# ---- block 1 ----
Figure 1. Clock wiring as the flow saved it (block 1).
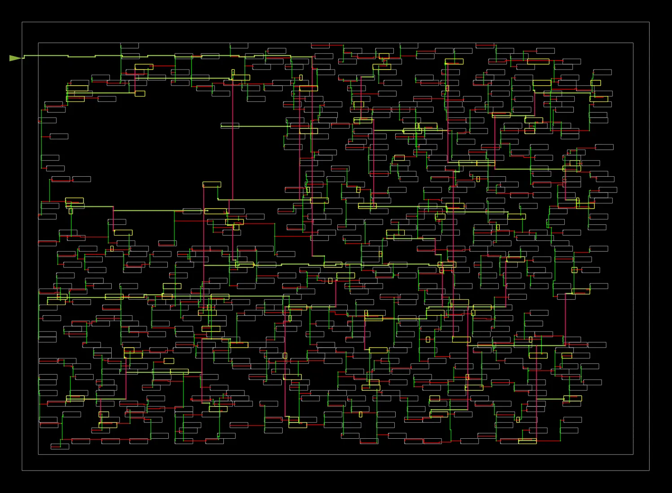

**src/rtl/ins_fetcher_pkg.sv**
```systemverilog
// Shared types and helpers for the instruction fetch front end.
package ins_fetcher_pkg;

  localparam int unsigned INS_WIDTH  = 32;
  localparam int unsigned ADDR_WIDTH = 32;
  localparam logic [6:0]  OPC_JAL    = 7'h6F;

  // Fetch FSM states
  typedef enum logic [1:0] {
    IF_IDLE = 2'd0,
    IF_WAIT = 2'd1,
    IF_DROP = 2'd2
  } if_state_t;

  // One buffered instruction as seen by issue
  typedef struct packed {
    logic [INS_WIDTH-1:0]  code;
    logic [ADDR_WIDTH-1:0] pc;
    logic                  pred_jump;
  } iq_entry_t;

  // J-type immediate from instruction bits [31:12], sign-extended to 32 bits
  function automatic logic [ADDR_WIDTH-1:0] jal_imm(input logic [31:12] d);
    return {{11{d[31]}}, d[31], d[19:12], d[20], d[30:21], 1'b0};
  endfunction

endpackage

```
**src/rtl/ins_fetcher_queue.sv**
```systemverilog
// Synchronous instruction FIFO with push/pop/clear; clear wins over everything.
module ins_fetcher_queue
  import ins_fetcher_pkg::*;
#(
  parameter int unsigned DEPTH = 8
) (
  input  logic                    clk_in,
  input  logic                    rst_in,
  input  logic                    clr,
  input  logic                    push,
  input  logic                    pop,
  input  iq_entry_t               din,
  output iq_entry_t               head,
  output logic [$clog2(DEPTH):0]  count
);

  localparam int unsigned PTR_W = $clog2(DEPTH);
  localparam int unsigned CNT_W = PTR_W + 1;

  iq_entry_t        mem [DEPTH];
  logic [PTR_W-1:0] rd_ptr;
  logic [PTR_W-1:0] wr_ptr;
  logic             do_push;
  logic             do_pop;

  // Pop on empty is ignored; push on full only lands when a pop frees a slot
  always_comb begin
    do_pop  = pop && (count != '0);
    do_push = push && ((count != CNT_W'(DEPTH)) || do_pop);
  end

  // Storage, pointers and occupancy
  always_ff @(posedge clk_in or negedge rst_in) begin
    if (!rst_in) begin
      rd_ptr <= '0;
      wr_ptr <= '0;
      count  <= '0;
      for (int i = 0; i < int'(DEPTH); i++) mem[i] <= '0;
    end else if (clr) begin
      rd_ptr <= '0;
      wr_ptr <= '0;
      count  <= '0;
    end else begin
      if (do_push) begin
        mem[wr_ptr] <= din;
        wr_ptr      <= wr_ptr + PTR_W'(1);
      end
      if (do_pop) rd_ptr <= rd_ptr + PTR_W'(1);
      count <= count + CNT_W'(do_push) - CNT_W'(do_pop);
    end
  end

  assign head = mem[rd_ptr];

endmodule

```
**src/rtl/ins_fetcher.sv**
```systemverilog
// Fetch stage: PC, icache req/ack FSM, JAL predecode and instruction queue.
module ins_fetcher
  import ins_fetcher_pkg::*;
#(
  parameter int unsigned           QUEUE_DEPTH = 8,
  parameter logic [ADDR_WIDTH-1:0] RESET_PC    = 32'h0
) (
  input  logic                  clk_in,
  input  logic                  rst_in,
  input  logic                  rdy_in,
  output logic                  ic_req_o,
  output logic [ADDR_WIDTH-1:0] ic_addr_o,
  input  logic                  ic_ack_i,
  input  logic [INS_WIDTH-1:0]  ic_data_i,
  output logic                  iq_valid_o,
  output logic [INS_WIDTH-1:0]  iq_code_o,
  output logic [ADDR_WIDTH-1:0] iq_pc_o,
  output logic                  iq_pred_jump_o,
  input  logic                  issue_ready_i,
  input  logic                  flush_i,
  input  logic [ADDR_WIDTH-1:0] flush_pc_i
);

  localparam int unsigned CNT_W = $clog2(QUEUE_DEPTH) + 1;

  if_state_t             state_q, state_d;
  logic [ADDR_WIDTH-1:0] pc_q, pc_d;
  logic                  req_d;
  logic [ADDR_WIDTH-1:0] addr_d;
  logic                  push, pop, clr, is_jal;
  iq_entry_t             entry, head;
  logic [CNT_W-1:0]      count;

  // Next state, next PC, request control and queue strobes
  always_comb begin
    state_d = state_q;
    pc_d    = pc_q;
    req_d   = ic_req_o;
    addr_d  = ic_addr_o;
    push    = 1'b0;
    clr     = 1'b0;
    pop     = iq_valid_o && issue_ready_i;
    is_jal  = (ic_data_i[6:0] == OPC_JAL);
    entry   = '{code: ic_data_i, pc: pc_q, pred_jump: is_jal};
    unique case (state_q)
      IF_IDLE: begin
        if (!flush_i && (count < CNT_W'(QUEUE_DEPTH))) begin
          state_d = IF_WAIT;
          req_d   = 1'b1;
          addr_d  = pc_q;
        end
      end
      IF_WAIT: begin
        if (ic_ack_i) begin
          state_d = IF_IDLE;
          req_d   = 1'b0;
          push    = 1'b1;
          pc_d    = is_jal ? pc_q + jal_imm(ic_data_i[31:12]) : pc_q + ADDR_WIDTH'(4);
        end else if (flush_i) begin
          state_d = IF_DROP;
        end
      end
      IF_DROP: begin
        // The stale request completes here; its data is thrown away
        if (ic_ack_i) begin
          state_d = IF_IDLE;
          req_d   = 1'b0;
        end
      end
      default: state_d = IF_IDLE;
    endcase
    if (flush_i) begin
      clr  = 1'b1;
      push = 1'b0;
      pc_d = flush_pc_i;
    end
  end

  // State, PC and icache request registers; rdy_in low freezes them
  always_ff @(posedge clk_in or negedge rst_in) begin
    if (!rst_in) begin
      state_q   <= IF_IDLE;
      pc_q      <= RESET_PC;
      ic_req_o  <= 1'b0;
      ic_addr_o <= '0;
    end else if (rdy_in) begin
      state_q   <= state_d;
      pc_q      <= pc_d;
      ic_req_o  <= req_d;
      ic_addr_o <= addr_d;
    end
  end

  ins_fetcher_queue #(
    .DEPTH (QUEUE_DEPTH)
  ) u_queue (
    .clk_in (clk_in),
    .rst_in (rst_in),
    .clr    (clr  && rdy_in),
    .push   (push && rdy_in),
    .pop    (pop  && rdy_in),
    .din    (entry),
    .head   (head),
    .count  (count)
  );

  assign iq_valid_o     = (count != '0);
  assign iq_code_o      = head.code;
  assign iq_pc_o        = head.pc;
  assign iq_pred_jump_o = head.pred_jump;

endmodule
```
**config.mk**
```make
export PLATFORM = sky130hd
export DESIGN_NAME = ins_fetcher
export DESIGN_NICKNAME = d
export VERILOG_FILES = /design/src/rtl/ins_fetcher_pkg.sv /design/src/rtl/ins_fetcher_queue.sv /design/src/rtl/ins_fetcher.sv
export SDC_FILE = /design/constraint.sdc
export NUM_CORES = 1
export LEC_CHECK = 0
export ABC_AREA = 1
export CAP_MARGIN = 20
export CORE_ASPECT_RATIO = 0.7
export CORE_MARGIN = 8
export CORE_UTILIZATION = 46
export CTS_BUF_LIST = sky130_fd_sc_hd__clkbuf_8 sky130_fd_sc_hd__clkbuf_16
export DETAILED_ROUTE_END_ITERATION = 8
export HOLD_SLACK_MARGIN = 0.06
export SLEW_MARGIN = 20
export SYNTH_ARGS = -nofsm -noshare
export SYNTH_HDL_FRONTEND = slang
export SYNTH_SLANG_ARGS = --single-unit
```
**constraint.sdc**
```tcl
create_clock -name clk_in -period 5.5 [get_ports clk_in]
set_input_delay 1.1 -clock clk_in [delete_from_list [all_inputs] [get_ports clk_in]]
set_output_delay 1.1 -clock clk_in [all_outputs]
set_load 0.03 [all_outputs]
```
# ---- block 2 ----
[config.mk]
export PLATFORM = sky130hd
export DESIGN_NAME = axi_thread_tracker
export DESIGN_NICKNAME = d
export VERILOG_FILES = /design/src/rtl/axi_thread_tracker.sv
export SDC_FILE = /design/constraint.sdc
export NUM_CORES = 1
export LEC_CHECK = 0
export CAP_MARGIN = 30
export CORE_MARGIN = 5
export CORE_UTILIZATION = 30
export DETAILED_ROUTE_END_ITERATION = 6
export GPL_TIMING_DRIVEN = 0
export MAX_ROUTING_LAYER = met4
export PLACE_DENSITY_LB_ADDON = 0.25
export SLEW_MARGIN = 5
export SYNTH_ARGS = -nofsm -noshare
export SYNTH_HDL_FRONTEND = slang
export SYNTH_SLANG_ARGS = --single-unit
[constraint.sdc]
create_clock -name sysClk -period 5.5 [get_ports sysClk]
set_input_delay 1.65 -clock sysClk [delete_from_list [all_inputs] [get_ports sysClk]]
set_output_delay 1.65 -clock sysClk [all_outputs]
set_load 0.05 [all_outputs]
[src/rtl/axi_thread_tracker.sv]
// ---------------------------------------------------------------------------
// axi_thread_tracker
//
// Open-transaction table for one AXI4 crossbar master port (use one instance
// for the read channel and one for the write channel). Each slot binds an
// open transaction ID to one target slave and keeps an outstanding count.
// The dependence checker uses the lookup outputs so that a new request for
// an already-open ID can only go to the same slave, and only while that ID
// is below OPEN_TRANS_MAX outstanding transactions.
//
// Handshake: openTransInc and openTransDec are single-cycle pulses sampled
// on the rising edge of sysClk. An inc means the request now presented on
// currTransID/currTransSlaveID was accepted. A dec means the last beat of
// the response for openTransDecID completed. There is no back-pressure.
// Both pulses are evaluated against the table state at the start of the
// cycle. Their effects show on the lookup outputs from the next cycle.
//
// Ports:
//   sysClk            clock; all state updates on the rising edge
//   sysReset          asynchronous, active-low reset
//   currTransID       ID of the request currently presented
//   currTransSlaveID  decoded target slave of that request
//   openTransInc      pulse: current request accepted
//   openTransDec      pulse: transaction openTransDecID completed
//   openTransDecID    ID of the completing transaction
//   threadAvail       at least one free slot
//   threadValid       currTransID matches an open slot
//   threadCount       outstanding count of the matched slot (0 if no match)
//   threadSlaveID     slave of the matched slot (0 if no match)
//   openTransAny      any slot open
//   trackErr          sticky protocol-error flag; only reset clears it
// ---------------------------------------------------------------------------
module axi_thread_tracker #(
  parameter int NUM_THREADS      = 4,
  parameter int NUM_SLAVES       = 4,
  parameter int NUM_SLAVES_WIDTH = 2,
  parameter int MASTERID_WIDTH   = 4,
  parameter int OPEN_TRANS_MAX   = 3,
  parameter int OPEN_TRANS_WIDTH = 2
) (
  input  logic                        sysClk,
  input  logic                        sysReset,
  input  logic [MASTERID_WIDTH-1:0]   currTransID,
  input  logic [NUM_SLAVES_WIDTH-1:0] currTransSlaveID,
  input  logic                        openTransInc,
  input  logic                        openTransDec,
  input  logic [MASTERID_WIDTH-1:0]   openTransDecID,
  output logic                        threadAvail,
  output logic                        threadValid,
  output logic [OPEN_TRANS_WIDTH-1:0] threadCount,
  output logic [NUM_SLAVES_WIDTH-1:0] threadSlaveID,
  output logic                        openTransAny,
  output logic                        trackErr
);

  localparam logic [OPEN_TRANS_WIDTH-1:0] MAX_CNT = OPEN_TRANS_WIDTH'(OPEN_TRANS_MAX);
  localparam logic [OPEN_TRANS_WIDTH-1:0] ONE_CNT = OPEN_TRANS_WIDTH'(1);

  // Slot state
  logic [NUM_THREADS-1:0]                       valid_q, valid_d;
  logic [NUM_THREADS-1:0][MASTERID_WIDTH-1:0]   id_q, id_d;
  logic [NUM_THREADS-1:0][NUM_SLAVES_WIDTH-1:0] slave_q, slave_d;
  logic [NUM_THREADS-1:0][OPEN_TRANS_WIDTH-1:0] cnt_q, cnt_d;
  logic                                         err_q, err_d;

  // Per-slot decode of the current request and of the completing ID
  logic [NUM_THREADS-1:0] cur_match;
  logic [NUM_THREADS-1:0] dec_match;
  logic [NUM_THREADS-1:0] alloc_oh;   // lowest-index free slot, one-hot
  logic                   alloc_found;
  logic                   cur_hit;
  logic                   hit_ok;
  logic [NUM_THREADS-1:0] inc_upd;
  logic [NUM_THREADS-1:0] inc_alloc;
  logic [NUM_THREADS-1:0] dec_apply;
  logic                   inc_err;
  logic                   dec_err;

  // Lookup: zero latency from registered state. Valid IDs are unique, so at
  // most one slot matches and an AND-OR mux is enough.
  always_comb begin
    cur_match     = '0;
    dec_match     = '0;
    threadCount   = '0;
    threadSlaveID = '0;
    for (int i = 0; i < NUM_THREADS; i++) begin
      cur_match[i]  = valid_q[i] && (id_q[i] == currTransID);
      dec_match[i]  = valid_q[i] && (id_q[i] == openTransDecID);
      threadCount   = threadCount   | (cnt_q[i]   & {OPEN_TRANS_WIDTH{cur_match[i]}});
      threadSlaveID = threadSlaveID | (slave_q[i] & {NUM_SLAVES_WIDTH{cur_match[i]}});
    end
  end

  assign threadValid  = |cur_match;
  assign threadAvail  = ~(&valid_q);
  assign openTransAny = |valid_q;
  assign trackErr     = err_q;

  // Allocation only looks at slots free at the start of the cycle, so a slot
  // released by a simultaneous dec cannot be taken in the same cycle.
  always_comb begin
    alloc_oh    = '0;
    alloc_found = 1'b0;
    for (int i = 0; i < NUM_THREADS; i++) begin
      if (!valid_q[i] && !alloc_found) begin
        alloc_oh[i] = 1'b1;
        alloc_found = 1'b1;
      end
    end
  end

  // Request qualification. The count check uses the pre-dec value, so an inc
  // at the maximum is refused even if the same ID completes this cycle.
  always_comb begin
    cur_hit   = threadValid;
    hit_ok    = cur_hit && (threadSlaveID == currTransSlaveID) && (threadCount < MAX_CNT);
    inc_upd   = cur_match & {NUM_THREADS{openTransInc && hit_ok}};
    inc_alloc = alloc_oh  & {NUM_THREADS{openTransInc && !cur_hit}};
    dec_apply = dec_match & {NUM_THREADS{openTransDec}};
    inc_err   = openTransInc && (cur_hit ? !hit_ok : !alloc_found);
    dec_err   = openTransDec && !(|dec_match);
  end

  // Next-state per slot. inc_alloc targets a free slot and dec_apply a valid
  // one, so those two never coincide on the same slot.
  always_comb begin
    valid_d = valid_q;
    id_d    = id_q;
    slave_d = slave_q;
    cnt_d   = cnt_q;
    err_d   = err_q || inc_err || dec_err;
    for (int i = 0; i < NUM_THREADS; i++) begin
      if (inc_alloc[i]) begin
        valid_d[i] = 1'b1;
        id_d[i]    = currTransID;
        slave_d[i] = currTransSlaveID;
        cnt_d[i]   = ONE_CNT;
      end else if (inc_upd[i] && dec_apply[i]) begin
        // Accepted inc and completing dec on the same slot cancel out; the
        // slot stays open even when its count is 1.
        cnt_d[i] = cnt_q[i];
      end else if (inc_upd[i]) begin
        cnt_d[i] = cnt_q[i] + ONE_CNT;
      end else if (dec_apply[i]) begin
        if (cnt_q[i] > ONE_CNT) begin
          cnt_d[i] = cnt_q[i] - ONE_CNT;
        end else begin
          // id and slave are left stale; they are ignored while invalid.
          valid_d[i] = 1'b0;
          cnt_d[i]   = '0;
        end
      end
    end
  end

  always_ff @(posedge sysClk or negedge sysReset) begin
    if (!sysReset) begin
      valid_q <= '0;
      id_q    <= '0;
      slave_q <= '0;
      cnt_q   <= '0;
      err_q   <= 1'b0;
    end else begin
      valid_q <= valid_d;
      id_q    <= id_d;
      slave_q <= slave_d;
      cnt_q   <= cnt_d;
      err_q   <= err_d;
    end
  end

endmodule
# ---- block 3 ----
### src/rtl/multiplier_five_bits_pkg.sv
// Shared constants and state encoding for the five-bit shift-and-add multiplier.
// Imported by the multiplier top and by the ripple-carry adder.
package multiplier_five_bits_pkg;

  localparam int WIDTH   = 5;
  localparam int PROD_W  = 2 * WIDTH;
  localparam int STEPS   = 5;
  localparam int CNT_W   = 3;

  typedef enum logic [1:0] {
    ST_IDLE = 2'd0,
    ST_BUSY = 2'd1,
    ST_DONE = 2'd2
  } mul_state_e;

  localparam logic [CNT_W-1:0] LAST_STEP = CNT_W'(STEPS - 1);

endpackage : multiplier_five_bits_pkg

### src/rtl/multiplier_five_bits_adder.sv
// Five-bit ripple-carry adder; the multiplier's only source of carry into the
// shifted partial product.
module adderFiveBits
  import multiplier_five_bits_pkg::*;
(
  output logic [WIDTH-1:0] sum,
  output logic             carryOut,
  input  logic [WIDTH-1:0] A,
  input  logic [WIDTH-1:0] B,
  input  logic             carryIn
);

  logic [WIDTH:0] w_carry;

  // NOTE: every signal written in always_comb gets a value before any branch
  // or loop, so no path leaves it unassigned and no latch is inferred.
  always_comb begin
    sum        = '0;
    w_carry    = '0;
    w_carry[0] = carryIn;
    for (int i = 0; i < WIDTH; i++) begin
      sum[i]       = A[i] ^ B[i] ^ w_carry[i];
      w_carry[i+1] = (A[i] & B[i]) | (w_carry[i] & (A[i] ^ B[i]));
    end
  end

  assign carryOut = w_carry[WIDTH];

endmodule : adderFiveBits

### src/rtl/multiplier_five_bits.sv
// Sequential 5x5 unsigned multiplier: one conditional add-and-shift per BUSY
// cycle, a one-cycle DONE pulse, and a product register held until the next start.
module multiplier_five_bits
  import multiplier_five_bits_pkg::*;
#(
  parameter int WIDTH_P = WIDTH
) (
  input  logic                  clk,
  input  logic                  rst_n,
  input  logic                  start,
  input  logic [WIDTH_P-1:0]    A,
  input  logic [WIDTH_P-1:0]    B,
  output logic                  busy,
  output logic                  done,
  output logic [2*WIDTH_P-1:0]  product
);

  mul_state_e        r_state;
  logic [WIDTH-1:0]  r_m;
  logic [WIDTH-1:0]  r_phi;
  logic [WIDTH-1:0]  r_plo;
  logic [CNT_W-1:0]  r_count;
  logic [PROD_W-1:0] r_product;

  mul_state_e        w_state_nxt;
  logic [WIDTH-1:0]  w_m_nxt;
  logic [WIDTH-1:0]  w_phi_nxt;
  logic [WIDTH-1:0]  w_plo_nxt;
  logic [CNT_W-1:0]  w_count_nxt;
  logic [PROD_W-1:0] w_product_nxt;

  logic [WIDTH-1:0]  w_add_sum;
  logic              w_add_carry;
  logic [WIDTH:0]    w_step_hi;
  logic [PROD_W-1:0] w_shifted;

  adderFiveBits u_adder (
    .sum      (w_add_sum),
    .carryOut (w_add_carry),
    .A        (r_phi),
    .B        (r_m),
    .carryIn  (1'b0)
  );

  // Add M only when the current multiplier LSB is set, then shift {c,s,Plo}
  // right by one; the adder carry becomes the new top bit of Phi.
  assign w_step_hi = r_plo[0] ? {w_add_carry, w_add_sum} : {1'b0, r_phi};
  assign w_shifted = {w_step_hi, r_plo[WIDTH-1:1]};

  always_comb begin
    w_state_nxt   = r_state;
    w_m_nxt       = r_m;
    w_phi_nxt     = r_phi;
    w_plo_nxt     = r_plo;
    w_count_nxt   = r_count;
    w_product_nxt = r_product;
    unique case (r_state)
      ST_IDLE: begin
        if (start) begin
          w_m_nxt     = A;
          w_plo_nxt   = B;
          w_phi_nxt   = '0;
          w_count_nxt = '0;
          w_state_nxt = ST_BUSY;
        end
      end
      ST_BUSY: begin
        w_phi_nxt   = w_shifted[PROD_W-1:WIDTH];
        w_plo_nxt   = w_shifted[WIDTH-1:0];
        w_count_nxt = CNT_W'(r_count + 1'b1);
        if (r_count == LAST_STEP) begin
          w_product_nxt = w_shifted;
          w_state_nxt   = ST_DONE;
        end
      end
      ST_DONE: begin
        w_state_nxt = ST_IDLE;
      end
      default: begin
        w_state_nxt = ST_IDLE;
      end
    endcase
  end

  // NOTE: sequential state uses non-blocking assignments so every register
  // samples the pre-edge values, regardless of statement order.
  always_ff @(posedge clk or negedge rst_n) begin
    if (!rst_n) begin
      r_state   <= ST_IDLE;
      r_m       <= '0;
      r_phi     <= '0;
      r_plo     <= '0;
      r_count   <= '0;
      r_product <= '0;
    end else begin
      r_state   <= w_state_nxt;
      r_m       <= w_m_nxt;
      r_phi     <= w_phi_nxt;
      r_plo     <= w_plo_nxt;
      r_count   <= w_count_nxt;
      r_product <= w_product_nxt;
    end
  end

  assign busy    = (r_state != ST_IDLE);
  assign done    = (r_state == ST_DONE);
  assign product = r_product;

endmodule : multiplier_five_bits

### config.mk
export PLATFORM = sky130hd
export DESIGN_NAME = multiplier_five_bits
export DESIGN_NICKNAME = d
export VERILOG_FILES = /design/src/rtl/multiplier_five_bits_pkg.sv /design/src/rtl/multiplier_five_bits_adder.sv /design/src/rtl/multiplier_five_bits.sv
export SDC_FILE = /design/constraint.sdc
export NUM_CORES = 1
export LEC_CHECK = 0
export CORE_MARGIN = 2
export CORE_UTILIZATION = 34
export CTS_CLUSTER_DIAMETER = 200
export CTS_CLUSTER_SIZE = 40
export DETAILED_ROUTE_END_ITERATION = 10
export HOLD_SLACK_MARGIN = 0.08
export PLACE_DENSITY = 0.58
export SLEW_MARGIN = 20
export SYNTH_ARGS = -nofsm -noshare
export SYNTH_HDL_FRONTEND = slang
export SYNTH_SLANG_ARGS = --single-unit
### constraint.sdc
create_clock -name clk -period 3 [get_ports clk]
set_clock_uncertainty 0.05 [all_clocks]
set_input_delay 0.3 -clock clk [delete_from_list [all_inputs] [get_ports clk]]
set_output_delay 0.3 -clock clk [all_outputs]
set_load 0.01 [all_outputs]
Figure 2. Power grid (block 1).
Pins as bars on the die edge.
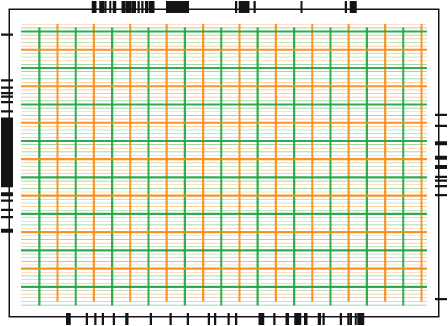
- green: VSS
- orange: VDD
- met1 rails: 78
- met5 straps: 15
- met4 straps: 22
- rows: 77
- signal pins: 169
Vert. Die Dim: 228 um
VDD IR max: 0.469 mV
x dimension of the die: 319 um
placeable core area: 63400 um2

Notes on Figure 1 above:
Late-Pin Clk Latency: 0.63 ns
FFs & Latches: 597

==> notes.md, block 1 <==
run metrics: run status=complete, no violations, nonclk inv count=about 200, Worst Max-Slew Pin Slew=roughly 1 ns, ys cells=3763, worst-path fanout max=50, Clock Tree Root=sky130_fd_sc_hd__clkbuf_16, net count of the mapped netlist=3878, HPWL after detailed placement=~58 mm, maximum number of pins on one net before global-route repair=around 190, cells along the critical path=inv_4, buf_4, o21ai_0, o22ai_1, nor2_1, a31oi_1, clkdlybuf4s50_1, Log Warnings=~48, crit share post-route=0.849, category of cells accounting for the largest share of critical-path delay=buffers and inverters, Initial Util=0.467, Setup crit start kind=flip-flop, cell group occupying the most layout area=registers, XOR/XNOR share of the synthesized area=0.00533, most common library cell in the layout ignoring fill and taps=sky130_fd_sc_hd__nand2_1, detailed-route vias per instance=between 5 and 6, simple-gate share of the synthesized area=0.210, share of the final layout cell area in sequential cells=0.445, Initial DRC Count=~2500, required time at the worst-slack endpoint=~4.4 ns, RD Place Congestion=~0.97, First-pass DRT Iterations=6, area taken by flip-flops and latches=14900 um2, setup repair bufs after CTS=0, share of cells above drive strength 1=0.0494, cell type with the largest total area after synthesis=sky130_fd_sc_hd__dfrtp_1, Switching Share=0.413, Sw Pwr=approximately 7 mW, depth of the most critical reg-to-reg path=11, clock network share of area=0.0578, most repeated cell in the gate-level netlist after synthesis=sky130_fd_sc_hd__nand2_1, Overflow after GRT=0, total leakage power=around 16 nW, combinational gate count=around 2700, arrival time at the worst endpoint=3.57 ns, number of port buffers=roughly 170, clk_buf instances=roughly 77, die area=~73000 um2, count of final max-slew check failures=0, Tapcell Cnt=between 800 and 900, total power consumption of the routed design=between 15 and 20 mW, R2R setup slack=about 2.6 ns, max-cap violations=0, Top FF cell, synth=sky130_fd_sc_hd__dfrtp_1
## block 1: power by group through the flow
stage          registers, mW  clock network [mW]  logic [mW]
3_3_place_gp            5.69                   0        6.81
3_5_place_dp            5.69                   0        6.83
6_report                5.65                4.05        6.84
5_1_grt                 5.72                4.28        7.51
4_1_cts                 5.63                4.13        6.86
2_1_floorplan           5.74                   0        4.15
## block 1: stage by stage
| step | hold slack [ns] | cells | cell area (um2) | worst slack [ns] |
|---|---|---|---|---|
| after global routing | 0.489 | 4655 | 33600 | 0.598 |
| after global placement | 0.460 | 4548 | 31600 | 1.47 |
| after detailed placement | 0.463 | 4548 | 31600 | 1.48 |
| after CTS | 0.476 | 4654 | 33500 | 0.800 |
| final | 0.471 | 4656 | 33600 | 0.831 |
| after floorplan | 0.448 | 3763 | 29600 | 2.52 |
## block 1: cell families after synthesis
kind of cell | Yosys count
DFF | 597
adders and majority gates | 45
xor gates and xnor gates | 18
AOI/OAI and AO/OA | 1075
and+or+nand+nor | 1577
buffers and inverters | 451
## block 1: layer usage
metal  up-vias  part of all wire  track usage
li1      12500                 -            -
met1     12100              0.49        0.382
met2       827              0.40        0.344
met3       127             0.083       0.0567
met4         2             0.023       0.0592
met5         -           0.00012            0
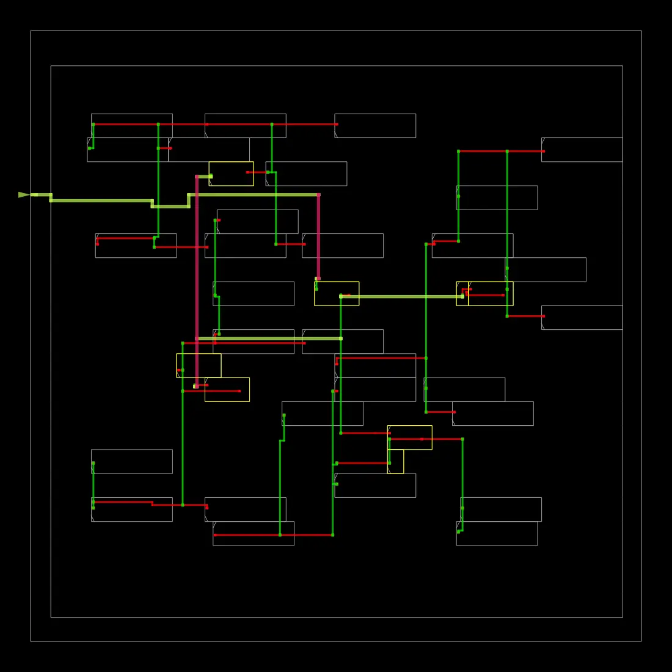
Figure 3: block 3, clock wiring as the flow saved it.
clock buffers created by TritonCTS: 5
FFs & Latches: 30
# clock sinks: 30
Late-Pin Clk Latency: 0.28 ns
P_clk: 0.333 mW

==> notes.md, block 3 <==
run metrics: reported combinational group power=0.739 mW, number of failing hold endpoints at the final stage=0, total power consumption of the routed design=1.82 mW, routed vias=approximately 990, number of placed cells counting well taps=around 200, R2R setup slack=between 0.3 and 0.4 ns, number of top-level pins=25, Largest register FFs=10, clock tree from TritonCTS=yes, run status=complete, no violations, wire length of the first global-routing pass=4.75 mm, placement-stage cell area=between 1500 and 2000 um2, area taken by flip-flops and latches=751 um2, Sw Pwr=~0.66 mW, setup repair bufs after CTS=0, Power Sequential=roughly 0.74 mW, final instance count without filler cells=approximately 200, area of all placed cells without fillers=~1800 um2
[block 3: worst min path at each step]
stage | depth (start not counted) | to | slack [ns]
detailed placement | 2 | product[4]$_DFFE_PN0P_ | 0.42
global placement | 2 | product[5]$_DFFE_PN0P_ | 0.42
CTS | 2 | r_phi[1]$_DFFE_PN0P_ | 0.37
global route | 2 | r_m[0]$_DFFE_PN0P_ | 0.40
finish | 2 | r_m[1]$_DFFE_PN0P_ | 0.36
floorplan | 0 | product[0]$_DFFE_PN0P_ | -0.05
[block 3: cell usage in the layout, fill, tap and decap left out, drive strengths merged, types with 2 or more instances in the layout]
cell type	instances
a22oi	3
clkdlybuf4s50	24
a21oi	4
inv	11
o22ai	5
dfrtp	30
mux2i	2
ha	3
o21ai	13
nand2	18
and2b	3
mux2	10
clkbuf	7
nor2b	4
nor2	2
fa	4
[block 3: cell families (layout without fill, tap and decap cells)]
logic type,after synthesis,after routing,share of synthesized area
AND-OR/OR-AND,29,29,0.118
XOR/XNOR,1,1,0.00605
adder cells (fa/ha/maj),7,7,0.0812
buffers and inverters,18,44,0.0596
flip-flops,30,30,0.518
multiplexers,12,12,0.0915
AND/OR/NAND/NOR,32,32,0.125
Figure 4. Layout detail (block 2).
Window x 1 to 51, y 52 to 102 um. Cells in gray, sequential cells in the stronger gray; small squares are vias.
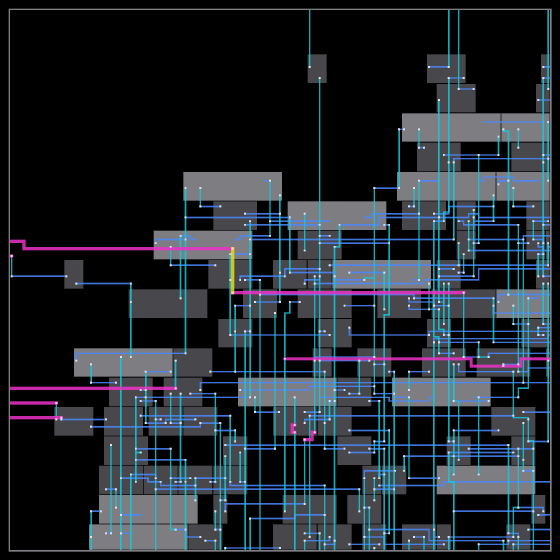
- magenta: metal 3
- blue: metal 1
- cyan: metal 2
- yellow: metal 4
- netlist names of flops here include: id_q (7), slave_q (7)
- cells with their middle in the window: 78
- sequential cells in the window: 14
- most frequent: mux2_2 (16), dfrtp_1 (14), xor2_1 (11)

Figure 5. Power grid (block 2).
Pins as bars on the die edge.
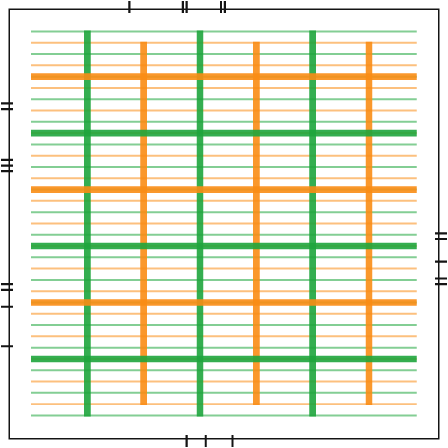
- orange: VDD
- green: VSS
- met4 straps: 6
- rows: 34

==> notes.md, block 2 <==
run metrics: setup repair bufs after CTS=0, post-synthesis adder-cell area fraction=0.0577, most numerous cell types in the synthesized netlist=sky130_fd_sc_hd__dfrtp_1, sky130_fd_sc_hd__mux2_2, sky130_fd_sc_hd__xor2_1, area of the multi-input gates=around 1600 um2, worst hold path cell count=1, setup repair after global routing missed its margin=false, clock network share of area=0.0299, routing usage on met3=0.0264, RD Place Congestion=0.810, met2 routing resource usage after global routing=0.218, Top pwr grp=combinational cells, Initial Util=0.303, Tapcell Cnt=roughly 110, area added between synthesis and finish=15.9%, run status=complete, no violations, detailed-route DRC error count=0, HPWL after detailed placement=between 4 and 5 mm, Vert. Die Dim=103 um, top cells by area, synth=sky130_fd_sc_hd__dfrtp_1, sky130_fd_sc_hd__mux2_2, sky130_fd_sc_hd__xor2_1, total met3 wirelength after detailed routing=~180 um, required time at the worst-slack endpoint=slightly below 4 ns, capturing instance or port of the critical path=threadCount[0], met2 wire length=just over 3 mm, clock buffers created by TritonCTS=5, number of enable flip-flop cells=0, VDD IR max=between 0.2 and 0.25 mV
[block 2: layout by cell type (no fill, tap or decap), drive strengths merged, types with 12 or more instances in the layout]
cell type,netlist,final
nand3,14,14
nor4,13,13
mux2,26,26
xor2,22,22
clkdlybuf4s50,0,13
ha,12,12
dfrtp,37,37
buf,8,12
nand2,17,17
[block 2: kinds of logic (layout without fill, tap and decap cells)]
group                    count (synthesis)  in the layout
AND-OR/OR-AND                           25             25
XOR/XNOR                                33             33
adder cells (fa/ha/maj)                 12             12
buffers and inverters                   21             48
flip-flops                              37             37
multiplexers                            27             27
AND/OR/NAND/NOR                        101            101
[block 2: stage by stage]
stage	setup slack, ns	area [um2]	hold WS [ns]	power (mW)
after floorplan	0.536	2600	0.480	1.12
after global placement	-0.0472	2900	0.489	1.32
after detailed placement	-0.0278	2930	0.496	1.34
after CTS	0.170	3010	0.515	1.54
after global routing	0.0657	3010	0.535	1.65
final	0.171	3010	0.516	1.52
[block 2: registers in the layout (all words and copies together) (netlist names)]
name / count
id_q: 16
valid_q: 4
trackErr: 1
cnt_q: 8
slave_q: 8
[block 2: what timing repair did]
item                                    in CTS  in global routing
endpoints found under the setup margin       2                  0
gates resized                                2                  0
hold buffers                                 0                  0

## Gallery

Selected gate families.
shot_01.png
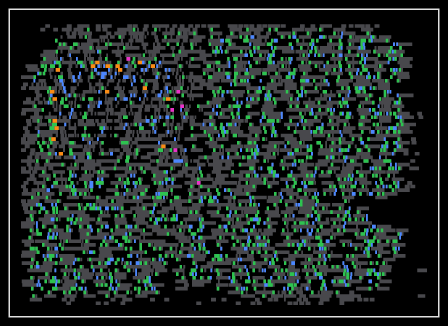
shot_02.png
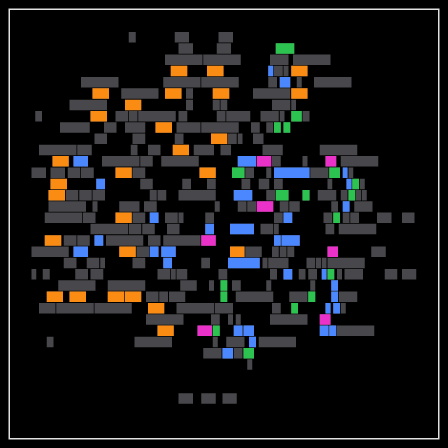
shot_03.png
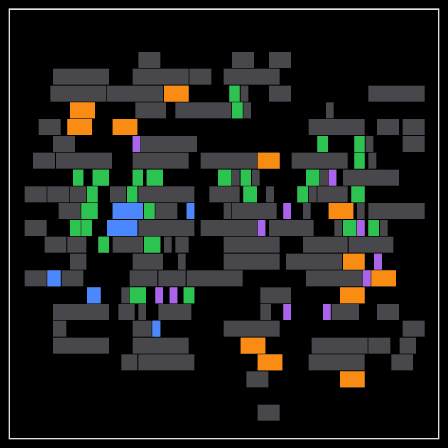
For block 2, see shot_02.png.
For block 3, see shot_03.png.
For block 1, see shot_01.png.


# ---- block 4 ----
Figure 6. Layout detail (block 4).
Window x 0 to 50, y 29 to 79 um. Cells in gray, sequential cells in the stronger gray; small squares are vias.
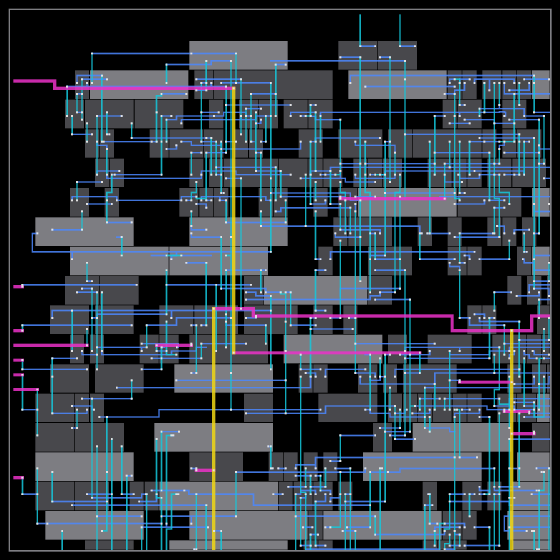

[config.mk]
export PLATFORM = sky130hd
export DESIGN_NAME = uart_tx_flat
export DESIGN_NICKNAME = d
export VERILOG_FILES = /design/src/rtl/uart_tx_pkg.sv /design/src/rtl/uart_tx_if.sv /design/src/rtl/uart_tx_sync_fifo.sv /design/src/rtl/uart_tx.sv /design/src/flat_wrapper.sv
export SDC_FILE = /design/constraint.sdc
export NUM_CORES = 1
export LEC_CHECK = 0
export ABC_AREA = 1
export CAP_MARGIN = 20
export CORE_MARGIN = 2
export CORE_UTILIZATION = 52
export CTS_CLUSTER_DIAMETER = 150
export DETAILED_ROUTE_END_ITERATION = 10
export GPL_ROUTABILITY_DRIVEN = 0
export PLACE_DENSITY_LB_ADDON = 0.08
export SLEW_MARGIN = 20
export SYNTH_ARGS = -nofsm -noshare
export SYNTH_HDL_FRONTEND = slang
export SYNTH_SLANG_ARGS = --single-unit
[constraint.sdc]
create_clock -name clk -period 5.5 [get_ports clk]
set_input_delay 1.1 -clock clk [delete_from_list [all_inputs] [get_ports clk]]
set_output_delay 1.1 -clock clk [all_outputs]
set_load 0.005 [all_outputs]
[src/rtl/uart_tx_pkg.sv]
`default_nettype none
// ----------------------------------------------------------------------------
// uart_pkg : shared parity modes, FSM state encoding and parity helper
// Rev 1.0
// ----------------------------------------------------------------------------
package uart_pkg;

  localparam int PAR_NONE = 0;
  localparam int PAR_ODD  = 1;
  localparam int PAR_EVEN = 2;

  typedef enum logic [2:0] {
    ST_IDLE   = 3'd0,
    ST_START  = 3'd1,
    ST_DATA   = 3'd2,
    ST_PARITY = 3'd3,
    ST_STOP   = 3'd4
  } state_t;

  // Zero-extended upper bits do not disturb the XOR reduction.
  function automatic logic parity_bit(input logic [8:0] data, input int mode);
    return (mode == PAR_ODD) ? ~(^data) : ^data;
  endfunction

endpackage
`default_nettype wire

[src/rtl/uart_tx_if.sv]
`default_nettype none
// ----------------------------------------------------------------------------
// uart_tx_if : valid/ready word-input handshake for the UART transmitter
// Rev 1.0
// ----------------------------------------------------------------------------
interface uart_tx_if #(
  parameter int DATA_BITS = 8
);
  logic                 in_valid;
  logic                 in_ready;
  logic [DATA_BITS-1:0] in_data;

  modport master (output in_valid, output in_data, input in_ready);
  modport slave  (input in_valid, input in_data, output in_ready);
endinterface
`default_nettype wire

[src/rtl/uart_tx_sync_fifo.sv]
`default_nettype none
// ----------------------------------------------------------------------------
// sync_fifo : single-clock show-ahead FIFO with occupancy count
// Rev 1.0
// ----------------------------------------------------------------------------
module sync_fifo #(
  parameter int WIDTH = 8,
  parameter int DEPTH = 4
) (
  input  logic                           clk,
  input  logic                           rst,
  input  logic                           push,
  input  logic                           pop,
  input  logic [WIDTH-1:0]               din,
  output logic [WIDTH-1:0]               dout,
  output logic [$clog2(DEPTH+1)-1:0]     count
);
  localparam int AW = $clog2(DEPTH);
  localparam int CW = $clog2(DEPTH+1);

  logic [WIDTH-1:0] mem_q [DEPTH];
  logic [AW-1:0]    rd_q;
  logic [AW-1:0]    wr_q;
  logic [CW-1:0]    count_q;

  // Storage carries no reset; only the pointers and count define validity.
  always_ff @(posedge clk) begin
    if (push) mem_q[wr_q] <= din;
  end

  always_ff @(posedge clk or posedge rst) begin
    if (rst) begin
      rd_q    <= '0;
      wr_q    <= '0;
      count_q <= '0;
    end else begin
      if (push) wr_q <= wr_q + 1'b1;
      if (pop)  rd_q <= rd_q + 1'b1;
      case ({push, pop})
        2'b10:   count_q <= count_q + 1'b1;
        2'b01:   count_q <= count_q - 1'b1;
        default: count_q <= count_q;
      endcase
    end
  end

  assign dout  = mem_q[rd_q];
  assign count = count_q;

endmodule
`default_nettype wire

[src/rtl/uart_tx.sv]
`default_nettype none
// ----------------------------------------------------------------------------
// uart_tx : FIFO-buffered UART transmitter, configurable width/parity/stop
// Rev 1.0
// ----------------------------------------------------------------------------
module uart_tx
  import uart_pkg::*;
#(
  parameter int CLKS_PER_BIT = 10,
  parameter int DATA_BITS    = 8,
  parameter int PARITY       = 0,
  parameter int STOP_BITS    = 1,
  parameter int FIFO_DEPTH   = 4
) (
  input  logic                              clk,
  input  logic                              rst,
  uart_tx_if.slave                          in_if,
  output logic                              tx,
  output logic                              busy,
  output logic [$clog2(FIFO_DEPTH+1)-1:0]   fifo_count
);
  localparam int CNT_W  = $clog2(FIFO_DEPTH+1);
  localparam int BAUD_W = $clog2(CLKS_PER_BIT);
  localparam int BIT_W  = 4;
  localparam logic [BAUD_W-1:0] BAUD_LAST = BAUD_W'(CLKS_PER_BIT-1);
  localparam logic [BIT_W-1:0]  DATA_LAST = BIT_W'(DATA_BITS-1);
  localparam logic [BIT_W-1:0]  STOP_LAST = BIT_W'(STOP_BITS-1);

  state_t               state_q;
  logic [BAUD_W-1:0]    baud_q;
  logic [BIT_W-1:0]     bit_q;
  logic [DATA_BITS-1:0] shift_q;
  logic                 par_q;
  logic                 tx_q;

  logic                 push;
  logic                 pop;
  logic                 fifo_empty;
  logic                 bit_done;
  logic [DATA_BITS-1:0] head;

  assign in_if.in_ready = (fifo_count != CNT_W'(FIFO_DEPTH));
  assign push           = in_if.in_valid && in_if.in_ready;
  assign fifo_empty     = (fifo_count == '0);
  assign bit_done       = (baud_q == BAUD_LAST);
  // A pop happens from IDLE, or on the final stop-bit cycle for zero-gap frames.
  assign pop = !fifo_empty &&
               ((state_q == ST_IDLE) ||
                (state_q == ST_STOP && bit_done && bit_q == STOP_LAST));

  sync_fifo #(
    .WIDTH (DATA_BITS),
    .DEPTH (FIFO_DEPTH)
  ) u_fifo (
    .clk   (clk),
    .rst   (rst),
    .push  (push),
    .pop   (pop),
    .din   (in_if.in_data),
    .dout  (head),
    .count (fifo_count)
  );

  always_ff @(posedge clk or posedge rst) begin
    if (rst) begin
      state_q <= ST_IDLE;
      baud_q  <= '0;
      bit_q   <= '0;
      shift_q <= '0;
      par_q   <= 1'b0;
      tx_q    <= 1'b1;
    end else begin
      if (state_q != ST_IDLE) baud_q <= bit_done ? '0 : baud_q + 1'b1;
      if (pop) begin
        shift_q <= head;
        par_q   <= parity_bit(9'(head), PARITY);
        state_q <= ST_START;
        tx_q    <= 1'b0;
      end else begin
        case (state_q)
          ST_IDLE: tx_q <= 1'b1;
          ST_START: if (bit_done) begin
            state_q <= ST_DATA;
            bit_q   <= '0;
            tx_q    <= shift_q[0];
          end
          ST_DATA: if (bit_done) begin
            if (bit_q == DATA_LAST) begin
              bit_q <= '0;
              if (PARITY != PAR_NONE) begin
                state_q <= ST_PARITY;
                tx_q    <= par_q;
              end else begin
                state_q <= ST_STOP;
                tx_q    <= 1'b1;
              end
            end else begin
              shift_q <= shift_q >> 1;
              tx_q    <= shift_q[1];
              bit_q   <= bit_q + 1'b1;
            end
          end
          ST_PARITY: if (bit_done) begin
            state_q <= ST_STOP;
            bit_q   <= '0;
            tx_q    <= 1'b1;
          end
          ST_STOP: if (bit_done) begin
            if (bit_q == STOP_LAST) state_q <= ST_IDLE;
            else                    bit_q   <= bit_q + 1'b1;
          end
          default: begin
            state_q <= ST_IDLE;
            tx_q    <= 1'b1;
          end
        endcase
      end
    end
  end

  assign tx   = tx_q;
  assign busy = (state_q != ST_IDLE) || !fifo_empty;

endmodule
`default_nettype wire

[src/flat_wrapper.sv]
// flat-port wrapper written by rule: the top's interface ports become plain ports
module uart_tx_flat import uart_pkg::*;
#(
  parameter int CLKS_PER_BIT = 10,
  parameter int DATA_BITS    = 8,
  parameter int PARITY       = 0,
  parameter int STOP_BITS    = 1,
  parameter int FIFO_DEPTH   = 4
)
  (clk, rst, tx, busy, fifo_count, in_if_in_valid, in_if_in_data, in_if_in_ready);
  uart_tx_if #(.DATA_BITS(DATA_BITS)) in_if_i ();
  input  logic clk;
  input  logic rst;
  output logic tx;
  output logic busy;
  output logic [$clog2(FIFO_DEPTH+1)-1:0] fifo_count;
  input wire logic [$bits(in_if_i.in_valid)-1:0] in_if_in_valid;
  input wire logic [$bits(in_if_i.in_data)-1:0] in_if_in_data;
  output wire logic [$bits(in_if_i.in_ready)-1:0] in_if_in_ready;
  assign in_if_i.in_valid = in_if_in_valid;
  assign in_if_i.in_data = in_if_in_data;
  assign in_if_in_ready = in_if_i.in_ready;
  uart_tx #(.CLKS_PER_BIT(CLKS_PER_BIT), .DATA_BITS(DATA_BITS), .PARITY(PARITY), .STOP_BITS(STOP_BITS), .FIFO_DEPTH(FIFO_DEPTH)) u_core (.clk(clk), .rst(rst), .in_if(in_if_i), .tx(tx), .busy(busy), .fifo_count(fifo_count));
endmodule
# ---- block 5 ----
File: src/rtl/instr_fetch_unit.sv
// Instruction fetch stage: owns the PC, fetches one word over a req/ack
// handshake and holds it in the instruction register for decode.
//
// Ports:
//   clk, reset                 clock, async active-high reset
//   fetch_start                request next instruction (IDLE/HOLD only)
//   pc_load, pc_load_addr      PC redirect for jumps/branches
//   mem_req, mem_addr          memory read request/address (held until ack)
//   mem_rdata, mem_ack         memory read data / data valid
//   instruction, instr_valid   instruction register and freshness flag
//   pc                         address of next fetch
//   busy                       fetch in flight
//   fetch_count, stall_count   perf counters (zero unless enabled)
//
// Build option: define IFETCH_PERF_CNT_EN to build the saturating
// fetch/stall counters; otherwise both count ports are tied to zero.

module instr_fetch_unit #(
    parameter int unsigned ADDR_W   = 16,
    parameter int unsigned DATA_W   = 16,
    parameter logic [ADDR_W-1:0] RESET_PC = '0
) (
    input  logic              clk,
    input  logic              reset,
    input  logic              fetch_start,
    input  logic              pc_load,
    input  logic [ADDR_W-1:0] pc_load_addr,
    output logic              mem_req,
    output logic [ADDR_W-1:0] mem_addr,
    input  logic [DATA_W-1:0] mem_rdata,
    input  logic              mem_ack,
    output logic [DATA_W-1:0] instruction,
    output logic              instr_valid,
    output logic [ADDR_W-1:0] pc,
    output logic              busy,
    output logic [15:0]       fetch_count,
    output logic [15:0]       stall_count
);

    typedef enum logic [1:0] {
        IDLE = 2'd0,
        REQ  = 2'd1,
        HOLD = 2'd2
    } state_t;

    state_t            state, state_d;
    logic [ADDR_W-1:0] pc_d;
    logic [DATA_W-1:0] instr_d;
    logic              valid_d;
    logic              req_d;
    logic [ADDR_W-1:0] addr_d;
    logic              busy_d;
    // PC redirect that arrived while a fetch was in flight
    logic              pend_v, pend_v_d;
    logic [ADDR_W-1:0] pend_a, pend_a_d;

    always_ff @(posedge clk or posedge reset) begin
        if (reset) begin
            state       <= IDLE;
            pc          <= RESET_PC;
            instruction <= '0;
            instr_valid <= 1'b0;
            mem_req     <= 1'b0;
            mem_addr    <= '0;
            busy        <= 1'b0;
            pend_v      <= 1'b0;
            pend_a      <= '0;
        end else begin
            state       <= state_d;
            pc          <= pc_d;
            instruction <= instr_d;
            instr_valid <= valid_d;
            mem_req     <= req_d;
            mem_addr    <= addr_d;
            busy        <= busy_d;
            pend_v      <= pend_v_d;
            pend_a      <= pend_a_d;
        end
    end

    always_comb begin
        state_d  = state;
        pc_d     = pc;
        instr_d  = instruction;
        valid_d  = instr_valid;
        req_d    = mem_req;
        addr_d   = mem_addr;
        busy_d   = busy;
        pend_v_d = pend_v;
        pend_a_d = pend_a;
        unique case (state)
            IDLE, HOLD: begin
                // A same-cycle load redirects the fetch itself, so the
                // PC takes the load address now and increments on ack.
                if (pc_load) begin
                    pc_d = pc_load_addr;
                end
                if (fetch_start) begin
                    state_d = REQ;
                    req_d   = 1'b1;
                    busy_d  = 1'b1;
                    valid_d = 1'b0;
                    addr_d  = pc_load ? pc_load_addr : pc;
                end
            end
            REQ: begin
                if (pc_load) begin
                    pend_v_d = 1'b1;
                    pend_a_d = pc_load_addr;
                end
                if (mem_ack) begin
                    state_d  = HOLD;
                    instr_d  = mem_rdata;
                    valid_d  = 1'b1;
                    req_d    = 1'b0;
                    busy_d   = 1'b0;
                    pend_v_d = 1'b0;
                    if (pc_load) begin
                        pc_d = pc_load_addr;
                    end else if (pend_v) begin
                        pc_d = pend_a;
                    end else begin
                        pc_d = pc + ADDR_W'(1);
                    end
                end
            end
            default: begin
                state_d = IDLE;
            end
        endcase
    end

`ifdef IFETCH_PERF_CNT_EN
    logic [15:0] fcnt;
    logic [15:0] scnt;

    always_ff @(posedge clk or posedge reset) begin
        if (reset) begin
            fcnt <= '0;
            scnt <= '0;
        end else if (state == REQ) begin
            if (mem_ack) begin
                if (fcnt != 16'hFFFF) begin
                    fcnt <= fcnt + 16'd1;
                end
            end else if (scnt != 16'hFFFF) begin
                scnt <= scnt + 16'd1;
            end
        end
    end

    assign fetch_count = fcnt;
    assign stall_count = scnt;
`else
    assign fetch_count = '0;
    assign stall_count = '0;
`endif

endmodule

File: config.mk
export PLATFORM = sky130hd
export DESIGN_NAME = instr_fetch_unit
export DESIGN_NICKNAME = d
export VERILOG_FILES = /design/src/rtl/instr_fetch_unit.sv
export SDC_FILE = /design/constraint.sdc
export NUM_CORES = 1
export LEC_CHECK = 0
export ABC_CLOCK_PERIOD_IN_PS = 6800
export CAP_MARGIN = 20
export CORE_ASPECT_RATIO = 0.8
export CORE_MARGIN = 2
export CORE_UTILIZATION = 50
export DETAILED_ROUTE_END_ITERATION = 6
export MAX_ROUTING_LAYER = met4
export PLACE_DENSITY = 0.95
export SLEW_MARGIN = 20
export SYNTH_ARGS = -nofsm -noshare
export SYNTH_HDL_FRONTEND = slang
export SYNTH_SLANG_ARGS = --single-unit
File: constraint.sdc
create_clock -name clk -period 6.8 [get_ports clk]
set_input_delay 1.36 -clock clk [delete_from_list [all_inputs] [get_ports clk]]
set_output_delay 1.36 -clock clk [all_outputs]
set_load 0.005 [all_outputs]
# ---- block 6 ----
### src/rtl/quidditch_match_controller.sv
// -----------------------------------------------------------------------------
// quidditch_match_controller
//
// Match-level sequencer for the ball/bludger controllers. It keeps both team
// scores, holds the balls centred for a serve pause after the start and after
// every goal, and declares a winner once a team reaches WIN_SCORE.
//
// Parameters:
//   WIN_SCORE    score that ends the match (1 .. 2^SCORE_WIDTH-1)
//   SCORE_WIDTH  width of each score counter
//   SERVE_DELAY  cycles game_initiated stays low per serve pause (>= 1)
//
// Ports:
//   clk             system clock
//   rst             synchronous, active-high reset
//   start_btn       start/restart request, rising edge acts
//   blue_score_up   blue goal indication, rising edge = one goal
//   red_score_up    red goal indication, rising edge = one goal
//   game_initiated  high only while play is running
//   game_over       high only once the match has been decided
//   blue_score      blue team score
//   red_score       red team score
//   winner          00 none, 01 blue, 10 red, 11 draw
// -----------------------------------------------------------------------------
module quidditch_match_controller #(
    parameter int WIN_SCORE   = 5,
    parameter int SCORE_WIDTH = 4,
    parameter int SERVE_DELAY = 50_000_000
) (
    input  logic                   clk,
    input  logic                   rst,
    input  logic                   start_btn,
    input  logic                   blue_score_up,
    input  logic                   red_score_up,
    output logic                   game_initiated,
    output logic                   game_over,
    output logic [SCORE_WIDTH-1:0] blue_score,
    output logic [SCORE_WIDTH-1:0] red_score,
    output logic [1:0]             winner
);

    // SERVE_DELAY-1 is the largest value the serve counter ever holds.
    localparam int CNT_W = (SERVE_DELAY > 1) ? $clog2(SERVE_DELAY) : 1;
    localparam logic [CNT_W-1:0]       SERVE_LOAD = CNT_W'(SERVE_DELAY - 1);
    localparam logic [SCORE_WIDTH-1:0] WIN_V      = SCORE_WIDTH'(WIN_SCORE);

    localparam logic [1:0] WIN_NONE = 2'b00;
    localparam logic [1:0] WIN_BLUE = 2'b01;
    localparam logic [1:0] WIN_RED  = 2'b10;
    localparam logic [1:0] WIN_DRAW = 2'b11;

    typedef enum logic [1:0] {
        ST_IDLE  = 2'd0,
        ST_SERVE = 2'd1,
        ST_PLAY  = 2'd2,
        ST_OVER  = 2'd3
    } state_t;

    state_t                 state_q, state_d;
    logic [CNT_W-1:0]       cnt_q, cnt_d;
    logic [SCORE_WIDTH-1:0] blue_q, blue_d;
    logic [SCORE_WIDTH-1:0] red_q, red_d;
    logic [1:0]             winner_q, winner_d;

    // Previous-value registers reset to 1 so a level held high through reset
    // never looks like a fresh edge.
    logic start_prev_q, blue_prev_q, red_prev_q;
    logic start_edge, blue_edge, red_edge;

    logic [SCORE_WIDTH-1:0] blue_inc, red_inc;
    logic                   blue_wins, red_wins;

    assign start_edge = start_btn     & ~start_prev_q;
    assign blue_edge  = blue_score_up & ~blue_prev_q;
    assign red_edge   = red_score_up  & ~red_prev_q;

    assign blue_inc  = blue_q + SCORE_WIDTH'(blue_edge);
    assign red_inc   = red_q  + SCORE_WIDTH'(red_edge);
    assign blue_wins = blue_edge && (blue_inc == WIN_V);
    assign red_wins  = red_edge  && (red_inc  == WIN_V);

    always_comb begin
        state_d  = state_q;
        cnt_d    = cnt_q;
        blue_d   = blue_q;
        red_d    = red_q;
        winner_d = winner_q;

        unique case (state_q)
            ST_IDLE, ST_OVER: begin
                // Restart from OVER behaves exactly like a first start.
                if (start_edge) begin
                    state_d  = ST_SERVE;
                    cnt_d    = SERVE_LOAD;
                    blue_d   = '0;
                    red_d    = '0;
                    winner_d = WIN_NONE;
                end
            end

            ST_SERVE: begin
                if (cnt_q == '0) begin
                    state_d = ST_PLAY;
                end else begin
                    cnt_d = cnt_q - 1'b1;
                end
            end

            ST_PLAY: begin
                if (blue_edge || red_edge) begin
                    blue_d = blue_inc;
                    red_d  = red_inc;
                    if (blue_wins && red_wins) begin
                        state_d  = ST_OVER;
                        winner_d = WIN_DRAW;
                    end else if (blue_wins) begin
                        state_d  = ST_OVER;
                        winner_d = WIN_BLUE;
                    end else if (red_wins) begin
                        state_d  = ST_OVER;
                        winner_d = WIN_RED;
                    end else begin
                        state_d = ST_SERVE;
                        cnt_d   = SERVE_LOAD;
                    end
                end
            end

            default: state_d = ST_IDLE;
        endcase
    end

    always_ff @(posedge clk) begin
        if (rst) begin
            state_q      <= ST_IDLE;
            cnt_q        <= '0;
            blue_q       <= '0;
            red_q        <= '0;
            winner_q     <= WIN_NONE;
            start_prev_q <= 1'b1;
            blue_prev_q  <= 1'b1;
            red_prev_q   <= 1'b1;
        end else begin
            state_q      <= state_d;
            cnt_q        <= cnt_d;
            blue_q       <= blue_d;
            red_q        <= red_d;
            winner_q     <= winner_d;
            start_prev_q <= start_btn;
            blue_prev_q  <= blue_score_up;
            red_prev_q   <= red_score_up;
        end
    end

    assign game_initiated = (state_q == ST_PLAY);
    assign game_over      = (state_q == ST_OVER);
    assign blue_score     = blue_q;
    assign red_score      = red_q;
    assign winner         = winner_q;

endmodule

### config.mk
export PLATFORM = sky130hd
export DESIGN_NAME = quidditch_match_controller
export DESIGN_NICKNAME = d
export VERILOG_FILES = /design/src/rtl/quidditch_match_controller.sv
export SDC_FILE = /design/constraint.sdc
export NUM_CORES = 1
export LEC_CHECK = 0
export ABC_AREA = 1
export CAP_MARGIN = 30
export CORE_MARGIN = 2
export CORE_UTILIZATION = 59
export DETAILED_ROUTE_END_ITERATION = 6
export MAX_ROUTING_LAYER = met4
export PLACE_DENSITY = 0.8
export SYNTH_ARGS = -nofsm -noshare
export SYNTH_HDL_FRONTEND = slang
export SYNTH_SLANG_ARGS = --single-unit
### constraint.sdc
create_clock -name clk -period 2.5 [get_ports clk]
set_input_delay 0.625 -clock clk [delete_from_list [all_inputs] [get_ports clk]]
set_output_delay 0.625 -clock clk [all_outputs]
set_load 0.02 [all_outputs]
# ---- block 7 ----
## src/rtl/spec_readout_pkg.sv

```systemverilog
// ============================================================================
// Module   : spec_readout_pkg
// Brief    : Shared widths, header constant and FSM state type for the readout.
// Revision : 1.0
// ============================================================================
`default_nettype none

package spec_readout_pkg;

  localparam int          DATA_W     = 32;
  localparam int          BIN_LOG2   = 10;
  localparam int          RANGE_LOG2 = 4;
  localparam int          ADDR_W     = BIN_LOG2 + RANGE_LOG2;
  localparam logic [15:0] HDR_MAGIC  = 16'hA55A;
  localparam logic [ADDR_W-1:0] ADDR_MAX = '1;

  typedef enum logic [1:0] {
    IDLE  = 2'd0,
    HDR   = 2'd1,
    STRM  = 2'd2,
    DRAIN = 2'd3
  } state_t;

endpackage

`default_nettype wire

```

## src/rtl/spec_readout_streamer_skid_fifo.sv

```systemverilog
// ============================================================================
// Module   : spec_skid_fifo
// Brief    : 2-entry FIFO with registered head (no fall-through) and occupancy.
// Revision : 1.0
// ============================================================================
`default_nettype none

module spec_skid_fifo #(
  parameter int WIDTH = 33
) (
  input  logic             clk_i,
  input  logic             rst_i,
  input  logic             i_push,
  input  logic [WIDTH-1:0] i_push_data,
  input  logic             i_pop,
  output logic [WIDTH-1:0] o_head,
  output logic [1:0]       o_count
);

  logic [WIDTH-1:0] r_mem [2];
  logic             r_wptr;
  logic             r_rptr;
  logic [1:0]       r_count;

  // Caller never pushes when full nor pops when empty.
  always_ff @(posedge clk_i or posedge rst_i) begin
    if (rst_i) begin
      r_mem[0] <= '0;
      r_mem[1] <= '0;
      r_wptr   <= 1'b0;
      r_rptr   <= 1'b0;
      r_count  <= 2'd0;
    end else begin
      if (i_push) begin
        r_mem[r_wptr] <= i_push_data;
        r_wptr        <= ~r_wptr;
      end
      if (i_pop) begin
        r_rptr <= ~r_rptr;
      end
      r_count <= r_count + {1'b0, i_push} - {1'b0, i_pop};
    end
  end

  assign o_head  = r_mem[r_rptr];
  assign o_count = r_count;

endmodule

`default_nettype wire

```

## src/rtl/spec_readout_streamer.sv

```systemverilog
// ============================================================================
// Module   : spec_readout_streamer
// Brief    : Streams a header word then every DPRAM port-B word as a framed stream.
// Revision : 1.0
// ============================================================================
`default_nettype none

module spec_readout_streamer
  import spec_readout_pkg::*;
(
  input  logic              clk_i,
  input  logic              rst_i,
  input  logic              start_i,
  input  logic [15:0]       pulse_count_i,
  output logic [ADDR_W-1:0] rd_addr_o,
  input  logic [DATA_W-1:0] rd_data_i,
  output logic              rd_own_o,
  output logic [DATA_W-1:0] out_data_o,
  output logic              out_valid_o,
  input  logic              out_ready_i,
  output logic              out_sof_o,
  output logic              out_eof_o,
  output logic              busy_o,
  output logic              done_o,
  output logic              overrun_o
);

  state_t            r_state;
  state_t            w_state_nxt;
  logic [15:0]       r_pcount;
  logic [ADDR_W-1:0] r_addr;
  logic              r_infl;
  logic              r_infl_eof;
  logic              r_done;
  logic              r_overrun;

  logic [DATA_W:0]   w_head;
  logic [1:0]        w_fifo_cnt;
  logic [1:0]        w_occ;
  logic              w_pop;
  logic              w_eof_acc;
  logic              w_issue;
  logic              w_last_issue;
  logic              w_valid;
  logic [DATA_W-1:0] w_data;
  logic              w_sof;
  logic              w_eof;

  // Each entry carries the eof tag in its MSB.
  spec_skid_fifo #(.WIDTH(DATA_W + 1)) u_skid (
    .clk_i       (clk_i),
    .rst_i       (rst_i),
    .i_push      (r_infl),
    .i_push_data ({r_infl_eof, rd_data_i}),
    .i_pop       (w_pop),
    .o_head      (w_head),
    .o_count     (w_fifo_cnt)
  );

  assign w_pop     = ((r_state == STRM) || (r_state == DRAIN)) && (w_fifo_cnt != 2'd0) && out_ready_i;
  assign w_eof_acc = w_pop && w_head[DATA_W];
  // Occupancy after this cycle's pop, so a steady stream issues every clock.
  assign w_occ     = w_fifo_cnt - {1'b0, w_pop};
  assign w_last_issue = w_issue && (r_addr == ADDR_MAX);

  always_ff @(posedge clk_i or posedge rst_i) begin
    if (rst_i) r_state <= IDLE;
    else       r_state <= w_state_nxt;
  end

  always_comb begin
    w_state_nxt = r_state;
    w_valid     = 1'b0;
    w_data      = '0;
    w_sof       = 1'b0;
    w_eof       = 1'b0;
    w_issue     = 1'b0;
    case (r_state)
      IDLE: begin
        if (start_i) w_state_nxt = HDR;
      end
      HDR: begin
        w_valid = 1'b1;
        w_data  = {HDR_MAGIC, r_pcount};
        w_sof   = 1'b1;
        w_issue = out_ready_i;
        if (out_ready_i) w_state_nxt = STRM;
      end
      STRM, DRAIN: begin
        w_valid = (w_fifo_cnt != 2'd0);
        if (w_valid) begin
          w_data = w_head[DATA_W-1:0];
          w_eof  = w_head[DATA_W];
        end
        if (r_state == STRM) begin
          w_issue = ((w_occ + {1'b0, r_infl}) < 2'd2);
          if (w_issue && (r_addr == ADDR_MAX)) w_state_nxt = DRAIN;
        end else if (w_eof_acc) begin
          w_state_nxt = IDLE;
        end
      end
      default: w_state_nxt = IDLE;
    endcase
  end

  always_ff @(posedge clk_i or posedge rst_i) begin
    if (rst_i) begin
      r_pcount   <= 16'd0;
      r_addr     <= '0;
      r_infl     <= 1'b0;
      r_infl_eof <= 1'b0;
      r_done     <= 1'b0;
      r_overrun  <= 1'b0;
    end else begin
      if ((r_state == IDLE) && start_i) begin
        r_pcount <= pulse_count_i;
        r_addr   <= '0;
      end else if (w_issue && (r_addr != ADDR_MAX)) begin
        r_addr <= r_addr + 1'b1;
      end
      r_infl     <= w_issue;
      r_infl_eof <= w_last_issue;
      r_done     <= w_eof_acc;
      if ((r_state != IDLE) && start_i) r_overrun <= 1'b1;
    end
  end

  assign rd_addr_o   = r_addr;
  assign rd_own_o    = (r_state != IDLE);
  assign busy_o      = (r_state != IDLE);
  assign out_valid_o = w_valid;
  assign out_data_o  = w_data;
  assign out_sof_o   = w_sof;
  assign out_eof_o   = w_eof;
  assign done_o      = r_done;
  assign overrun_o   = r_overrun;

endmodule

`default_nettype wire

```

## config.mk

```make
export PLATFORM = sky130hd
export DESIGN_NAME = spec_readout_streamer
export DESIGN_NICKNAME = d
export VERILOG_FILES = /design/src/rtl/spec_readout_pkg.sv /design/src/rtl/spec_readout_streamer_skid_fifo.sv /design/src/rtl/spec_readout_streamer.sv
export SDC_FILE = /design/constraint.sdc
export NUM_CORES = 1
export LEC_CHECK = 0
export ABC_AREA = 1
export CAP_MARGIN = 20
export CELL_PAD_IN_SITES_DETAIL_PLACEMENT = 1
export CELL_PAD_IN_SITES_GLOBAL_PLACEMENT = 1
export CORE_MARGIN = 2
export CORE_UTILIZATION = 30
export CTS_BUF_LIST = sky130_fd_sc_hd__clkbuf_16
export CTS_CLUSTER_DIAMETER = 50
export DETAILED_ROUTE_END_ITERATION = 10
export GPL_TIMING_DRIVEN = 0
export PLACE_DENSITY_LB_ADDON = 0.1
export REMOVE_ABC_BUFFERS = 1
export SETUP_SLACK_MARGIN = 0.15
export SYNTH_ARGS = -nofsm -noshare
export SYNTH_HDL_FRONTEND = slang
export SYNTH_SLANG_ARGS = --single-unit
```

## constraint.sdc

```tcl
create_clock -name clk_i -period 3.6 [get_ports clk_i]
set_input_delay 0.36 -clock clk_i [delete_from_list [all_inputs] [get_ports clk_i]]
set_output_delay 0.36 -clock clk_i [all_outputs]
set_load 0.01 [all_outputs]
```

Figure 7. Clock wiring as the flow saved it (block 4).
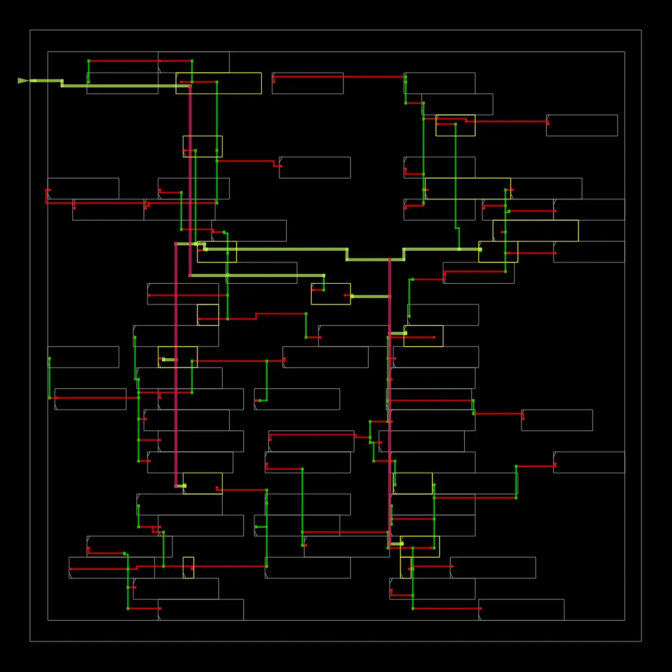
clk_buf instances: 12
Late-Pin Clk Latency: 0.34 ns
# clock sinks: 59
P_clk: 0.483 mW
worst setup skew after layout: 0.0115 ns

Figure 8. Where the registers sit (block 4).
Other sequential cells in the stronger gray, the rest of the logic in the fainter gray.
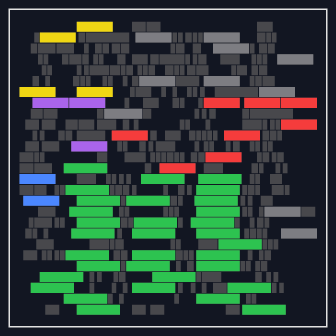
- red: u_core.shift_q (sequential cells 8)
- purple: u_core.u_fifo.count (sequential cells 3)
- blue: u_core.u_fifo.wr_q (sequential cells 2)
- green: u_core.u_fifo.mem_q (sequential cells 32)
- yellow: u_core.bit_q (sequential cells 4; where upper left)

## Picture notes: Figure 6
- blue: metal 1
- magenta: metal 3
- cyan: metal 2
- yellow: metal 4
- most frequent: nand2_1 (42), inv_1 (19), nand3_1 (15)
- netlist names of flops here include: u_core.u_fifo.mem_q (5), u_core.bit_q (4), u_core.u_fifo.count (3)
- cells with their middle in the window: 163
- sequential cells in the window: 19

==> notes.md, block 4 <==
run metrics: run status=complete, no violations, largest buffer count on any clock path=2, clock tree from TritonCTS=yes, depth of the most critical reg-to-reg path=11, relative slew slack=0.537, Post-Route WL=~5.0 mm, die area=6240 um2, antenna violations before repair=0, wire length of the first global-routing pass=~9 mm, worst hold path startpoint=u_core.tx$_DFFE_PP1P_, yosys synthesis chip area=just under 3000 um2, crit path kind=flip-flop to primary output, Min Clock Period, post-route=about 2.8 ns, placeable core area=between 5000 and 6000 um2, fraction of power consumed by sequential logic=0.393
block 4: metal layers:
metal	vias up	global-route usage
li1	1050	-
met1	938	0.264
met2	37	0.284
met3	9	0.0489
met4	0	0.0983
met5	-	0
block 4: flip-flops by register name (all words and copies together), names as in the netlist:
name and count:
u_core.state_q 3, u_core.baud_q 4, u_core.shift_q 8, u_core.u_fifo.rd_q 2, u_core.bit_q 4, u_core.tx 1
u_core.u_fifo.count 3, u_core.u_fifo.wr_q 2, u_core.u_fifo.mem_q 32
block 4: area by class of cell:
| cell class | count | area [um2] |
|---|---|---|
| repair buffers | 17 | 175 |
| fillers | 480 | 2070 |
| flip-flops and latches | 59 | 1640 |
| multi-input cells | 194 | 1030 |
| clock inverters | 4 | 97.6 |
| well taps | 72 | 90.1 |
| clock buffers | 12 | 145 |
| inverters | 60 | 228 |
block 4: per-stage QoR:
stage	cell area [um2]	total power, mW	cells	setup WS [ns]	utilization
2_1_floorplan	2920	1.25	318	3.15	-
3_3_place_gp	3140	1.40	401	2.59	0.574
6_report	3400	1.89	418	2.66	0.621
4_1_cts	3400	1.90	418	2.64	0.621
3_5_place_dp	3160	1.42	402	2.56	0.577
5_1_grt	3400	2.06	418	2.52	0.621
Figure 9. Where the registers sit (block 7).
Other sequential cells in the stronger gray, the rest of the logic in the fainter gray.
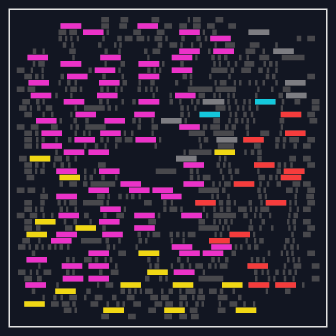
- cyan: u_skid.o_count (sequential cells 2)
- magenta: u_skid.r_mem (sequential cells 66)
- yellow: r_pcount (sequential cells 16)
- red: rd_addr_o (sequential cells 14)

==> notes.md, block 7 <==
run metrics: run status=complete, no violations, relative slew slack=0.483, fraction of power consumed by sequential logic=0.351, Setup crit start kind=flip-flop, die area=around 19000 um2, crit path kind=flip-flop to primary output, worst setup slack after layout=around 0.45 ns, number of buffer and inverter instances along the worst setup path=4, top cells by area, synth=sky130_fd_sc_hd__dfrtp_1, sky130_fd_sc_hd__nand2_1, sky130_fd_sc_hd__o21ai_0, Vert. Die Dim=about 140 um, maximum number of pins on one net before global-route repair=70, most common library cell in the layout ignoring fill and taps=sky130_fd_sc_hd__nand2_1, Hold WS=~0.41 ns, setup tns final=0 ns, final instance count without filler cells=around 960, overall track demand over capacity in global routing=0.165, First-pass DRT Iterations=4, number of diodes added for antenna fixing=0, hold_buf cts=0, RD Place Congestion=~0.73, post-synthesis register bit count=106, leading cell types in the layout, fill and taps excluded=sky130_fd_sc_hd__nand2_1, sky130_fd_sc_hd__dfrtp_1, sky130_fd_sc_hd__clkdlybuf4s50_1, max-cap violations=0, Internal Power=3.47 mW, reported combinational group power=between 2 and 2.5 mW, area of all placed cells without fillers=6890 um2, Log Warnings=30, crit share post-route=0.874, Clock Tree Root=sky130_fd_sc_hd__clkbuf_16, pre-CTS setup slack=between 0.6 and 0.7 ns, antenna violations before repair=1, setup repair after global routing missed its margin=false, Sw Pwr=about 2.1 mW, total leakage power=between 3 and 4 nW, master of the slowest instance on the critical path=sky130_fd_sc_hd__clkdlybuf4s50_1, Combinational Power Share=0.446, most numerous cell types in the synthesized netlist=sky130_fd_sc_hd__nand2_1, sky130_fd_sc_hd__dfrtp_1, sky130_fd_sc_hd__inv_1, most repeated cell in the gate-level netlist after synthesis=sky130_fd_sc_hd__nand2_1
block 7: cell type report:
cell class	count	area (um2)	share of cell area
Clock buffer	9	225	0.0327
Clock inverter	7	118	0.0171
Inverter	87	329	0.0477
Multi-Input combinational cell	414	2100	0.305
Sequential cell	106	2650	0.385
Tap cell	225	282	0.0408
Timing Repair Buffer	110	1180	0.172
block 7: routing by layer:
layer  global-route usage  share of wire  wire [um]
met2                0.282           0.49       7040
met4               0.0417         0.0077        110
met1                0.219           0.47       6760
met3               0.0254          0.031        445
met5                    0              0          0
block 7: sequential cells by signal (all words and copies together), names as in the netlist, 2 cells and up:
register / flops
r_pcount: 16
r_state: 2
rd_addr_o: 14
u_skid.o_count: 2
u_skid.r_mem: 66
block 7: cell families (layout without fill, tap and decap cells):
kind of cell,Yosys count,in the layout,share of synthesized area
simple gates,264,264,0.211
compound gates,119,119,0.127
buf+inv,118,213,0.0925
flops,106,106,0.507
mux,16,16,0.0306
fa+ha+maj,9,9,0.0215
xor+xnor,6,6,0.0100
Figure 10. Selected gate families (block 5).
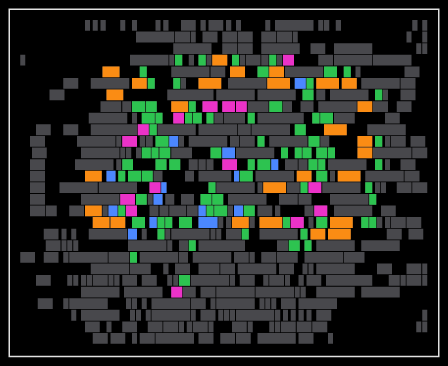
- orange: multiplexers (cells 27)
- green: inverting AOI/OAI gates (cells 80)
- magenta: AND-OR and OR-AND gates (cells 15)
- blue: NOR gates (cells 14)

Figure 11. Where the registers sit (block 5).
Other sequential cells in the stronger gray, the rest of the logic in the fainter gray.
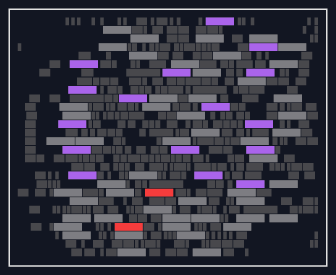
- purple: pend_a (sequential cells 16)
- red: state (sequential cells 2)

==> notes.md, block 5 <==
run metrics: run status=complete, no violations, Initial DRC Count=305, Crit. End Element=flip-flop, placeable core area=between 7000 and 8000 um2, ys cells=around 380, die area=a little over 8000 um2, routed vias=3140, area taken by flip-flops and latches=between 1500 and 2000 um2, post-synthesis cell count=about 380, master of the slowest instance on the critical path=sky130_fd_sc_hd__clkdlybuf4s50_1, Top pwr grp=registers, most repeated cell in the gate-level netlist after synthesis=sky130_fd_sc_hd__nand2_1, number of distinct library cells after synthesis=58, number of buffer and inverter instances along the worst setup path=1, crit share post-route=0.463, clock buffers created by TritonCTS=9, met2 routing resource usage after global routing=0.370, Clock H-tree levels=3, Routed Antenna Nets=0, wire length of the first global-routing pass=around 15 mm, # clock sinks=slightly below 70, stage delay of the slowest cell on the critical path=between 0.5 and 0.6 ns, cells along the critical path=clkdlybuf4s50_1, nand3b_1, o21ai_0, o31ai_1, a221o_1, P_clk=0.485 mW, average wire per cell in the routed design=16.8 um, Late-Pin Clk Latency=0.35 ns, clock transition at the registers of the reported paths=0.08 ns, setup repair bufs after CTS=0, Worst Max-Slew Pin Slew=roughly 0.98 ns, VDD IR max=approximately 0.18 mV, total met3 wirelength after detailed routing=between 700 and 800 um, Synth logic family=AND-OR/OR-AND gates, Mux cell area share=0.0871, antenna violations before repair=0, cell type with the largest total area after synthesis=sky130_fd_sc_hd__dfrtp_1, routing usage on met3=0.0620, Top FF cell, synth=sky130_fd_sc_hd__dfrtp_1, fraction of power consumed by sequential logic=0.396
## block 5: area by class of cell
class                      count  area share
timing repair buffer          89       0.186
multi-input combinational    283       0.360
inverter                       5     0.00447
clock inverter                 6      0.0331
sequential                    69       0.363
tap                           90      0.0237
clock buffer                  10      0.0289
## block 5: stage by stage
step	cell area [um2]	utilization	power, mW	hold WS (ns)	instances
floorplan	3830	-	1.09	0.470	412
global placement	4460	0.612	1.40	0.460	536
detailed placement	4460	0.612	1.43	0.468	536
CTS	4760	0.653	1.92	0.487	552
global route	4760	0.653	2.04	0.509	552
finish	4760	0.653	1.92	0.484	552
## block 5: final timing paths
path,slack [ns],cells past startpoint,endpoint,start
max,3.65,5,pc[7]$_DFFE_PP0P_,mem_ack
min,0.48,2,mem_addr[3]$_DFFE_PP0P_,mem_addr[3]$_DFFE_PP0P_
max reg2reg,4.66,4,pc[7]$_DFFE_PP0P_,state[1]$_DFFE_PP0P_
min reg2reg,0.48,2,mem_addr[3]$_DFFE_PP0P_,mem_addr[3]$_DFFE_PP0P_
max in group asynchronous,4.63,3,pend_a[2]$_DFFE_PP0P_,reset
min in group asynchronous,1.57,3,mem_addr[3]$_DFFE_PP0P_,reset
Figure 12. Placement by cell class (block 6).
Scale bar: 20 um. Fill, decap, tap and diode cells in gray.
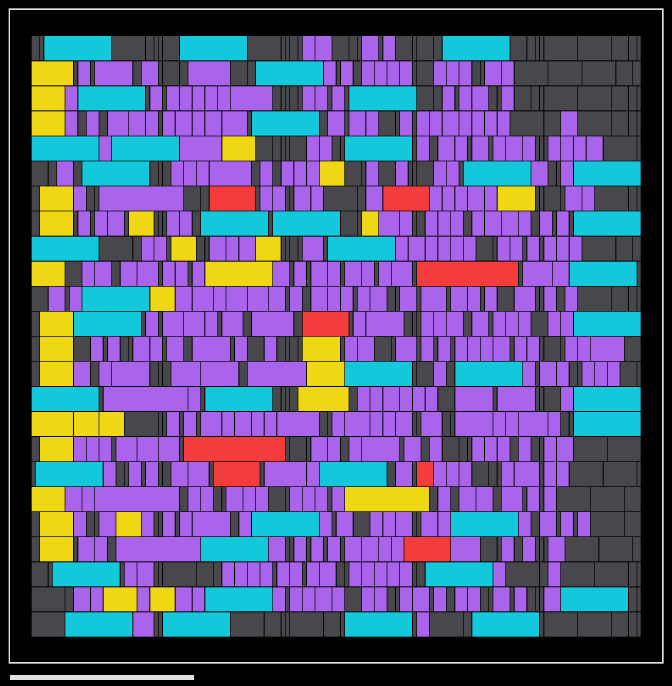
- red: clock drivers and dummy loads (cells 8; share of their area 4.3%)
- purple: combinational and other logic (cells 378; share of their area 59%)
- yellow: other buffers and delay cells (cells 32; share of their area 11%)
- cyan: flops (cells 41; share of their area 26%)

Figure 13. Clock wiring as the flow saved it (block 6).
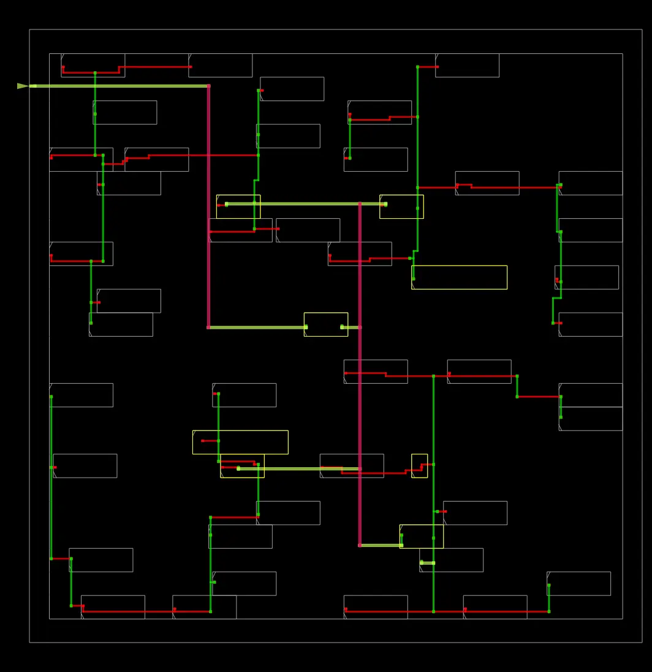
Late-Pin Clk Latency: 0.30 ns
clock buffers created by TritonCTS: 5
clk_buf instances: 5
P_clk: 0.636 mW
# clock sinks: 41

==> notes.md, block 6 <==
run metrics: clock transition at the registers of the reported paths=0.08 ns, number of top-level pins=17, met1 demand-to-capacity share in global routing=0.304, Crit. End Element=primary output, post-synthesis cell count=431, x dimension of the die=between 70 and 80 um, Top FF cell, synth=sky130_fd_sc_hd__dfxtp_1, clock tree from TritonCTS=yes, required time at the worst-slack endpoint=1.88 ns, most numerous cell types in the synthesized netlist=sky130_fd_sc_hd__nand2_1, sky130_fd_sc_hd__nor2_1, sky130_fd_sc_hd__inv_1, count of final max-slew check failures=0, run status=complete, no violations, yosys synthesis chip area=between 2000 and 3000 um2, Synth logic family=simple AND/OR/NAND/NOR gates, wire length of the first global-routing pass=10.3 mm, met2 routing resource usage after global routing=0.428, number of diodes added for antenna fixing=0
## block 6: power groups by stage
stage	clock [mW]	combinational, mW	sequential, mW
finish	0.636	2.00	0.972
global route	0.674	2.25	0.998
global placement	0	1.77	0.975
CTS	0.649	1.83	0.965
detailed placement	0	1.82	0.977
floorplan	0	1.49	0.939
## block 6: worst reg2reg max path, delay by kind of cell, from the launching register on
kind | cells | cell delay, ns
AND/OR/NAND/NOR | 5 | 0.58
buffers and inverters | 3 | 0.44
flip-flops | 1 | 0.39
adder cells (fa/ha/maj) | 1 | 0.33
AND-OR/OR-AND | 2 | 0.20
## block 6: registers in the layout, summed over array words and instances (netlist names)
signal        count
blue_score        4
state_q           2
start_prev_q      1
cnt_q            26
winner            2
red_prev_q        1
blue_prev_q       1
red_score         4
## block 6: what timing repair did
| action | 4_1_cts | 5_1_grt |
|---|---|---|
| hold buffers | 0 | 0 |
| gates resized | 0 | 34 |
| buffers inserted | 0 | 2 |
| endpoints found under the setup margin | 0 | 27 |
## block 6: layer usage
layer / vias to the layer above / part of all wire
met5: - / 0
met4: 0 / 0.026
met2: 87 / 0.50
met1: 1243 / 0.42
li1: 1401 / -
met3: 18 / 0.052

# ---- block 8 ----
<file path="config.mk">
export PLATFORM = sky130hd
export DESIGN_NAME = id_exe_pipe_reg
export DESIGN_NICKNAME = d
export VERILOG_FILES = /design/src/rtl/andes_pipe_pkg.sv /design/src/rtl/pipe_skid_buf.sv /design/src/rtl/id_exe_pipe_reg.sv
export SDC_FILE = /design/constraint.sdc
export NUM_CORES = 1
export LEC_CHECK = 0
export CAP_MARGIN = 5
export CORE_MARGIN = 2
export CORE_UTILIZATION = 45
export CTS_CLUSTER_DIAMETER = 60
export DETAILED_ROUTE_END_ITERATION = 8
export PLACE_DENSITY = 0.77
export SLEW_MARGIN = 10
export SYNTH_ARGS = -nofsm -noshare
export SYNTH_HDL_FRONTEND = slang
export SYNTH_HIERARCHICAL = 1
export SYNTH_SLANG_ARGS = --single-unit
</file>
<file path="constraint.sdc">
create_clock -name i_clk -period 2.6 [get_ports i_clk]
set_input_delay 0.52 -clock i_clk [delete_from_list [all_inputs] [get_ports i_clk]]
set_output_delay 0.52 -clock i_clk [all_outputs]
set_load 0.01 [all_outputs]
</file>
<file path="src/rtl/andes_pipe_pkg.sv">
// Types and constants shared by the andes stage registers.
package andes_pipe_pkg;

  typedef enum logic [1:0] {
    OCC_EMPTY = 2'd0,
    OCC_FULL  = 2'd1,
    OCC_SKID  = 2'd2
  } occ_e;

  localparam int unsigned ALU_NOP = 0;
  localparam logic        REG_SRC = 1'b0;

  typedef struct packed {
    logic lwsrc;
    logic aluSrc2;
    logic dm_read;
    logic dm_write;
    logic reg_we;
  } ctrl_t;

  // Control word that makes an empty EXE slot architecturally harmless.
  function automatic ctrl_t bubble_ctrl();
    ctrl_t c;
    c.lwsrc    = 1'b0;
    c.aluSrc2  = REG_SRC;
    c.dm_read  = 1'b0;
    c.dm_write = 1'b0;
    c.reg_we   = 1'b0;
    return c;
  endfunction

endpackage

</file>
<file path="src/rtl/pipe_skid_buf.sv">
// Generic 2-entry valid/ready skid register with flush; the low KEY_W bits of
// the skid entry are exposed so the owner can hazard-check it.
module pipe_skid_buf
  import andes_pipe_pkg::*;
#(
  parameter type T     = logic [7:0],
  parameter int  KEY_W = 1
) (
  input  logic             i_clk,
  input  logic             i_rst,
  input  logic             i_flush,
  input  logic             i_in_valid,
  input  logic             i_in_block,
  input  T                 i_in_data,
  output logic             o_in_ready,
  output logic             o_out_valid,
  input  logic             i_out_ready,
  output T                 o_out_data,
  output logic             o_skid_valid,
  output logic [KEY_W-1:0] o_skid_key
);

  occ_e r_state;
  occ_e w_state_nxt;
  T     r_main;
  T     r_skid;
  logic w_in_xfer;
  logic w_out_xfer;
  logic w_main_ld;
  logic w_main_from_skid;
  logic w_skid_ld;

  assign o_out_valid  = (r_state != OCC_EMPTY);
  assign o_skid_valid = (r_state == OCC_SKID);
  assign o_in_ready   = i_rst && !o_skid_valid && !i_in_block;
  assign o_out_data   = r_main;
  assign o_skid_key   = r_skid[KEY_W-1:0];
  assign w_in_xfer    = i_in_valid && o_in_ready;
  assign w_out_xfer   = o_out_valid && i_out_ready;

  always_comb begin
    w_state_nxt      = r_state;
    w_main_ld        = 1'b0;
    w_main_from_skid = 1'b0;
    w_skid_ld        = 1'b0;
    case (r_state)
      OCC_EMPTY: begin
        if (w_in_xfer) begin
          w_main_ld   = 1'b1;
          w_state_nxt = OCC_FULL;
        end
      end
      OCC_FULL: begin
        if (w_in_xfer && w_out_xfer) begin
          w_main_ld = 1'b1;
        end else if (w_out_xfer) begin
          w_state_nxt = OCC_EMPTY;
        end else if (w_in_xfer) begin
          w_skid_ld   = 1'b1;
          w_state_nxt = OCC_SKID;
        end
      end
      OCC_SKID: begin
        if (w_out_xfer) begin
          w_main_from_skid = 1'b1;
          w_state_nxt      = OCC_FULL;
        end
      end
      default: w_state_nxt = OCC_EMPTY;
    endcase
    // A kill drops both held entries and anything offered this cycle.
    if (i_flush) begin
      w_state_nxt      = OCC_EMPTY;
      w_main_ld        = 1'b0;
      w_main_from_skid = 1'b0;
      w_skid_ld        = 1'b0;
    end
  end

  always_ff @(posedge i_clk) begin
    if (!i_rst) r_state <= OCC_EMPTY;
    else        r_state <= w_state_nxt;
  end

  always_ff @(posedge i_clk) begin
    if (!i_rst) begin
      r_main <= '0;
      r_skid <= '0;
    end else begin
      if (w_main_ld)             r_main <= i_in_data;
      else if (w_main_from_skid) r_main <= r_skid;
      if (w_skid_ld)             r_skid <= i_in_data;
    end
  end

endmodule

</file>
<file path="src/rtl/id_exe_pipe_reg.sv">
// ID->EXE pipeline register: skid-buffered handshake, load-use stall with
// bubble insertion, bubble-safe control outputs and a saturating stall counter.
module id_exe_pipe_reg
  import andes_pipe_pkg::*;
#(
  parameter int ADDR_W    = 32,
  parameter int DATA_W    = 32,
  parameter int RIDX_W    = 5,
  parameter int ALUCTRL_W = 4,
  parameter int CNT_W     = 16
) (
  input  logic                 i_clk,
  input  logic                 i_rst,
  input  logic                 i_flush,
  input  logic                 i_id_valid,
  output logic                 o_id_ready,
  input  logic [ADDR_W-1:0]    i_id_pc,
  input  logic [ADDR_W-1:0]    i_id_branch_addr,
  input  logic [DATA_W-1:0]    i_id_reg1,
  input  logic [DATA_W-1:0]    i_id_reg2,
  input  logic [DATA_W-1:0]    i_id_write,
  input  logic [RIDX_W-1:0]    i_id_rs1,
  input  logic [RIDX_W-1:0]    i_id_rs2,
  input  logic [RIDX_W-1:0]    i_id_rd,
  input  logic                 i_id_rs1_used,
  input  logic                 i_id_rs2_used,
  input  logic [ALUCTRL_W-1:0] i_id_alu_ctrl,
  input  logic                 i_id_lwsrc,
  input  logic                 i_id_aluSrc2,
  input  logic                 i_id_DM_read,
  input  logic                 i_id_DM_write,
  input  logic                 i_id_reg_we,
  output logic                 o_exe_valid,
  input  logic                 i_exe_ready,
  output logic [ADDR_W-1:0]    o_exe_pc,
  output logic [ADDR_W-1:0]    o_exe_branch_addr,
  output logic [DATA_W-1:0]    o_exe_reg1,
  output logic [DATA_W-1:0]    o_exe_reg2,
  output logic [DATA_W-1:0]    o_exe_write,
  output logic [RIDX_W-1:0]    o_exe_rs1,
  output logic [RIDX_W-1:0]    o_exe_rs2,
  output logic [RIDX_W-1:0]    o_exe_rd,
  output logic [ALUCTRL_W-1:0] o_exe_alu_ctrl,
  output logic                 o_exe_lwsrc,
  output logic                 o_exe_aluSrc2,
  output logic                 o_exe_DM_read,
  output logic                 o_exe_DM_write,
  output logic                 o_exe_reg_we,
  output logic                 o_hazard_stall,
  output logic [CNT_W-1:0]     o_bubble_cnt
);

  // rd and dm_read sit at the LSB end so the skid buffer can expose them as a key.
  typedef struct packed {
    logic [ADDR_W-1:0]    pc;
    logic [ADDR_W-1:0]    branch_addr;
    logic [DATA_W-1:0]    reg1;
    logic [DATA_W-1:0]    reg2;
    logic [DATA_W-1:0]    wdata;
    logic [RIDX_W-1:0]    rs1;
    logic [RIDX_W-1:0]    rs2;
    logic [ALUCTRL_W-1:0] alu_ctrl;
    logic                 lwsrc;
    logic                 aluSrc2;
    logic                 dm_write;
    logic                 reg_we;
    logic [RIDX_W-1:0]    rd;
    logic                 dm_read;
  } id_exe_pkt_t;

  localparam int               KEY_W   = RIDX_W + 1;
  localparam logic [CNT_W-1:0] CNT_MAX = '1;

  function automatic logic load_use(
    input logic              v,
    input logic              dm_read,
    input logic [RIDX_W-1:0] rd,
    input logic              rs1_used,
    input logic [RIDX_W-1:0] rs1,
    input logic              rs2_used,
    input logic [RIDX_W-1:0] rs2
  );
    return v && dm_read && (rd != '0) &&
           ((rs1_used && (rs1 == rd)) || (rs2_used && (rs2 == rd)));
  endfunction

  id_exe_pkt_t      w_id_pkt;
  id_exe_pkt_t      w_main;
  logic             w_main_valid;
  logic             w_skid_valid;
  logic [KEY_W-1:0] w_skid_key;
  logic             w_hazard;
  ctrl_t            w_exe_ctrl;
  logic [CNT_W-1:0] r_bubble_cnt;

  assign w_id_pkt.pc          = i_id_pc;
  assign w_id_pkt.branch_addr = i_id_branch_addr;
  assign w_id_pkt.reg1        = i_id_reg1;
  assign w_id_pkt.reg2        = i_id_reg2;
  assign w_id_pkt.wdata       = i_id_write;
  assign w_id_pkt.rs1         = i_id_rs1;
  assign w_id_pkt.rs2         = i_id_rs2;
  assign w_id_pkt.alu_ctrl    = i_id_alu_ctrl;
  assign w_id_pkt.lwsrc       = i_id_lwsrc;
  assign w_id_pkt.aluSrc2     = i_id_aluSrc2;
  assign w_id_pkt.dm_write    = i_id_DM_write;
  assign w_id_pkt.reg_we      = i_id_reg_we;
  assign w_id_pkt.rd          = i_id_rd;
  assign w_id_pkt.dm_read     = i_id_DM_read;

  // ID -> EXE register boundary.
  pipe_skid_buf #(
    .T     (id_exe_pkt_t),
    .KEY_W (KEY_W)
  ) u_skid (
    .i_clk        (i_clk),
    .i_rst        (i_rst),
    .i_flush      (i_flush),
    .i_in_valid   (i_id_valid),
    .i_in_block   (w_hazard),
    .i_in_data    (w_id_pkt),
    .o_in_ready   (o_id_ready),
    .o_out_valid  (w_main_valid),
    .i_out_ready  (i_exe_ready),
    .o_out_data   (w_main),
    .o_skid_valid (w_skid_valid),
    .o_skid_key   (w_skid_key)
  );

  assign w_hazard = i_rst && i_id_valid && !i_flush &&
                    (load_use(w_main_valid, w_main.dm_read, w_main.rd,
                              i_id_rs1_used, i_id_rs1, i_id_rs2_used, i_id_rs2) ||
                     load_use(w_skid_valid, w_skid_key[0], w_skid_key[KEY_W-1:1],
                              i_id_rs1_used, i_id_rs1, i_id_rs2_used, i_id_rs2));

  always_ff @(posedge i_clk) begin
    if (!i_rst)                                     r_bubble_cnt <= '0;
    else if (w_hazard && (r_bubble_cnt != CNT_MAX)) r_bubble_cnt <= r_bubble_cnt + 1'b1;
  end

  always_comb begin
    w_exe_ctrl = bubble_ctrl();
    if (w_main_valid) begin
      w_exe_ctrl.lwsrc    = w_main.lwsrc;
      w_exe_ctrl.aluSrc2  = w_main.aluSrc2;
      w_exe_ctrl.dm_read  = w_main.dm_read;
      w_exe_ctrl.dm_write = w_main.dm_write;
      w_exe_ctrl.reg_we   = w_main.reg_we;
    end
  end

  assign o_exe_valid       = w_main_valid;
  assign o_exe_pc          = w_main.pc;
  assign o_exe_branch_addr = w_main.branch_addr;
  assign o_exe_reg1        = w_main.reg1;
  assign o_exe_reg2        = w_main.reg2;
  assign o_exe_write       = w_main.wdata;
  assign o_exe_rs1         = w_main.rs1;
  assign o_exe_rs2         = w_main.rs2;
  assign o_exe_rd          = w_main.rd;
  assign o_exe_alu_ctrl    = w_main_valid ? w_main.alu_ctrl : ALUCTRL_W'(ALU_NOP);
  assign o_exe_lwsrc       = w_exe_ctrl.lwsrc;
  assign o_exe_aluSrc2     = w_exe_ctrl.aluSrc2;
  assign o_exe_DM_read     = w_exe_ctrl.dm_read;
  assign o_exe_DM_write    = w_exe_ctrl.dm_write;
  assign o_exe_reg_we      = w_exe_ctrl.reg_we;
  assign o_hazard_stall    = w_hazard;
  assign o_bubble_cnt      = r_bubble_cnt;

endmodule

</file>
# ---- block 9 ----
--- src/rtl/mmi64_upstream_arbiter.sv ---
// Purpose: round-robin merge of N_REQ message streams onto one upstream beat port.
// Latency: one IDLE arbitration cycle per message, then beats pass combinationally owner -> upstream.
// Backpressure: up_ready_i is routed straight to the owner's req_ready_o; non-owners always see 0.
//
// Ports:
//   clk_i, rst_n_i            clock, asynchronous active-low reset
//   req_valid_i/_data_i/_last_i, req_ready_o   per-requester beat handshake (requester k data at [k*DATA_W +: DATA_W])
//   up_valid_o/_data_o/_last_o, up_ready_i     upstream beat handshake
//   grant_o                   one-hot current owner, zero when idle
//   err_overlong_o            one-cycle pulse after a message was cut at MAX_BEATS
module mmi64_upstream_arbiter #(
  parameter int N_REQ     = 4,
  parameter int DATA_W    = 64,
  parameter int MAX_BEATS = 16
) (
  input  logic                    clk_i,
  input  logic                    rst_n_i,
  input  logic [N_REQ-1:0]        req_valid_i,
  input  logic [N_REQ*DATA_W-1:0] req_data_i,
  input  logic [N_REQ-1:0]        req_last_i,
  output logic [N_REQ-1:0]        req_ready_o,
  output logic                    up_valid_o,
  output logic [DATA_W-1:0]       up_data_o,
  output logic                    up_last_o,
  input  logic                    up_ready_i,
  output logic [N_REQ-1:0]        grant_o,
  output logic                    err_overlong_o
);

  // A single requester still needs a 1-bit index.
  localparam int PTR_W = (N_REQ > 1) ? $clog2(N_REQ) : 1;
  localparam int CNT_W = $clog2(MAX_BEATS + 1);

  typedef enum logic {IDLE, BUSY} state_t;

  state_t           state_q;
  logic [N_REQ-1:0] grant_q;
  logic [PTR_W-1:0] ptr_q;
  logic [PTR_W-1:0] owner_q;
  logic [CNT_W-1:0] cnt_q;
  logic             err_q;

  logic             pick_vld;
  logic [PTR_W-1:0] pick_idx;
  logic [PTR_W-1:0] cand;
  logic             forced_last;

  // First valid requester at or above the pointer, wrapping modulo N_REQ.
  always_comb begin
    pick_vld = 1'b0;
    pick_idx = '0;
    cand     = '0;
    for (int i = 0; i < N_REQ; i++) begin
      cand = PTR_W'((int'(ptr_q) + i) % N_REQ);
      if (!pick_vld && req_valid_i[cand]) begin
        pick_vld = 1'b1;
        pick_idx = cand;
      end
    end
  end

  // The beat on the bus is the last one this message may carry.
  assign forced_last = (cnt_q == CNT_W'(MAX_BEATS - 1));

  // Upstream side mirrors the owner; everything is held at zero while idle.
  always_comb begin
    up_valid_o  = 1'b0;
    up_data_o   = '0;
    up_last_o   = 1'b0;
    req_ready_o = '0;
    if (state_q == BUSY) begin
      up_valid_o  = req_valid_i[owner_q];
      up_data_o   = req_data_i[int'(owner_q)*DATA_W +: DATA_W];
      up_last_o   = req_last_i[owner_q] | forced_last;
      req_ready_o = grant_q & {N_REQ{up_ready_i}};
    end
  end

  always_ff @(posedge clk_i or negedge rst_n_i) begin
    if (!rst_n_i) begin
      state_q <= IDLE;
      grant_q <= '0;
      ptr_q   <= '0;
      owner_q <= '0;
      cnt_q   <= '0;
      err_q   <= 1'b0;
    end else begin
      err_q <= 1'b0;
      case (state_q)
        IDLE: begin
          if (pick_vld) begin
            state_q <= BUSY;
            grant_q <= N_REQ'(1) << pick_idx;
            owner_q <= pick_idx;
            cnt_q   <= '0;
          end
        end
        BUSY: begin
          // Owner keeps the grant across valid gaps until its last beat moves.
          if (up_valid_o && up_ready_i) begin
            cnt_q <= cnt_q + CNT_W'(1);
            if (up_last_o) begin
              state_q <= IDLE;
              grant_q <= '0;
              ptr_q   <= (owner_q == PTR_W'(N_REQ - 1)) ? '0 : owner_q + PTR_W'(1);
              // Cut short only if the requester itself did not mark this beat last.
              err_q   <= forced_last & ~req_last_i[owner_q];
            end
          end
        end
        default: state_q <= IDLE;
      endcase
    end
  end

  assign grant_o        = grant_q;
  assign err_overlong_o = err_q;

endmodule

--- config.mk ---
export PLATFORM = sky130hd
export DESIGN_NAME = mmi64_upstream_arbiter
export DESIGN_NICKNAME = d
export VERILOG_FILES = /design/src/rtl/mmi64_upstream_arbiter.sv
export SDC_FILE = /design/constraint.sdc
export NUM_CORES = 1
export LEC_CHECK = 0
export CAP_MARGIN = 20
export CORE_AREA = 2 2 132 134
export CTS_BUF_LIST = sky130_fd_sc_hd__clkbuf_16
export DETAILED_ROUTE_END_ITERATION = 16
export DIE_AREA = 0 0 134 136
export PLACE_DENSITY = 0.56
export SYNTH_ARGS = -nofsm -noshare
export SYNTH_HDL_FRONTEND = slang
export SYNTH_SLANG_ARGS = --single-unit
--- constraint.sdc ---
create_clock -name clk_i -period 4 [get_ports clk_i]
set_input_delay 0.4 -clock clk_i [delete_from_list [all_inputs] [get_ports clk_i]]
set_output_delay 0.4 -clock clk_i [all_outputs]
set_load 0.1 [all_outputs]
# ---- block 10 ----
===== src/rtl/ram_arbiter.sv =====
// rtl/ram_arbiter.sv - round-robin burst arbiter sharing one RAM port among NREQ requesters
module ram_arbiter #(
  parameter int NREQ  = 4,
  parameter int BURST = 2,
  localparam int IW   = (NREQ > 1) ? $clog2(NREQ) : 1,
  localparam int CW   = (BURST > 1) ? $clog2(BURST) : 1
) (
  input  logic                CLK,
  input  logic                nRST,
  input  logic [NREQ-1:0]     rq_ren,
  input  logic [NREQ-1:0]     rq_wen,
  input  logic [NREQ*32-1:0]  rq_addr,
  input  logic [NREQ*32-1:0]  rq_store,
  output logic [NREQ-1:0]     rq_wait,
  output logic [NREQ*32-1:0]  rq_load,
  output logic                ramREN,
  output logic                ramWEN,
  output logic [31:0]         ramaddr,
  output logic [31:0]         ramstore,
  input  logic [31:0]         ramload,
  input  logic [1:0]          ramstate,
  output logic [IW-1:0]       gnt_id,
  output logic                gnt_vld,
  output logic                err
);

  localparam logic [1:0] RS_ACCESS = 2'd2;
  localparam logic [1:0] RS_ERROR  = 2'd3;

  typedef enum logic [1:0] {IDLE, XFER, GAP} state_t;

  state_t        state_q, state_d;
  logic [IW-1:0] owner_q, owner_d;
  logic [IW-1:0] rr_q, rr_d;
  logic [CW-1:0] cnt_q, cnt_d;

  logic [NREQ-1:0] req_any;
  logic [IW-1:0]   pick;
  logic            found;
  logic            own_ren, own_wen;

  assign req_any = rq_ren | rq_wen;
  assign own_ren = rq_ren[owner_q];
  assign own_wen = rq_wen[owner_q];

  // First requester at or after rr_q, wrapping around.
  always_comb begin
    pick  = '0;
    found = 1'b0;
    for (int i = 0; i < NREQ; i++) begin
      if (!found && req_any[(int'(rr_q) + i) % NREQ]) begin
        pick  = IW'((int'(rr_q) + i) % NREQ);
        found = 1'b1;
      end
    end
  end

  always_ff @(posedge CLK or negedge nRST) begin
    if (!nRST) begin
      state_q <= IDLE;
      owner_q <= '0;
      rr_q    <= '0;
      cnt_q   <= '0;
    end else begin
      state_q <= state_d;
      owner_q <= owner_d;
      rr_q    <= rr_d;
      cnt_q   <= cnt_d;
    end
  end

  always_comb begin
    state_d  = state_q;
    owner_d  = owner_q;
    rr_d     = rr_q;
    cnt_d    = cnt_q;
    rq_wait  = '1;
    rq_load  = '0;
    ramREN   = 1'b0;
    ramWEN   = 1'b0;
    ramaddr  = '0;
    ramstore = '0;
    gnt_id   = '0;
    gnt_vld  = 1'b0;
    err      = 1'b0;

    case (state_q)
      IDLE: begin
        if (found) begin
          owner_d = pick;
          cnt_d   = '0;
          state_d = XFER;
        end
      end

      XFER: begin
        gnt_vld  = 1'b1;
        gnt_id   = owner_q;
        ramaddr  = rq_addr[32*int'(owner_q) +: 32];
        ramstore = rq_store[32*int'(owner_q) +: 32];
        rq_load[32*int'(owner_q) +: 32] = ramload;
        if (!(own_ren || own_wen)) begin
          // Owner withdrew: end the burst without touching the RAM.
          state_d = GAP;
        end else begin
          ramWEN = own_wen;
          ramREN = own_ren & ~own_wen;
          rq_wait[owner_q] = (ramstate != RS_ACCESS);
          if (ramstate == RS_ERROR) begin
            err     = 1'b1;
            state_d = GAP;
          end else if (ramstate == RS_ACCESS) begin
            cnt_d = cnt_q + 1'b1;
            if (cnt_q == CW'(BURST - 1)) state_d = GAP;
          end
        end
      end

      GAP: begin
        rr_d    = (int'(owner_q) == NREQ - 1) ? '0 : owner_q + 1'b1;
        state_d = IDLE;
      end

      default: state_d = IDLE;
    endcase
  end

endmodule


===== config.mk =====
export PLATFORM = sky130hd
export DESIGN_NAME = ram_arbiter
export DESIGN_NICKNAME = d
export VERILOG_FILES = /design/src/rtl/ram_arbiter.sv
export SDC_FILE = /design/constraint.sdc
export NUM_CORES = 1
export LEC_CHECK = 0
export ABC_AREA = 1
export CAP_MARGIN = 40
export CORE_AREA = 2 2 194 196
export CTS_CLUSTER_SIZE = 10
export DETAILED_ROUTE_END_ITERATION = 12
export DIE_AREA = 0 0 196 198
export PLACE_DENSITY = 0.44
export SYNTH_ARGS = -nofsm -noshare
export SYNTH_HDL_FRONTEND = slang
export SYNTH_SLANG_ARGS = --single-unit

===== constraint.sdc =====
create_clock -name CLK -period 6.3 [get_ports CLK]
set_input_delay 0.63 -clock CLK [delete_from_list [all_inputs] [get_ports CLK]]
set_output_delay 0.63 -clock CLK [all_outputs]
set_load 0.02 [all_outputs]

# ---- block 11 ----
**src/rtl/mem_access_unit.sv**
```systemverilog
// mem_access_unit: memory-port sequencer for a multicycle MIPS datapath.
//
// Sits behind the main control FSM. Any of irwrite/iord/memwrite starts one word access to an
// external memory over a req/ack handshake. stall freezes the control FSM until the access has
// completed. Fetched words load the IR (instr), data reads load the MDR (data). A misaligned
// address or a missing ack (TIMEOUT BUSY cycles) sets the sticky bus_err flag. The unit then
// parks in an error state with stall held high until reset.
//
// Ports:
//   clk, reset            rising-edge clock, synchronous active-low reset
//   pc, aluout            fetch address / data address (iord selects aluout)
//   writedata             store data
//   iord, memwrite,
//   irwrite               access strobes from the control FSM
//   stall                 holds the control FSM state register while high
//   instr, data           IR and MDR contents
//   mem_req, mem_we       memory request and write enable (mem_we valid with mem_req)
//   mem_adr, mem_wdata    address and store data, latched for the whole access
//   mem_rdata, mem_ack    read data and single-cycle completion pulse from memory
//   bus_err               sticky misalignment / timeout flag
module mem_access_unit #(
   parameter int unsigned WIDTH   = 32,
   parameter int unsigned TIMEOUT = 16,
   parameter int unsigned CNTW    = 5
) (
   input  logic             clk,
   input  logic             reset,
   input  logic [WIDTH-1:0] pc,
   input  logic [WIDTH-1:0] aluout,
   input  logic [WIDTH-1:0] writedata,
   input  logic             iord,
   input  logic             memwrite,
   input  logic             irwrite,
   output logic             stall,
   output logic [WIDTH-1:0] instr,
   output logic [WIDTH-1:0] data,
   output logic             mem_req,
   output logic             mem_we,
   output logic [WIDTH-1:0] mem_adr,
   output logic [WIDTH-1:0] mem_wdata,
   input  logic [WIDTH-1:0] mem_rdata,
   input  logic             mem_ack,
   output logic             bus_err
);

   typedef enum logic [1:0] {StIdle, StBusy, StDone, StErr} state_t;

   state_t           state;
   logic [CNTW-1:0]  cnt;
   logic             fetch;    // latched access type: 1 = instruction fetch
   logic             acc;
   logic [WIDTH-1:0] req_adr;

   assign acc     = irwrite | iord | memwrite;
   assign req_adr = iord ? aluout : pc;

   // stall is combinational so the control FSM is frozen in the very cycle it asks.
   always_comb begin
      stall = 1'b1;
      unique case (state)
         StIdle:  stall = acc;
         StBusy:  stall = 1'b1;
         StDone:  stall = 1'b0;
         StErr:   stall = 1'b1;
         default: stall = 1'b1;
      endcase
   end

   always_ff @(posedge clk) begin
      if (!reset) begin
         state     <= StIdle;
         cnt       <= '0;
         fetch     <= 1'b0;
         instr     <= '0;
         data      <= '0;
         mem_adr   <= '0;
         mem_wdata <= '0;
         mem_req   <= 1'b0;
         mem_we    <= 1'b0;
         bus_err   <= 1'b0;
      end else begin
         unique case (state)
            StIdle: begin
               if (acc) begin
                  if (req_adr[1:0] == 2'b00) begin
                     state     <= StBusy;
                     mem_req   <= 1'b1;
                     mem_adr   <= req_adr;
                     mem_we    <= memwrite;
                     mem_wdata <= writedata;
                     // A store takes precedence over a simultaneous fetch strobe.
                     fetch     <= irwrite & ~memwrite;
                     cnt       <= '0;
                  end else begin
                     state   <= StErr;
                     bus_err <= 1'b1;
                  end
               end
            end
            StBusy: begin
               cnt <= cnt + CNTW'(1);
               // Ack is tested first so an ack on the last allowed cycle still completes.
               if (mem_ack) begin
                  state   <= StDone;
                  mem_req <= 1'b0;
                  if (!mem_we) begin
                     if (fetch) instr <= mem_rdata;
                     else       data  <= mem_rdata;
                  end
               end else if (cnt == CNTW'(TIMEOUT - 1)) begin
                  state   <= StErr;
                  mem_req <= 1'b0;
                  bus_err <= 1'b1;
               end
            end
            StDone:  state <= StIdle;
            StErr:   state <= StErr;
            default: state <= StIdle;
         endcase
      end
   end

endmodule

```
**config.mk**
```make
export PLATFORM = sky130hd
export DESIGN_NAME = mem_access_unit
export DESIGN_NICKNAME = d
export VERILOG_FILES = /design/src/rtl/mem_access_unit.sv
export SDC_FILE = /design/constraint.sdc
export NUM_CORES = 1
export LEC_CHECK = 0
export CORE_ASPECT_RATIO = 0.6
export CORE_MARGIN = 8
export CORE_UTILIZATION = 44
export CTS_BUF_LIST = sky130_fd_sc_hd__clkbuf_16
export CTS_CLUSTER_SIZE = 25
export DETAILED_ROUTE_END_ITERATION = 7
export PLACE_DENSITY = 0.88
export SKIP_CTS_REPAIR_TIMING = 1
export SLEW_MARGIN = 5
export SYNTH_ARGS = -nofsm -noshare
export SYNTH_HDL_FRONTEND = slang
export SYNTH_SLANG_ARGS = --single-unit
export TNS_END_PERCENT = 30
```
**constraint.sdc**
```tcl
create_clock -name clk -period 2.2 [get_ports clk]
set_input_delay 0.44 -clock clk [delete_from_list [all_inputs] [get_ports clk]]
set_output_delay 0.44 -clock clk [all_outputs]
set_load 0.005 [all_outputs]
```
Figure 14. Placement by cell class (block 10).
Scale bar: 50 um. Fill, decap, tap and diode cells in gray.
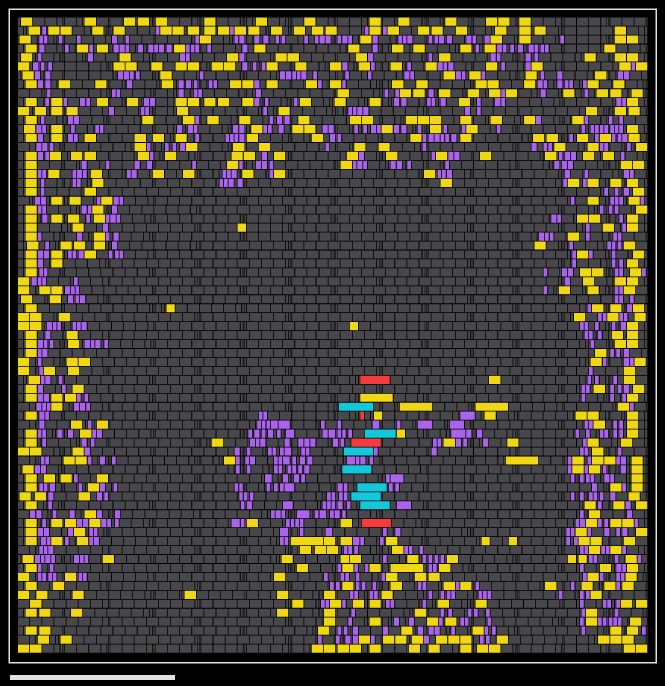
- cyan: flops (cells 7; share of their area 2.0%)
- purple: combinational and other logic (cells 834; share of their area 39%)
- yellow: other buffers and delay cells (cells 517; share of their area 58%)
- red: clock drivers and dummy loads (cells 4; share of their area 0.87%)
standard-cell row count: 71
final core utilization: 0.262
share of the final layout cell area in sequential cells: 0.0186
placeable core area: 37000 um2

==> notes.md, block 10 <==
run metrics: Non-clock buffering overhead=0.543, Tapcell Cnt=474, XOR/XNOR share of the synthesized area=0, Worst Max-Slew Pin Slew=roughly 0.83 ns, tally of yosys warning messages=0, pre-CTS setup slack=between 2 and 2.5 ns, Overflow after GRT=0, clock transition at the registers of the reported paths=~0.040 ns, crit path kind=flip-flop to primary output, cell group occupying the most layout area=non-clock buffers, area fraction in compound gates=0.254, worst-path fanout max=~80, most common library cell in the layout ignoring fill and taps=sky130_fd_sc_hd__clkdlybuf4s50_1, Hold WS=around 0.55 ns, Post-Route WL=approximately 29 mm, Initial Util=0.111, post-synthesis register bit count=7, wire length of the first global-routing pass=~43 mm, setup repair after global routing missed its margin=false, number of top-level pins=502, Late-Pin Clk Latency=0.23 ns, crit share post-route=0.654, fraction of power consumed by sequential logic=0.028, Mux cell area share=0, Log Warnings=30, end of the worst hold path=cnt_q$_DFFE_PN0P_, number of placed cells counting well taps=around 1800, clk_buf instances=4, Top FF cell, synth=sky130_fd_sc_hd__dfrtp_1, count of final max-slew check failures=0, origin of the critical flop-to-flop path=owner_q[0]$_DFFE_PN0P_, run status=complete, no violations, share of the final layout cell area in multi-input gates=0.349, routed vias=about 7500, max-cap violations=0, average wire per cell in the routed design=around 16 um, final instance count without filler cells=1837, net count of the mapped netlist=around 1200, setup tns final=0 ns
==> block 10: routing by layer <==
layer	track usage	part of all wire	wire length, um	vias up
met5	0	0.0010	30	-
met4	0.0286	0.017	482	4
met3	0.0390	0.089	2570	26
met2	0.269	0.52	15000	335
met1	0.150	0.37	10800	3331
li1	-	-	-	3800
==> block 10: through the flow <==
stage | instance area, um2 | power (mW)
3_5_place_dp | 9590 | 3.39
4_1_cts | 9670 | 3.52
3_3_place_gp | 9420 | 3.28
6_report | 9670 | 3.45
5_1_grt | 9670 | 3.79
2_1_floorplan | 4090 | 1.99
==> block 10: power groups by stage <==
| stage | Sequential, mW | Combinational [mW] | Clock, mW |
|---|---|---|---|
| 2_1_floorplan | 0.0820 | 1.91 | 0 |
| 3_3_place_gp | 0.0961 | 3.19 | 0 |
| 3_5_place_dp | 0.0962 | 3.30 | 0 |
| 4_1_cts | 0.0958 | 3.31 | 0.112 |
| 5_1_grt | 0.101 | 3.58 | 0.113 |
| 6_report | 0.0952 | 3.24 | 0.110 |
==> block 10: state kept, by name (all words and copies together) (netlist names) <==
register / flops
owner_q: 2
rr_q: 2
state_q: 2
cnt_q: 1
Figure 15. Power grid (block 11).
Pins as bars on the die edge.
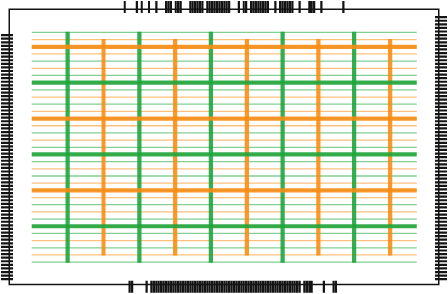
- green: VSS
- orange: VDD
- met4 straps: 10
- met5 straps: 6
- signal pins: 266
- rows: 32
placeable core area: 12700 um2
VDD IR max: 0.566 mV
Vert. Die Dim: 104 um

Figure 16. Where the registers sit (block 11).
Other sequential cells in the stronger gray, the rest of the logic in the fainter gray.
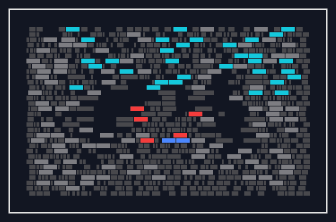
- red: cnt (sequential cells 5; where center)
- blue: state (sequential cells 2)
- cyan: data (sequential cells 32)
- not colored: 100

==> notes.md, block 11 <==
run metrics: final core utilization=0.715, Min Clock Period, post-route=around 2.0 ns, R2R setup slack=between 0.5 and 0.6 ns, category of cells accounting for the largest share of critical-path delay=buffers and inverters, type of the tightest min-delay check=flip-flop to flip-flop, synthesized area per cell=around 8.5 um2, pre-CTS setup slack=-0.121 ns, worst hold path cell count=2, clock network share of area=0.0659, number of cells on the critical path=4, number of nets in the final layout=1045, synthesized cell area=about 5600 um2, Clock H-tree levels=4, area of the multi-input gates=2570 um2, RD Place Congestion=between 0.7 and 0.8, placement-stage cell area=8460 um2, Async S/R FF share, synth=0, crit share post-route=0.915, worst setup skew after layout=0.0125 ns, worst setup slack after layout=around 0.19 ns, Hold WS=0.450 ns, worst-path fanout max=2, number of top-level pins=roughly 270, clock tree from TritonCTS=yes, detailed-route DRC error count=0, post-synthesis cell count=approximately 660, buffers outside the clock class=around 280, FFs & Latches=about 140, most repeated cell in the gate-level netlist after synthesis=sky130_fd_sc_hd__nand2_1, number of port buffers=between 200 and 300, setup tns final=0 ns, end of the worst hold path=instr[29]$_SDFFE_PN0P_, Worst Max-Slew Pin Slew=~0.50 ns, final instance count without filler cells=between 1000 and 1500, net count of the mapped netlist=roughly 800, total power consumption of the routed design=between 6 and 7 mW, stage delay of the slowest cell on the critical path=between 0.4 and 0.5 ns, run status=complete, no violations, routed vias=5385, leading cell types in the layout, fill and taps excluded=sky130_fd_sc_hd__clkdlybuf4s50_1, sky130_fd_sc_hd__nand2_1, sky130_fd_sc_hd__dfxtp_1, standard-cell row count=32, Initial DRC Count=between 300 and 400, count of final max-slew check failures=0, number of failing hold endpoints at the final stage=0, HPWL after detailed placement=around 13 mm, arrival time at the worst endpoint=1.57 ns
[block 11: registers in the layout (all words and copies together), names as in the netlist]
signal,cells
mem_adr,32
state,2
instr,32
data,32
mem_we,1
cnt,5
mem_req,1
bus_err,1
fetch,1
mem_wdata,32
[block 11: layer usage]
metal	wire length, um	GRT usage	part of all wire	vias to the layer above
met4	129	0.0428	0.0074	0
li1	-	-	-	2720
met3	1880	0.0937	0.11	12
met5	0	0	0	-
met2	8140	0.330	0.47	213
met1	7350	0.238	0.42	2440
[block 11: cell families after synthesis]
family | after synthesis | share of synthesized area
and+or+nand+nor | 285 | 0.219
AOI/OAI and AO/OA | 146 | 0.165
DFF | 139 | 0.493
buffers and inverters | 59 | 0.0559
muxes | 30 | 0.0599
adders and majority gates | 2 | 0.00444
xor gates and xnor gates | 1 | 0.00155
[block 11: power breakdown]
| part | total, mW | leakage (nW) | switching [mW] | internal, mW |
|---|---|---|---|---|
| Clock | 2.86 | 0.291 | 1.07 | 1.78 |
| Sequential | 2.70 | 1.13 | 0.0726 | 2.63 |
| Combinational | 0.919 | 1.87 | 0.364 | 0.555 |
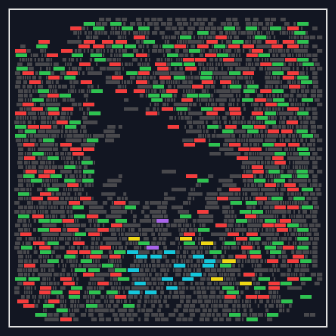
Figure 17: block 8, where the registers sit.
Other cells in gray.
- red: u_skid/r_skid (sequential cells 178; where widely spread)
- green: u_skid/o_out_data (sequential cells 184; where widely spread)
- purple: u_skid/r_state (sequential cells 2)
- cyan: o_bubble_cnt (sequential cells 16; where bottom center)
- yellow: u_skid/o_skid_key (sequential cells 6)
share of the final layout cell area in sequential cells: 0.325
Power Sequential: 6.19 mW
area taken by flip-flops and latches: 7740 um2

Figure 18. Layout detail (block 8).
Window x 23 to 73, y 119 to 169 um. Cells in gray, sequential cells in the stronger gray; small squares are vias.
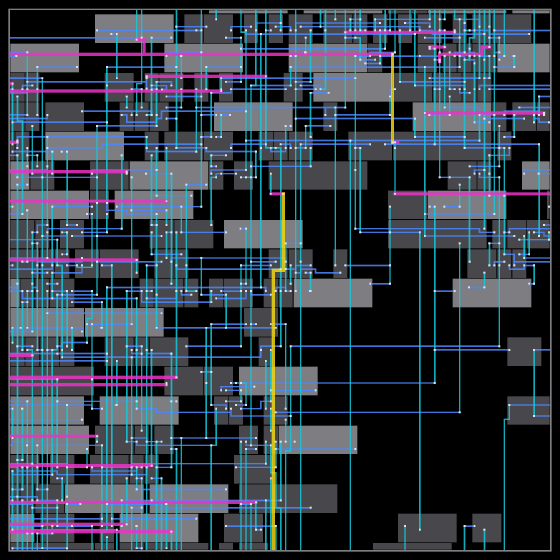
- yellow: metal 4
- blue: metal 1
- cyan: metal 2
- magenta: metal 3
- netlist names of flops here include: u_skid/r_skid (14), u_skid/o_out_data (12)
- most frequent: nand2_1 (55), dfxtp_1 (26)
- sequential cells in the window: 26
- cells with their middle in the window: 153

==> notes.md, block 8 <==
run metrics: vias in the first global route=14800, ratio of total power to cell area=approximately 570 nW/um2, cell type with the largest total area after synthesis=sky130_fd_sc_hd__dfxtp_1, ys cells=roughly 2000, count of final max-slew check failures=0, leading cell types in the layout, fill and taps excluded=sky130_fd_sc_hd__nand2_1, sky130_fd_sc_hd__clkdlybuf4s50_1, sky130_fd_sc_hd__dfxtp_1, run status=finished, violations left, cell with the most instances on the worst path=sky130_fd_sc_hd__buf_12, total setup violations reported at the end of the flow=212, stage delay of the slowest cell on the critical path=0.33 ns, Log Warnings=34, worst setup slack after layout=-0.158 ns, highest-utilization routing layer at the global route stage=met2, number of enable flip-flop cells=0, capturing instance or port of the critical path=u_skid/o_out_data[2]$_SDFFE_PN0P_, number of fill cells=approximately 2600, met2 wire length=27.2 mm, # clock sinks=386, Max Freq=0.363 GHz, area added between synthesis and finish=49.8%, antenna violations before repair=4, share of the final layout cell area in multi-input gates=0.325, cells along the critical path=or2_4, and2_4, nand2_2, a21oi_2, a22oi_2, inv_2, buf_6, buf_4, nor3b_4, nand3b_4, buf_12, buf_12, o21ai_0, a31oi_1, Setup crit start kind=flip-flop, worst hold path cell count=2, failing checks=setup timing
==> block 8: metrics by stage <==
stage,setup WS [ns],power [mW],instances,instance area (um2)
2_1_floorplan,0.0700,6.77,2003,15900
3_3_place_gp,-0.525,7.57,2752,20500
3_5_place_dp,-0.611,7.60,2752,20500
4_1_cts,-0.0115,13.5,2831,22000
5_1_grt,-0.266,14.1,2894,23800
6_report,-0.158,13.7,2895,23800
==> block 8: what timing repair did <==
item                       CTS  global route
resized                     47           223
gates cloned                 0            51
setup endpoints to repair  130           366
buffers inserted             6            10
pin swaps                    6            11
==> block 8: registers in the layout, indices dropped and copies added, names as in the netlist <==
| register | cells |
|---|---|
| o_bubble_cnt | 16 |
| u_skid/o_out_data | 184 |
| u_skid/o_skid_key | 6 |
| u_skid/r_skid | 178 |
| u_skid/r_state | 2 |
==> block 8: critical path, delay by kind of cell (launching register included) <==
family          cells  cell delay (ns)
buf+inv             5             0.72
flops               1             0.33
compound gates      4             0.61
simple gates        5             0.96
==> block 8: power by group <==
group	internal, mW	switching, mW	leakage [nW]
clock network	3.56	2.45	0.690
registers	6.08	0.108	3.14
logic	0.822	0.658	4.47
Figure 19. Layout detail (block 9).
Window x 8 to 58, y 77 to 127 um. Cells in gray, sequential cells in the stronger gray; small squares are vias.
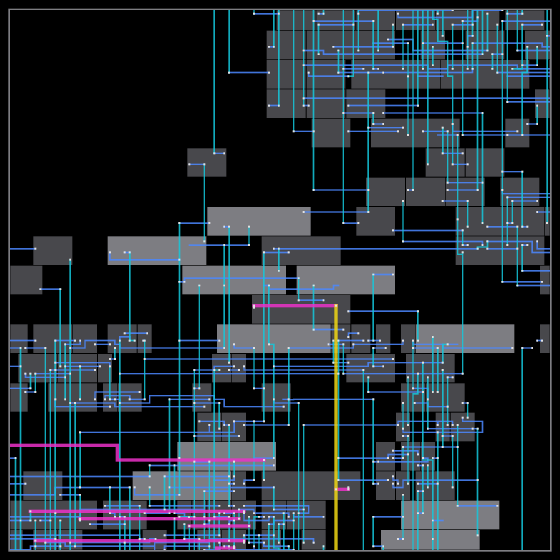
- blue: metal 1
- cyan: metal 2
- magenta: metal 3
- yellow: metal 4
- cells with their middle in the window: 97
- sequential cells in the window: 10
- most frequent: clkdlybuf4s50_1 (26), nand2_1 (9)
- netlist names of flops here include: cnt_q (4), grant_o (2), owner_q (2)

Figure 20. Power grid (block 9).
Pins as bars on the die edge.
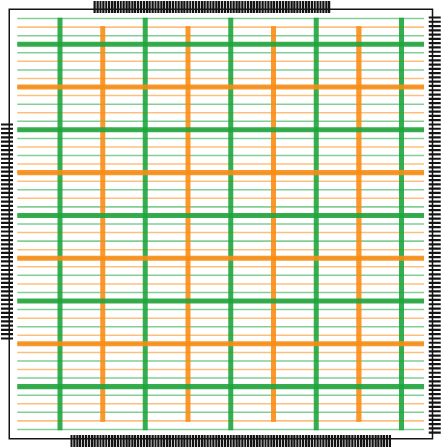
- orange: VDD
- green: VSS
- signal pins: 342
- met1 rails: 49
- met5 straps: 9

==> notes.md, block 9 <==
run metrics: Mux cell area share=0.547, Tapcell Cnt=225, Max Freq=around 0.3 GHz, number of enable flip-flop cells=0, clock buffers created by TritonCTS=3, cells along the critical path=mux4_2, and2_1, clkdlybuf4s50_1, buffers outside the clock class=~350, Top FF cell, synth=sky130_fd_sc_hd__dfrtp_1, run status=complete, no violations, net count of the mapped netlist=a little over 500, type of the tightest min-delay check=flip-flop to flip-flop, most repeated cell in the gate-level netlist after synthesis=sky130_fd_sc_hd__and2_1, largest buffer count on any clock path=2, share of the final layout cell area in multi-input gates=0.359, number of port buffers=approximately 340, Initial Util=0.166, VDD IR max=roughly 0.63 mV
[block 9: report_power, final]
| group | internal, mW | switching [mW] |
|---|---|---|
| sequential | 0.210 | 0.203 |
| combinational | 1.57 | 3.69 |
| clock | 0.132 | 0.0566 |
[block 9: path summary, 6_finish.rpt]
kind / to / cells after the start
max: up_data_o[29] / 3
min reg2reg: cnt_q[3]$_DFFE_PN0P_ / 1
min in group asynchronous: err_overlong_o$_DFF_PN0_ / 1
max reg2reg: ptr_q[1]$_DFFE_PN0P_ / 5
max in group asynchronous: owner_q[0]$_DFFE_PN0P_ / 1
min: cnt_q[3]$_DFFE_PN0P_ / 1
[block 9: layout by cell type (no fill, tap or decap), drive strengths merged, types with 3 or more instances in the layout]
| cell type | synthesis | routed |
|---|---|---|
| clkdlybuf4s50 | 0 | 297 |
| nand2 | 11 | 11 |
| nor2 | 5 | 5 |
| dfrtp | 15 | 15 |
| o22ai | 3 | 3 |
| inv | 3 | 4 |
| and2 | 66 | 66 |
| nand3 | 5 | 5 |
| ha | 3 | 3 |
| buf | 16 | 48 |
| o21ai | 3 | 3 |
| clkbuf | 9 | 3 |
| mux2i | 5 | 5 |
| a21oi | 4 | 4 |
| mux4 | 65 | 65 |
| and3 | 7 | 7 |


==> screenshots <==
Power grid.
Pins as bars on the die edge.
panel A
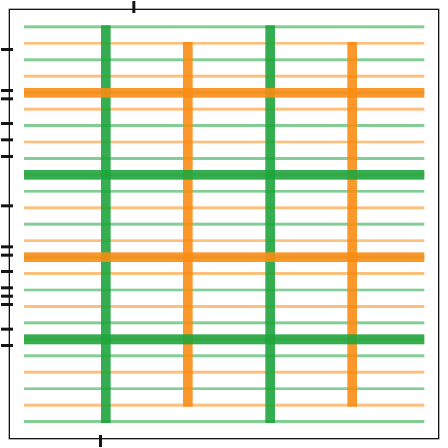
panel B
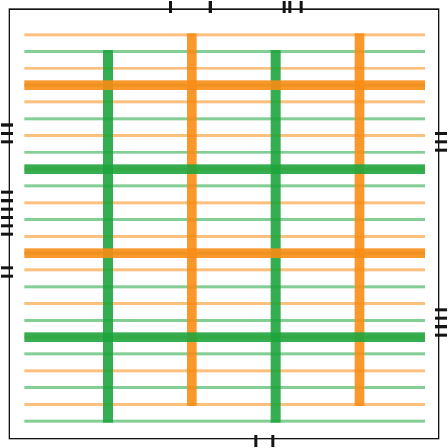
panel C
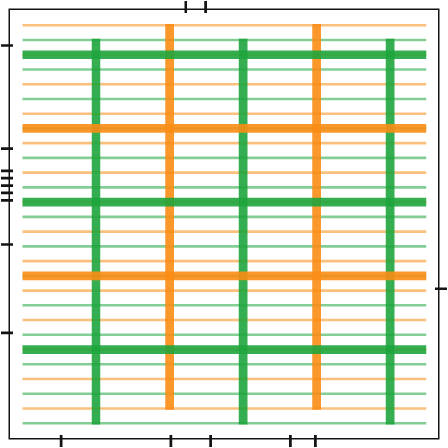
panel D
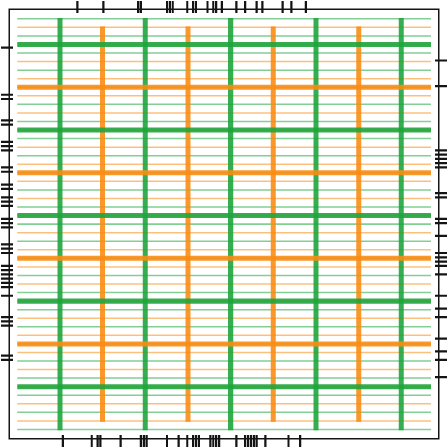
panel E
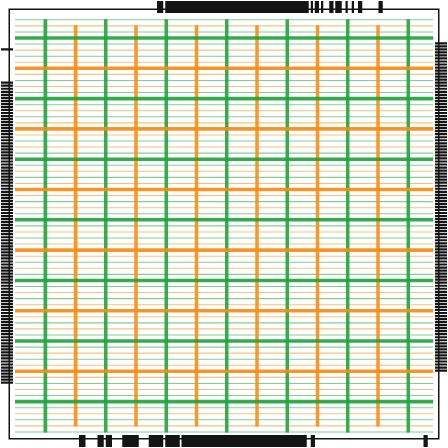
panel F
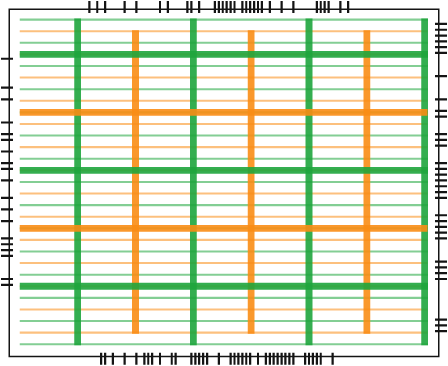
The one with the most pins is panel E.
Panel A is block 6.
Panel D is block 7.
Panel E is block 8.
Panel C is block 4.
Panel B is block 3.
Panel F is block 5.


## Gallery

Layout detail.
Plate I
Window x 9 to 59, y 77 to 127 um. Cells in gray, sequential cells in the stronger gray; small squares are vias.
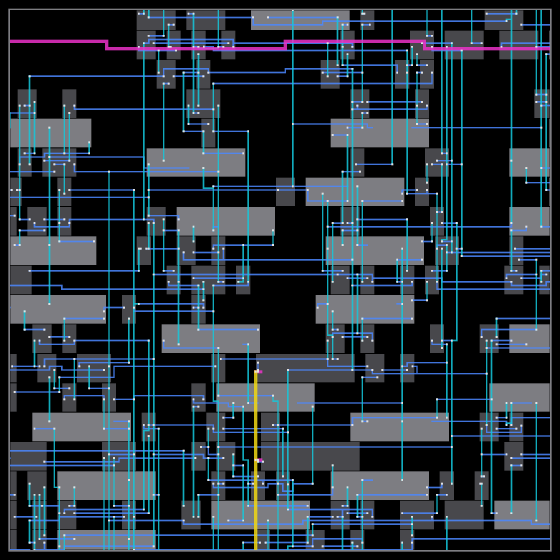
Plate II
Window x 24 to 74, y 124 to 174 um. Cells in gray, sequential cells in the stronger gray; small squares are vias.
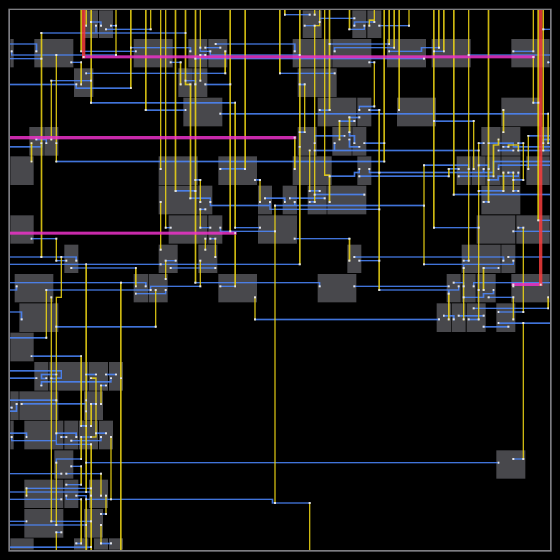
Plate III
Window x 55 to 105, y 146 to 196 um. Cells in gray, sequential cells in the stronger gray; small squares are vias.
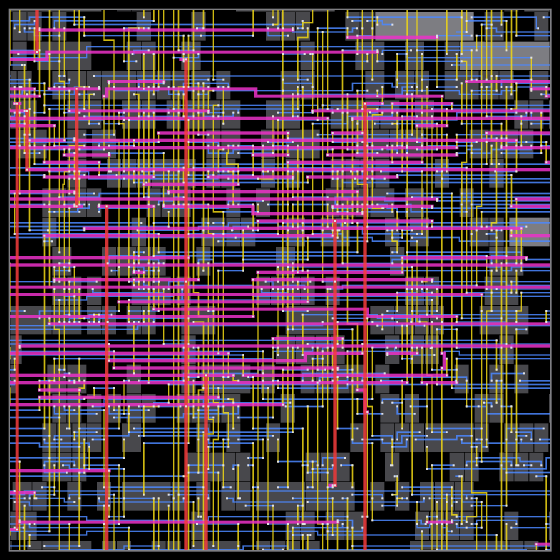
Plate IV
Window x 0 to 50, y 31 to 81 um. Cells in gray, sequential cells in the stronger gray; small squares are vias.
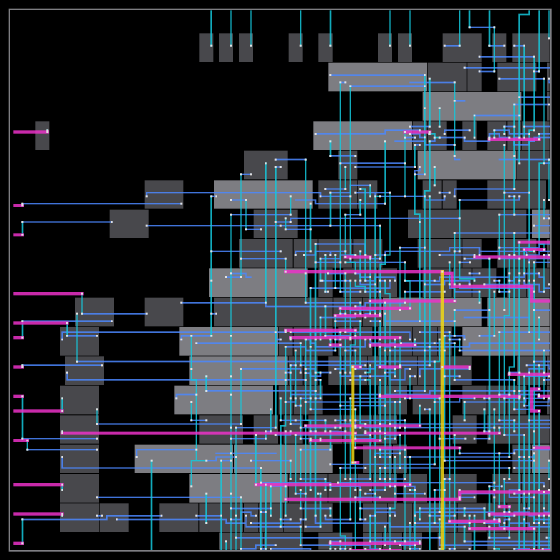
Plate V
Window x 16 to 66, y 53 to 103 um. Cells in gray, sequential cells in the stronger gray; small squares are vias.
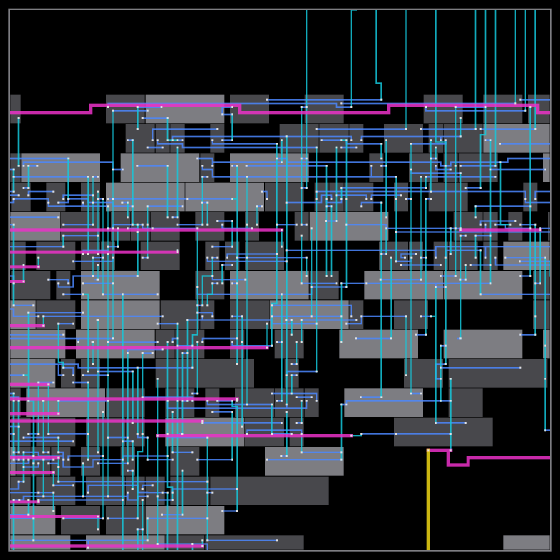
block 1: Plate III
block 10: Plate II
block 11: Plate V
block 7: Plate I
block 5: Plate IV

Power and IR drop assume default switching activity.
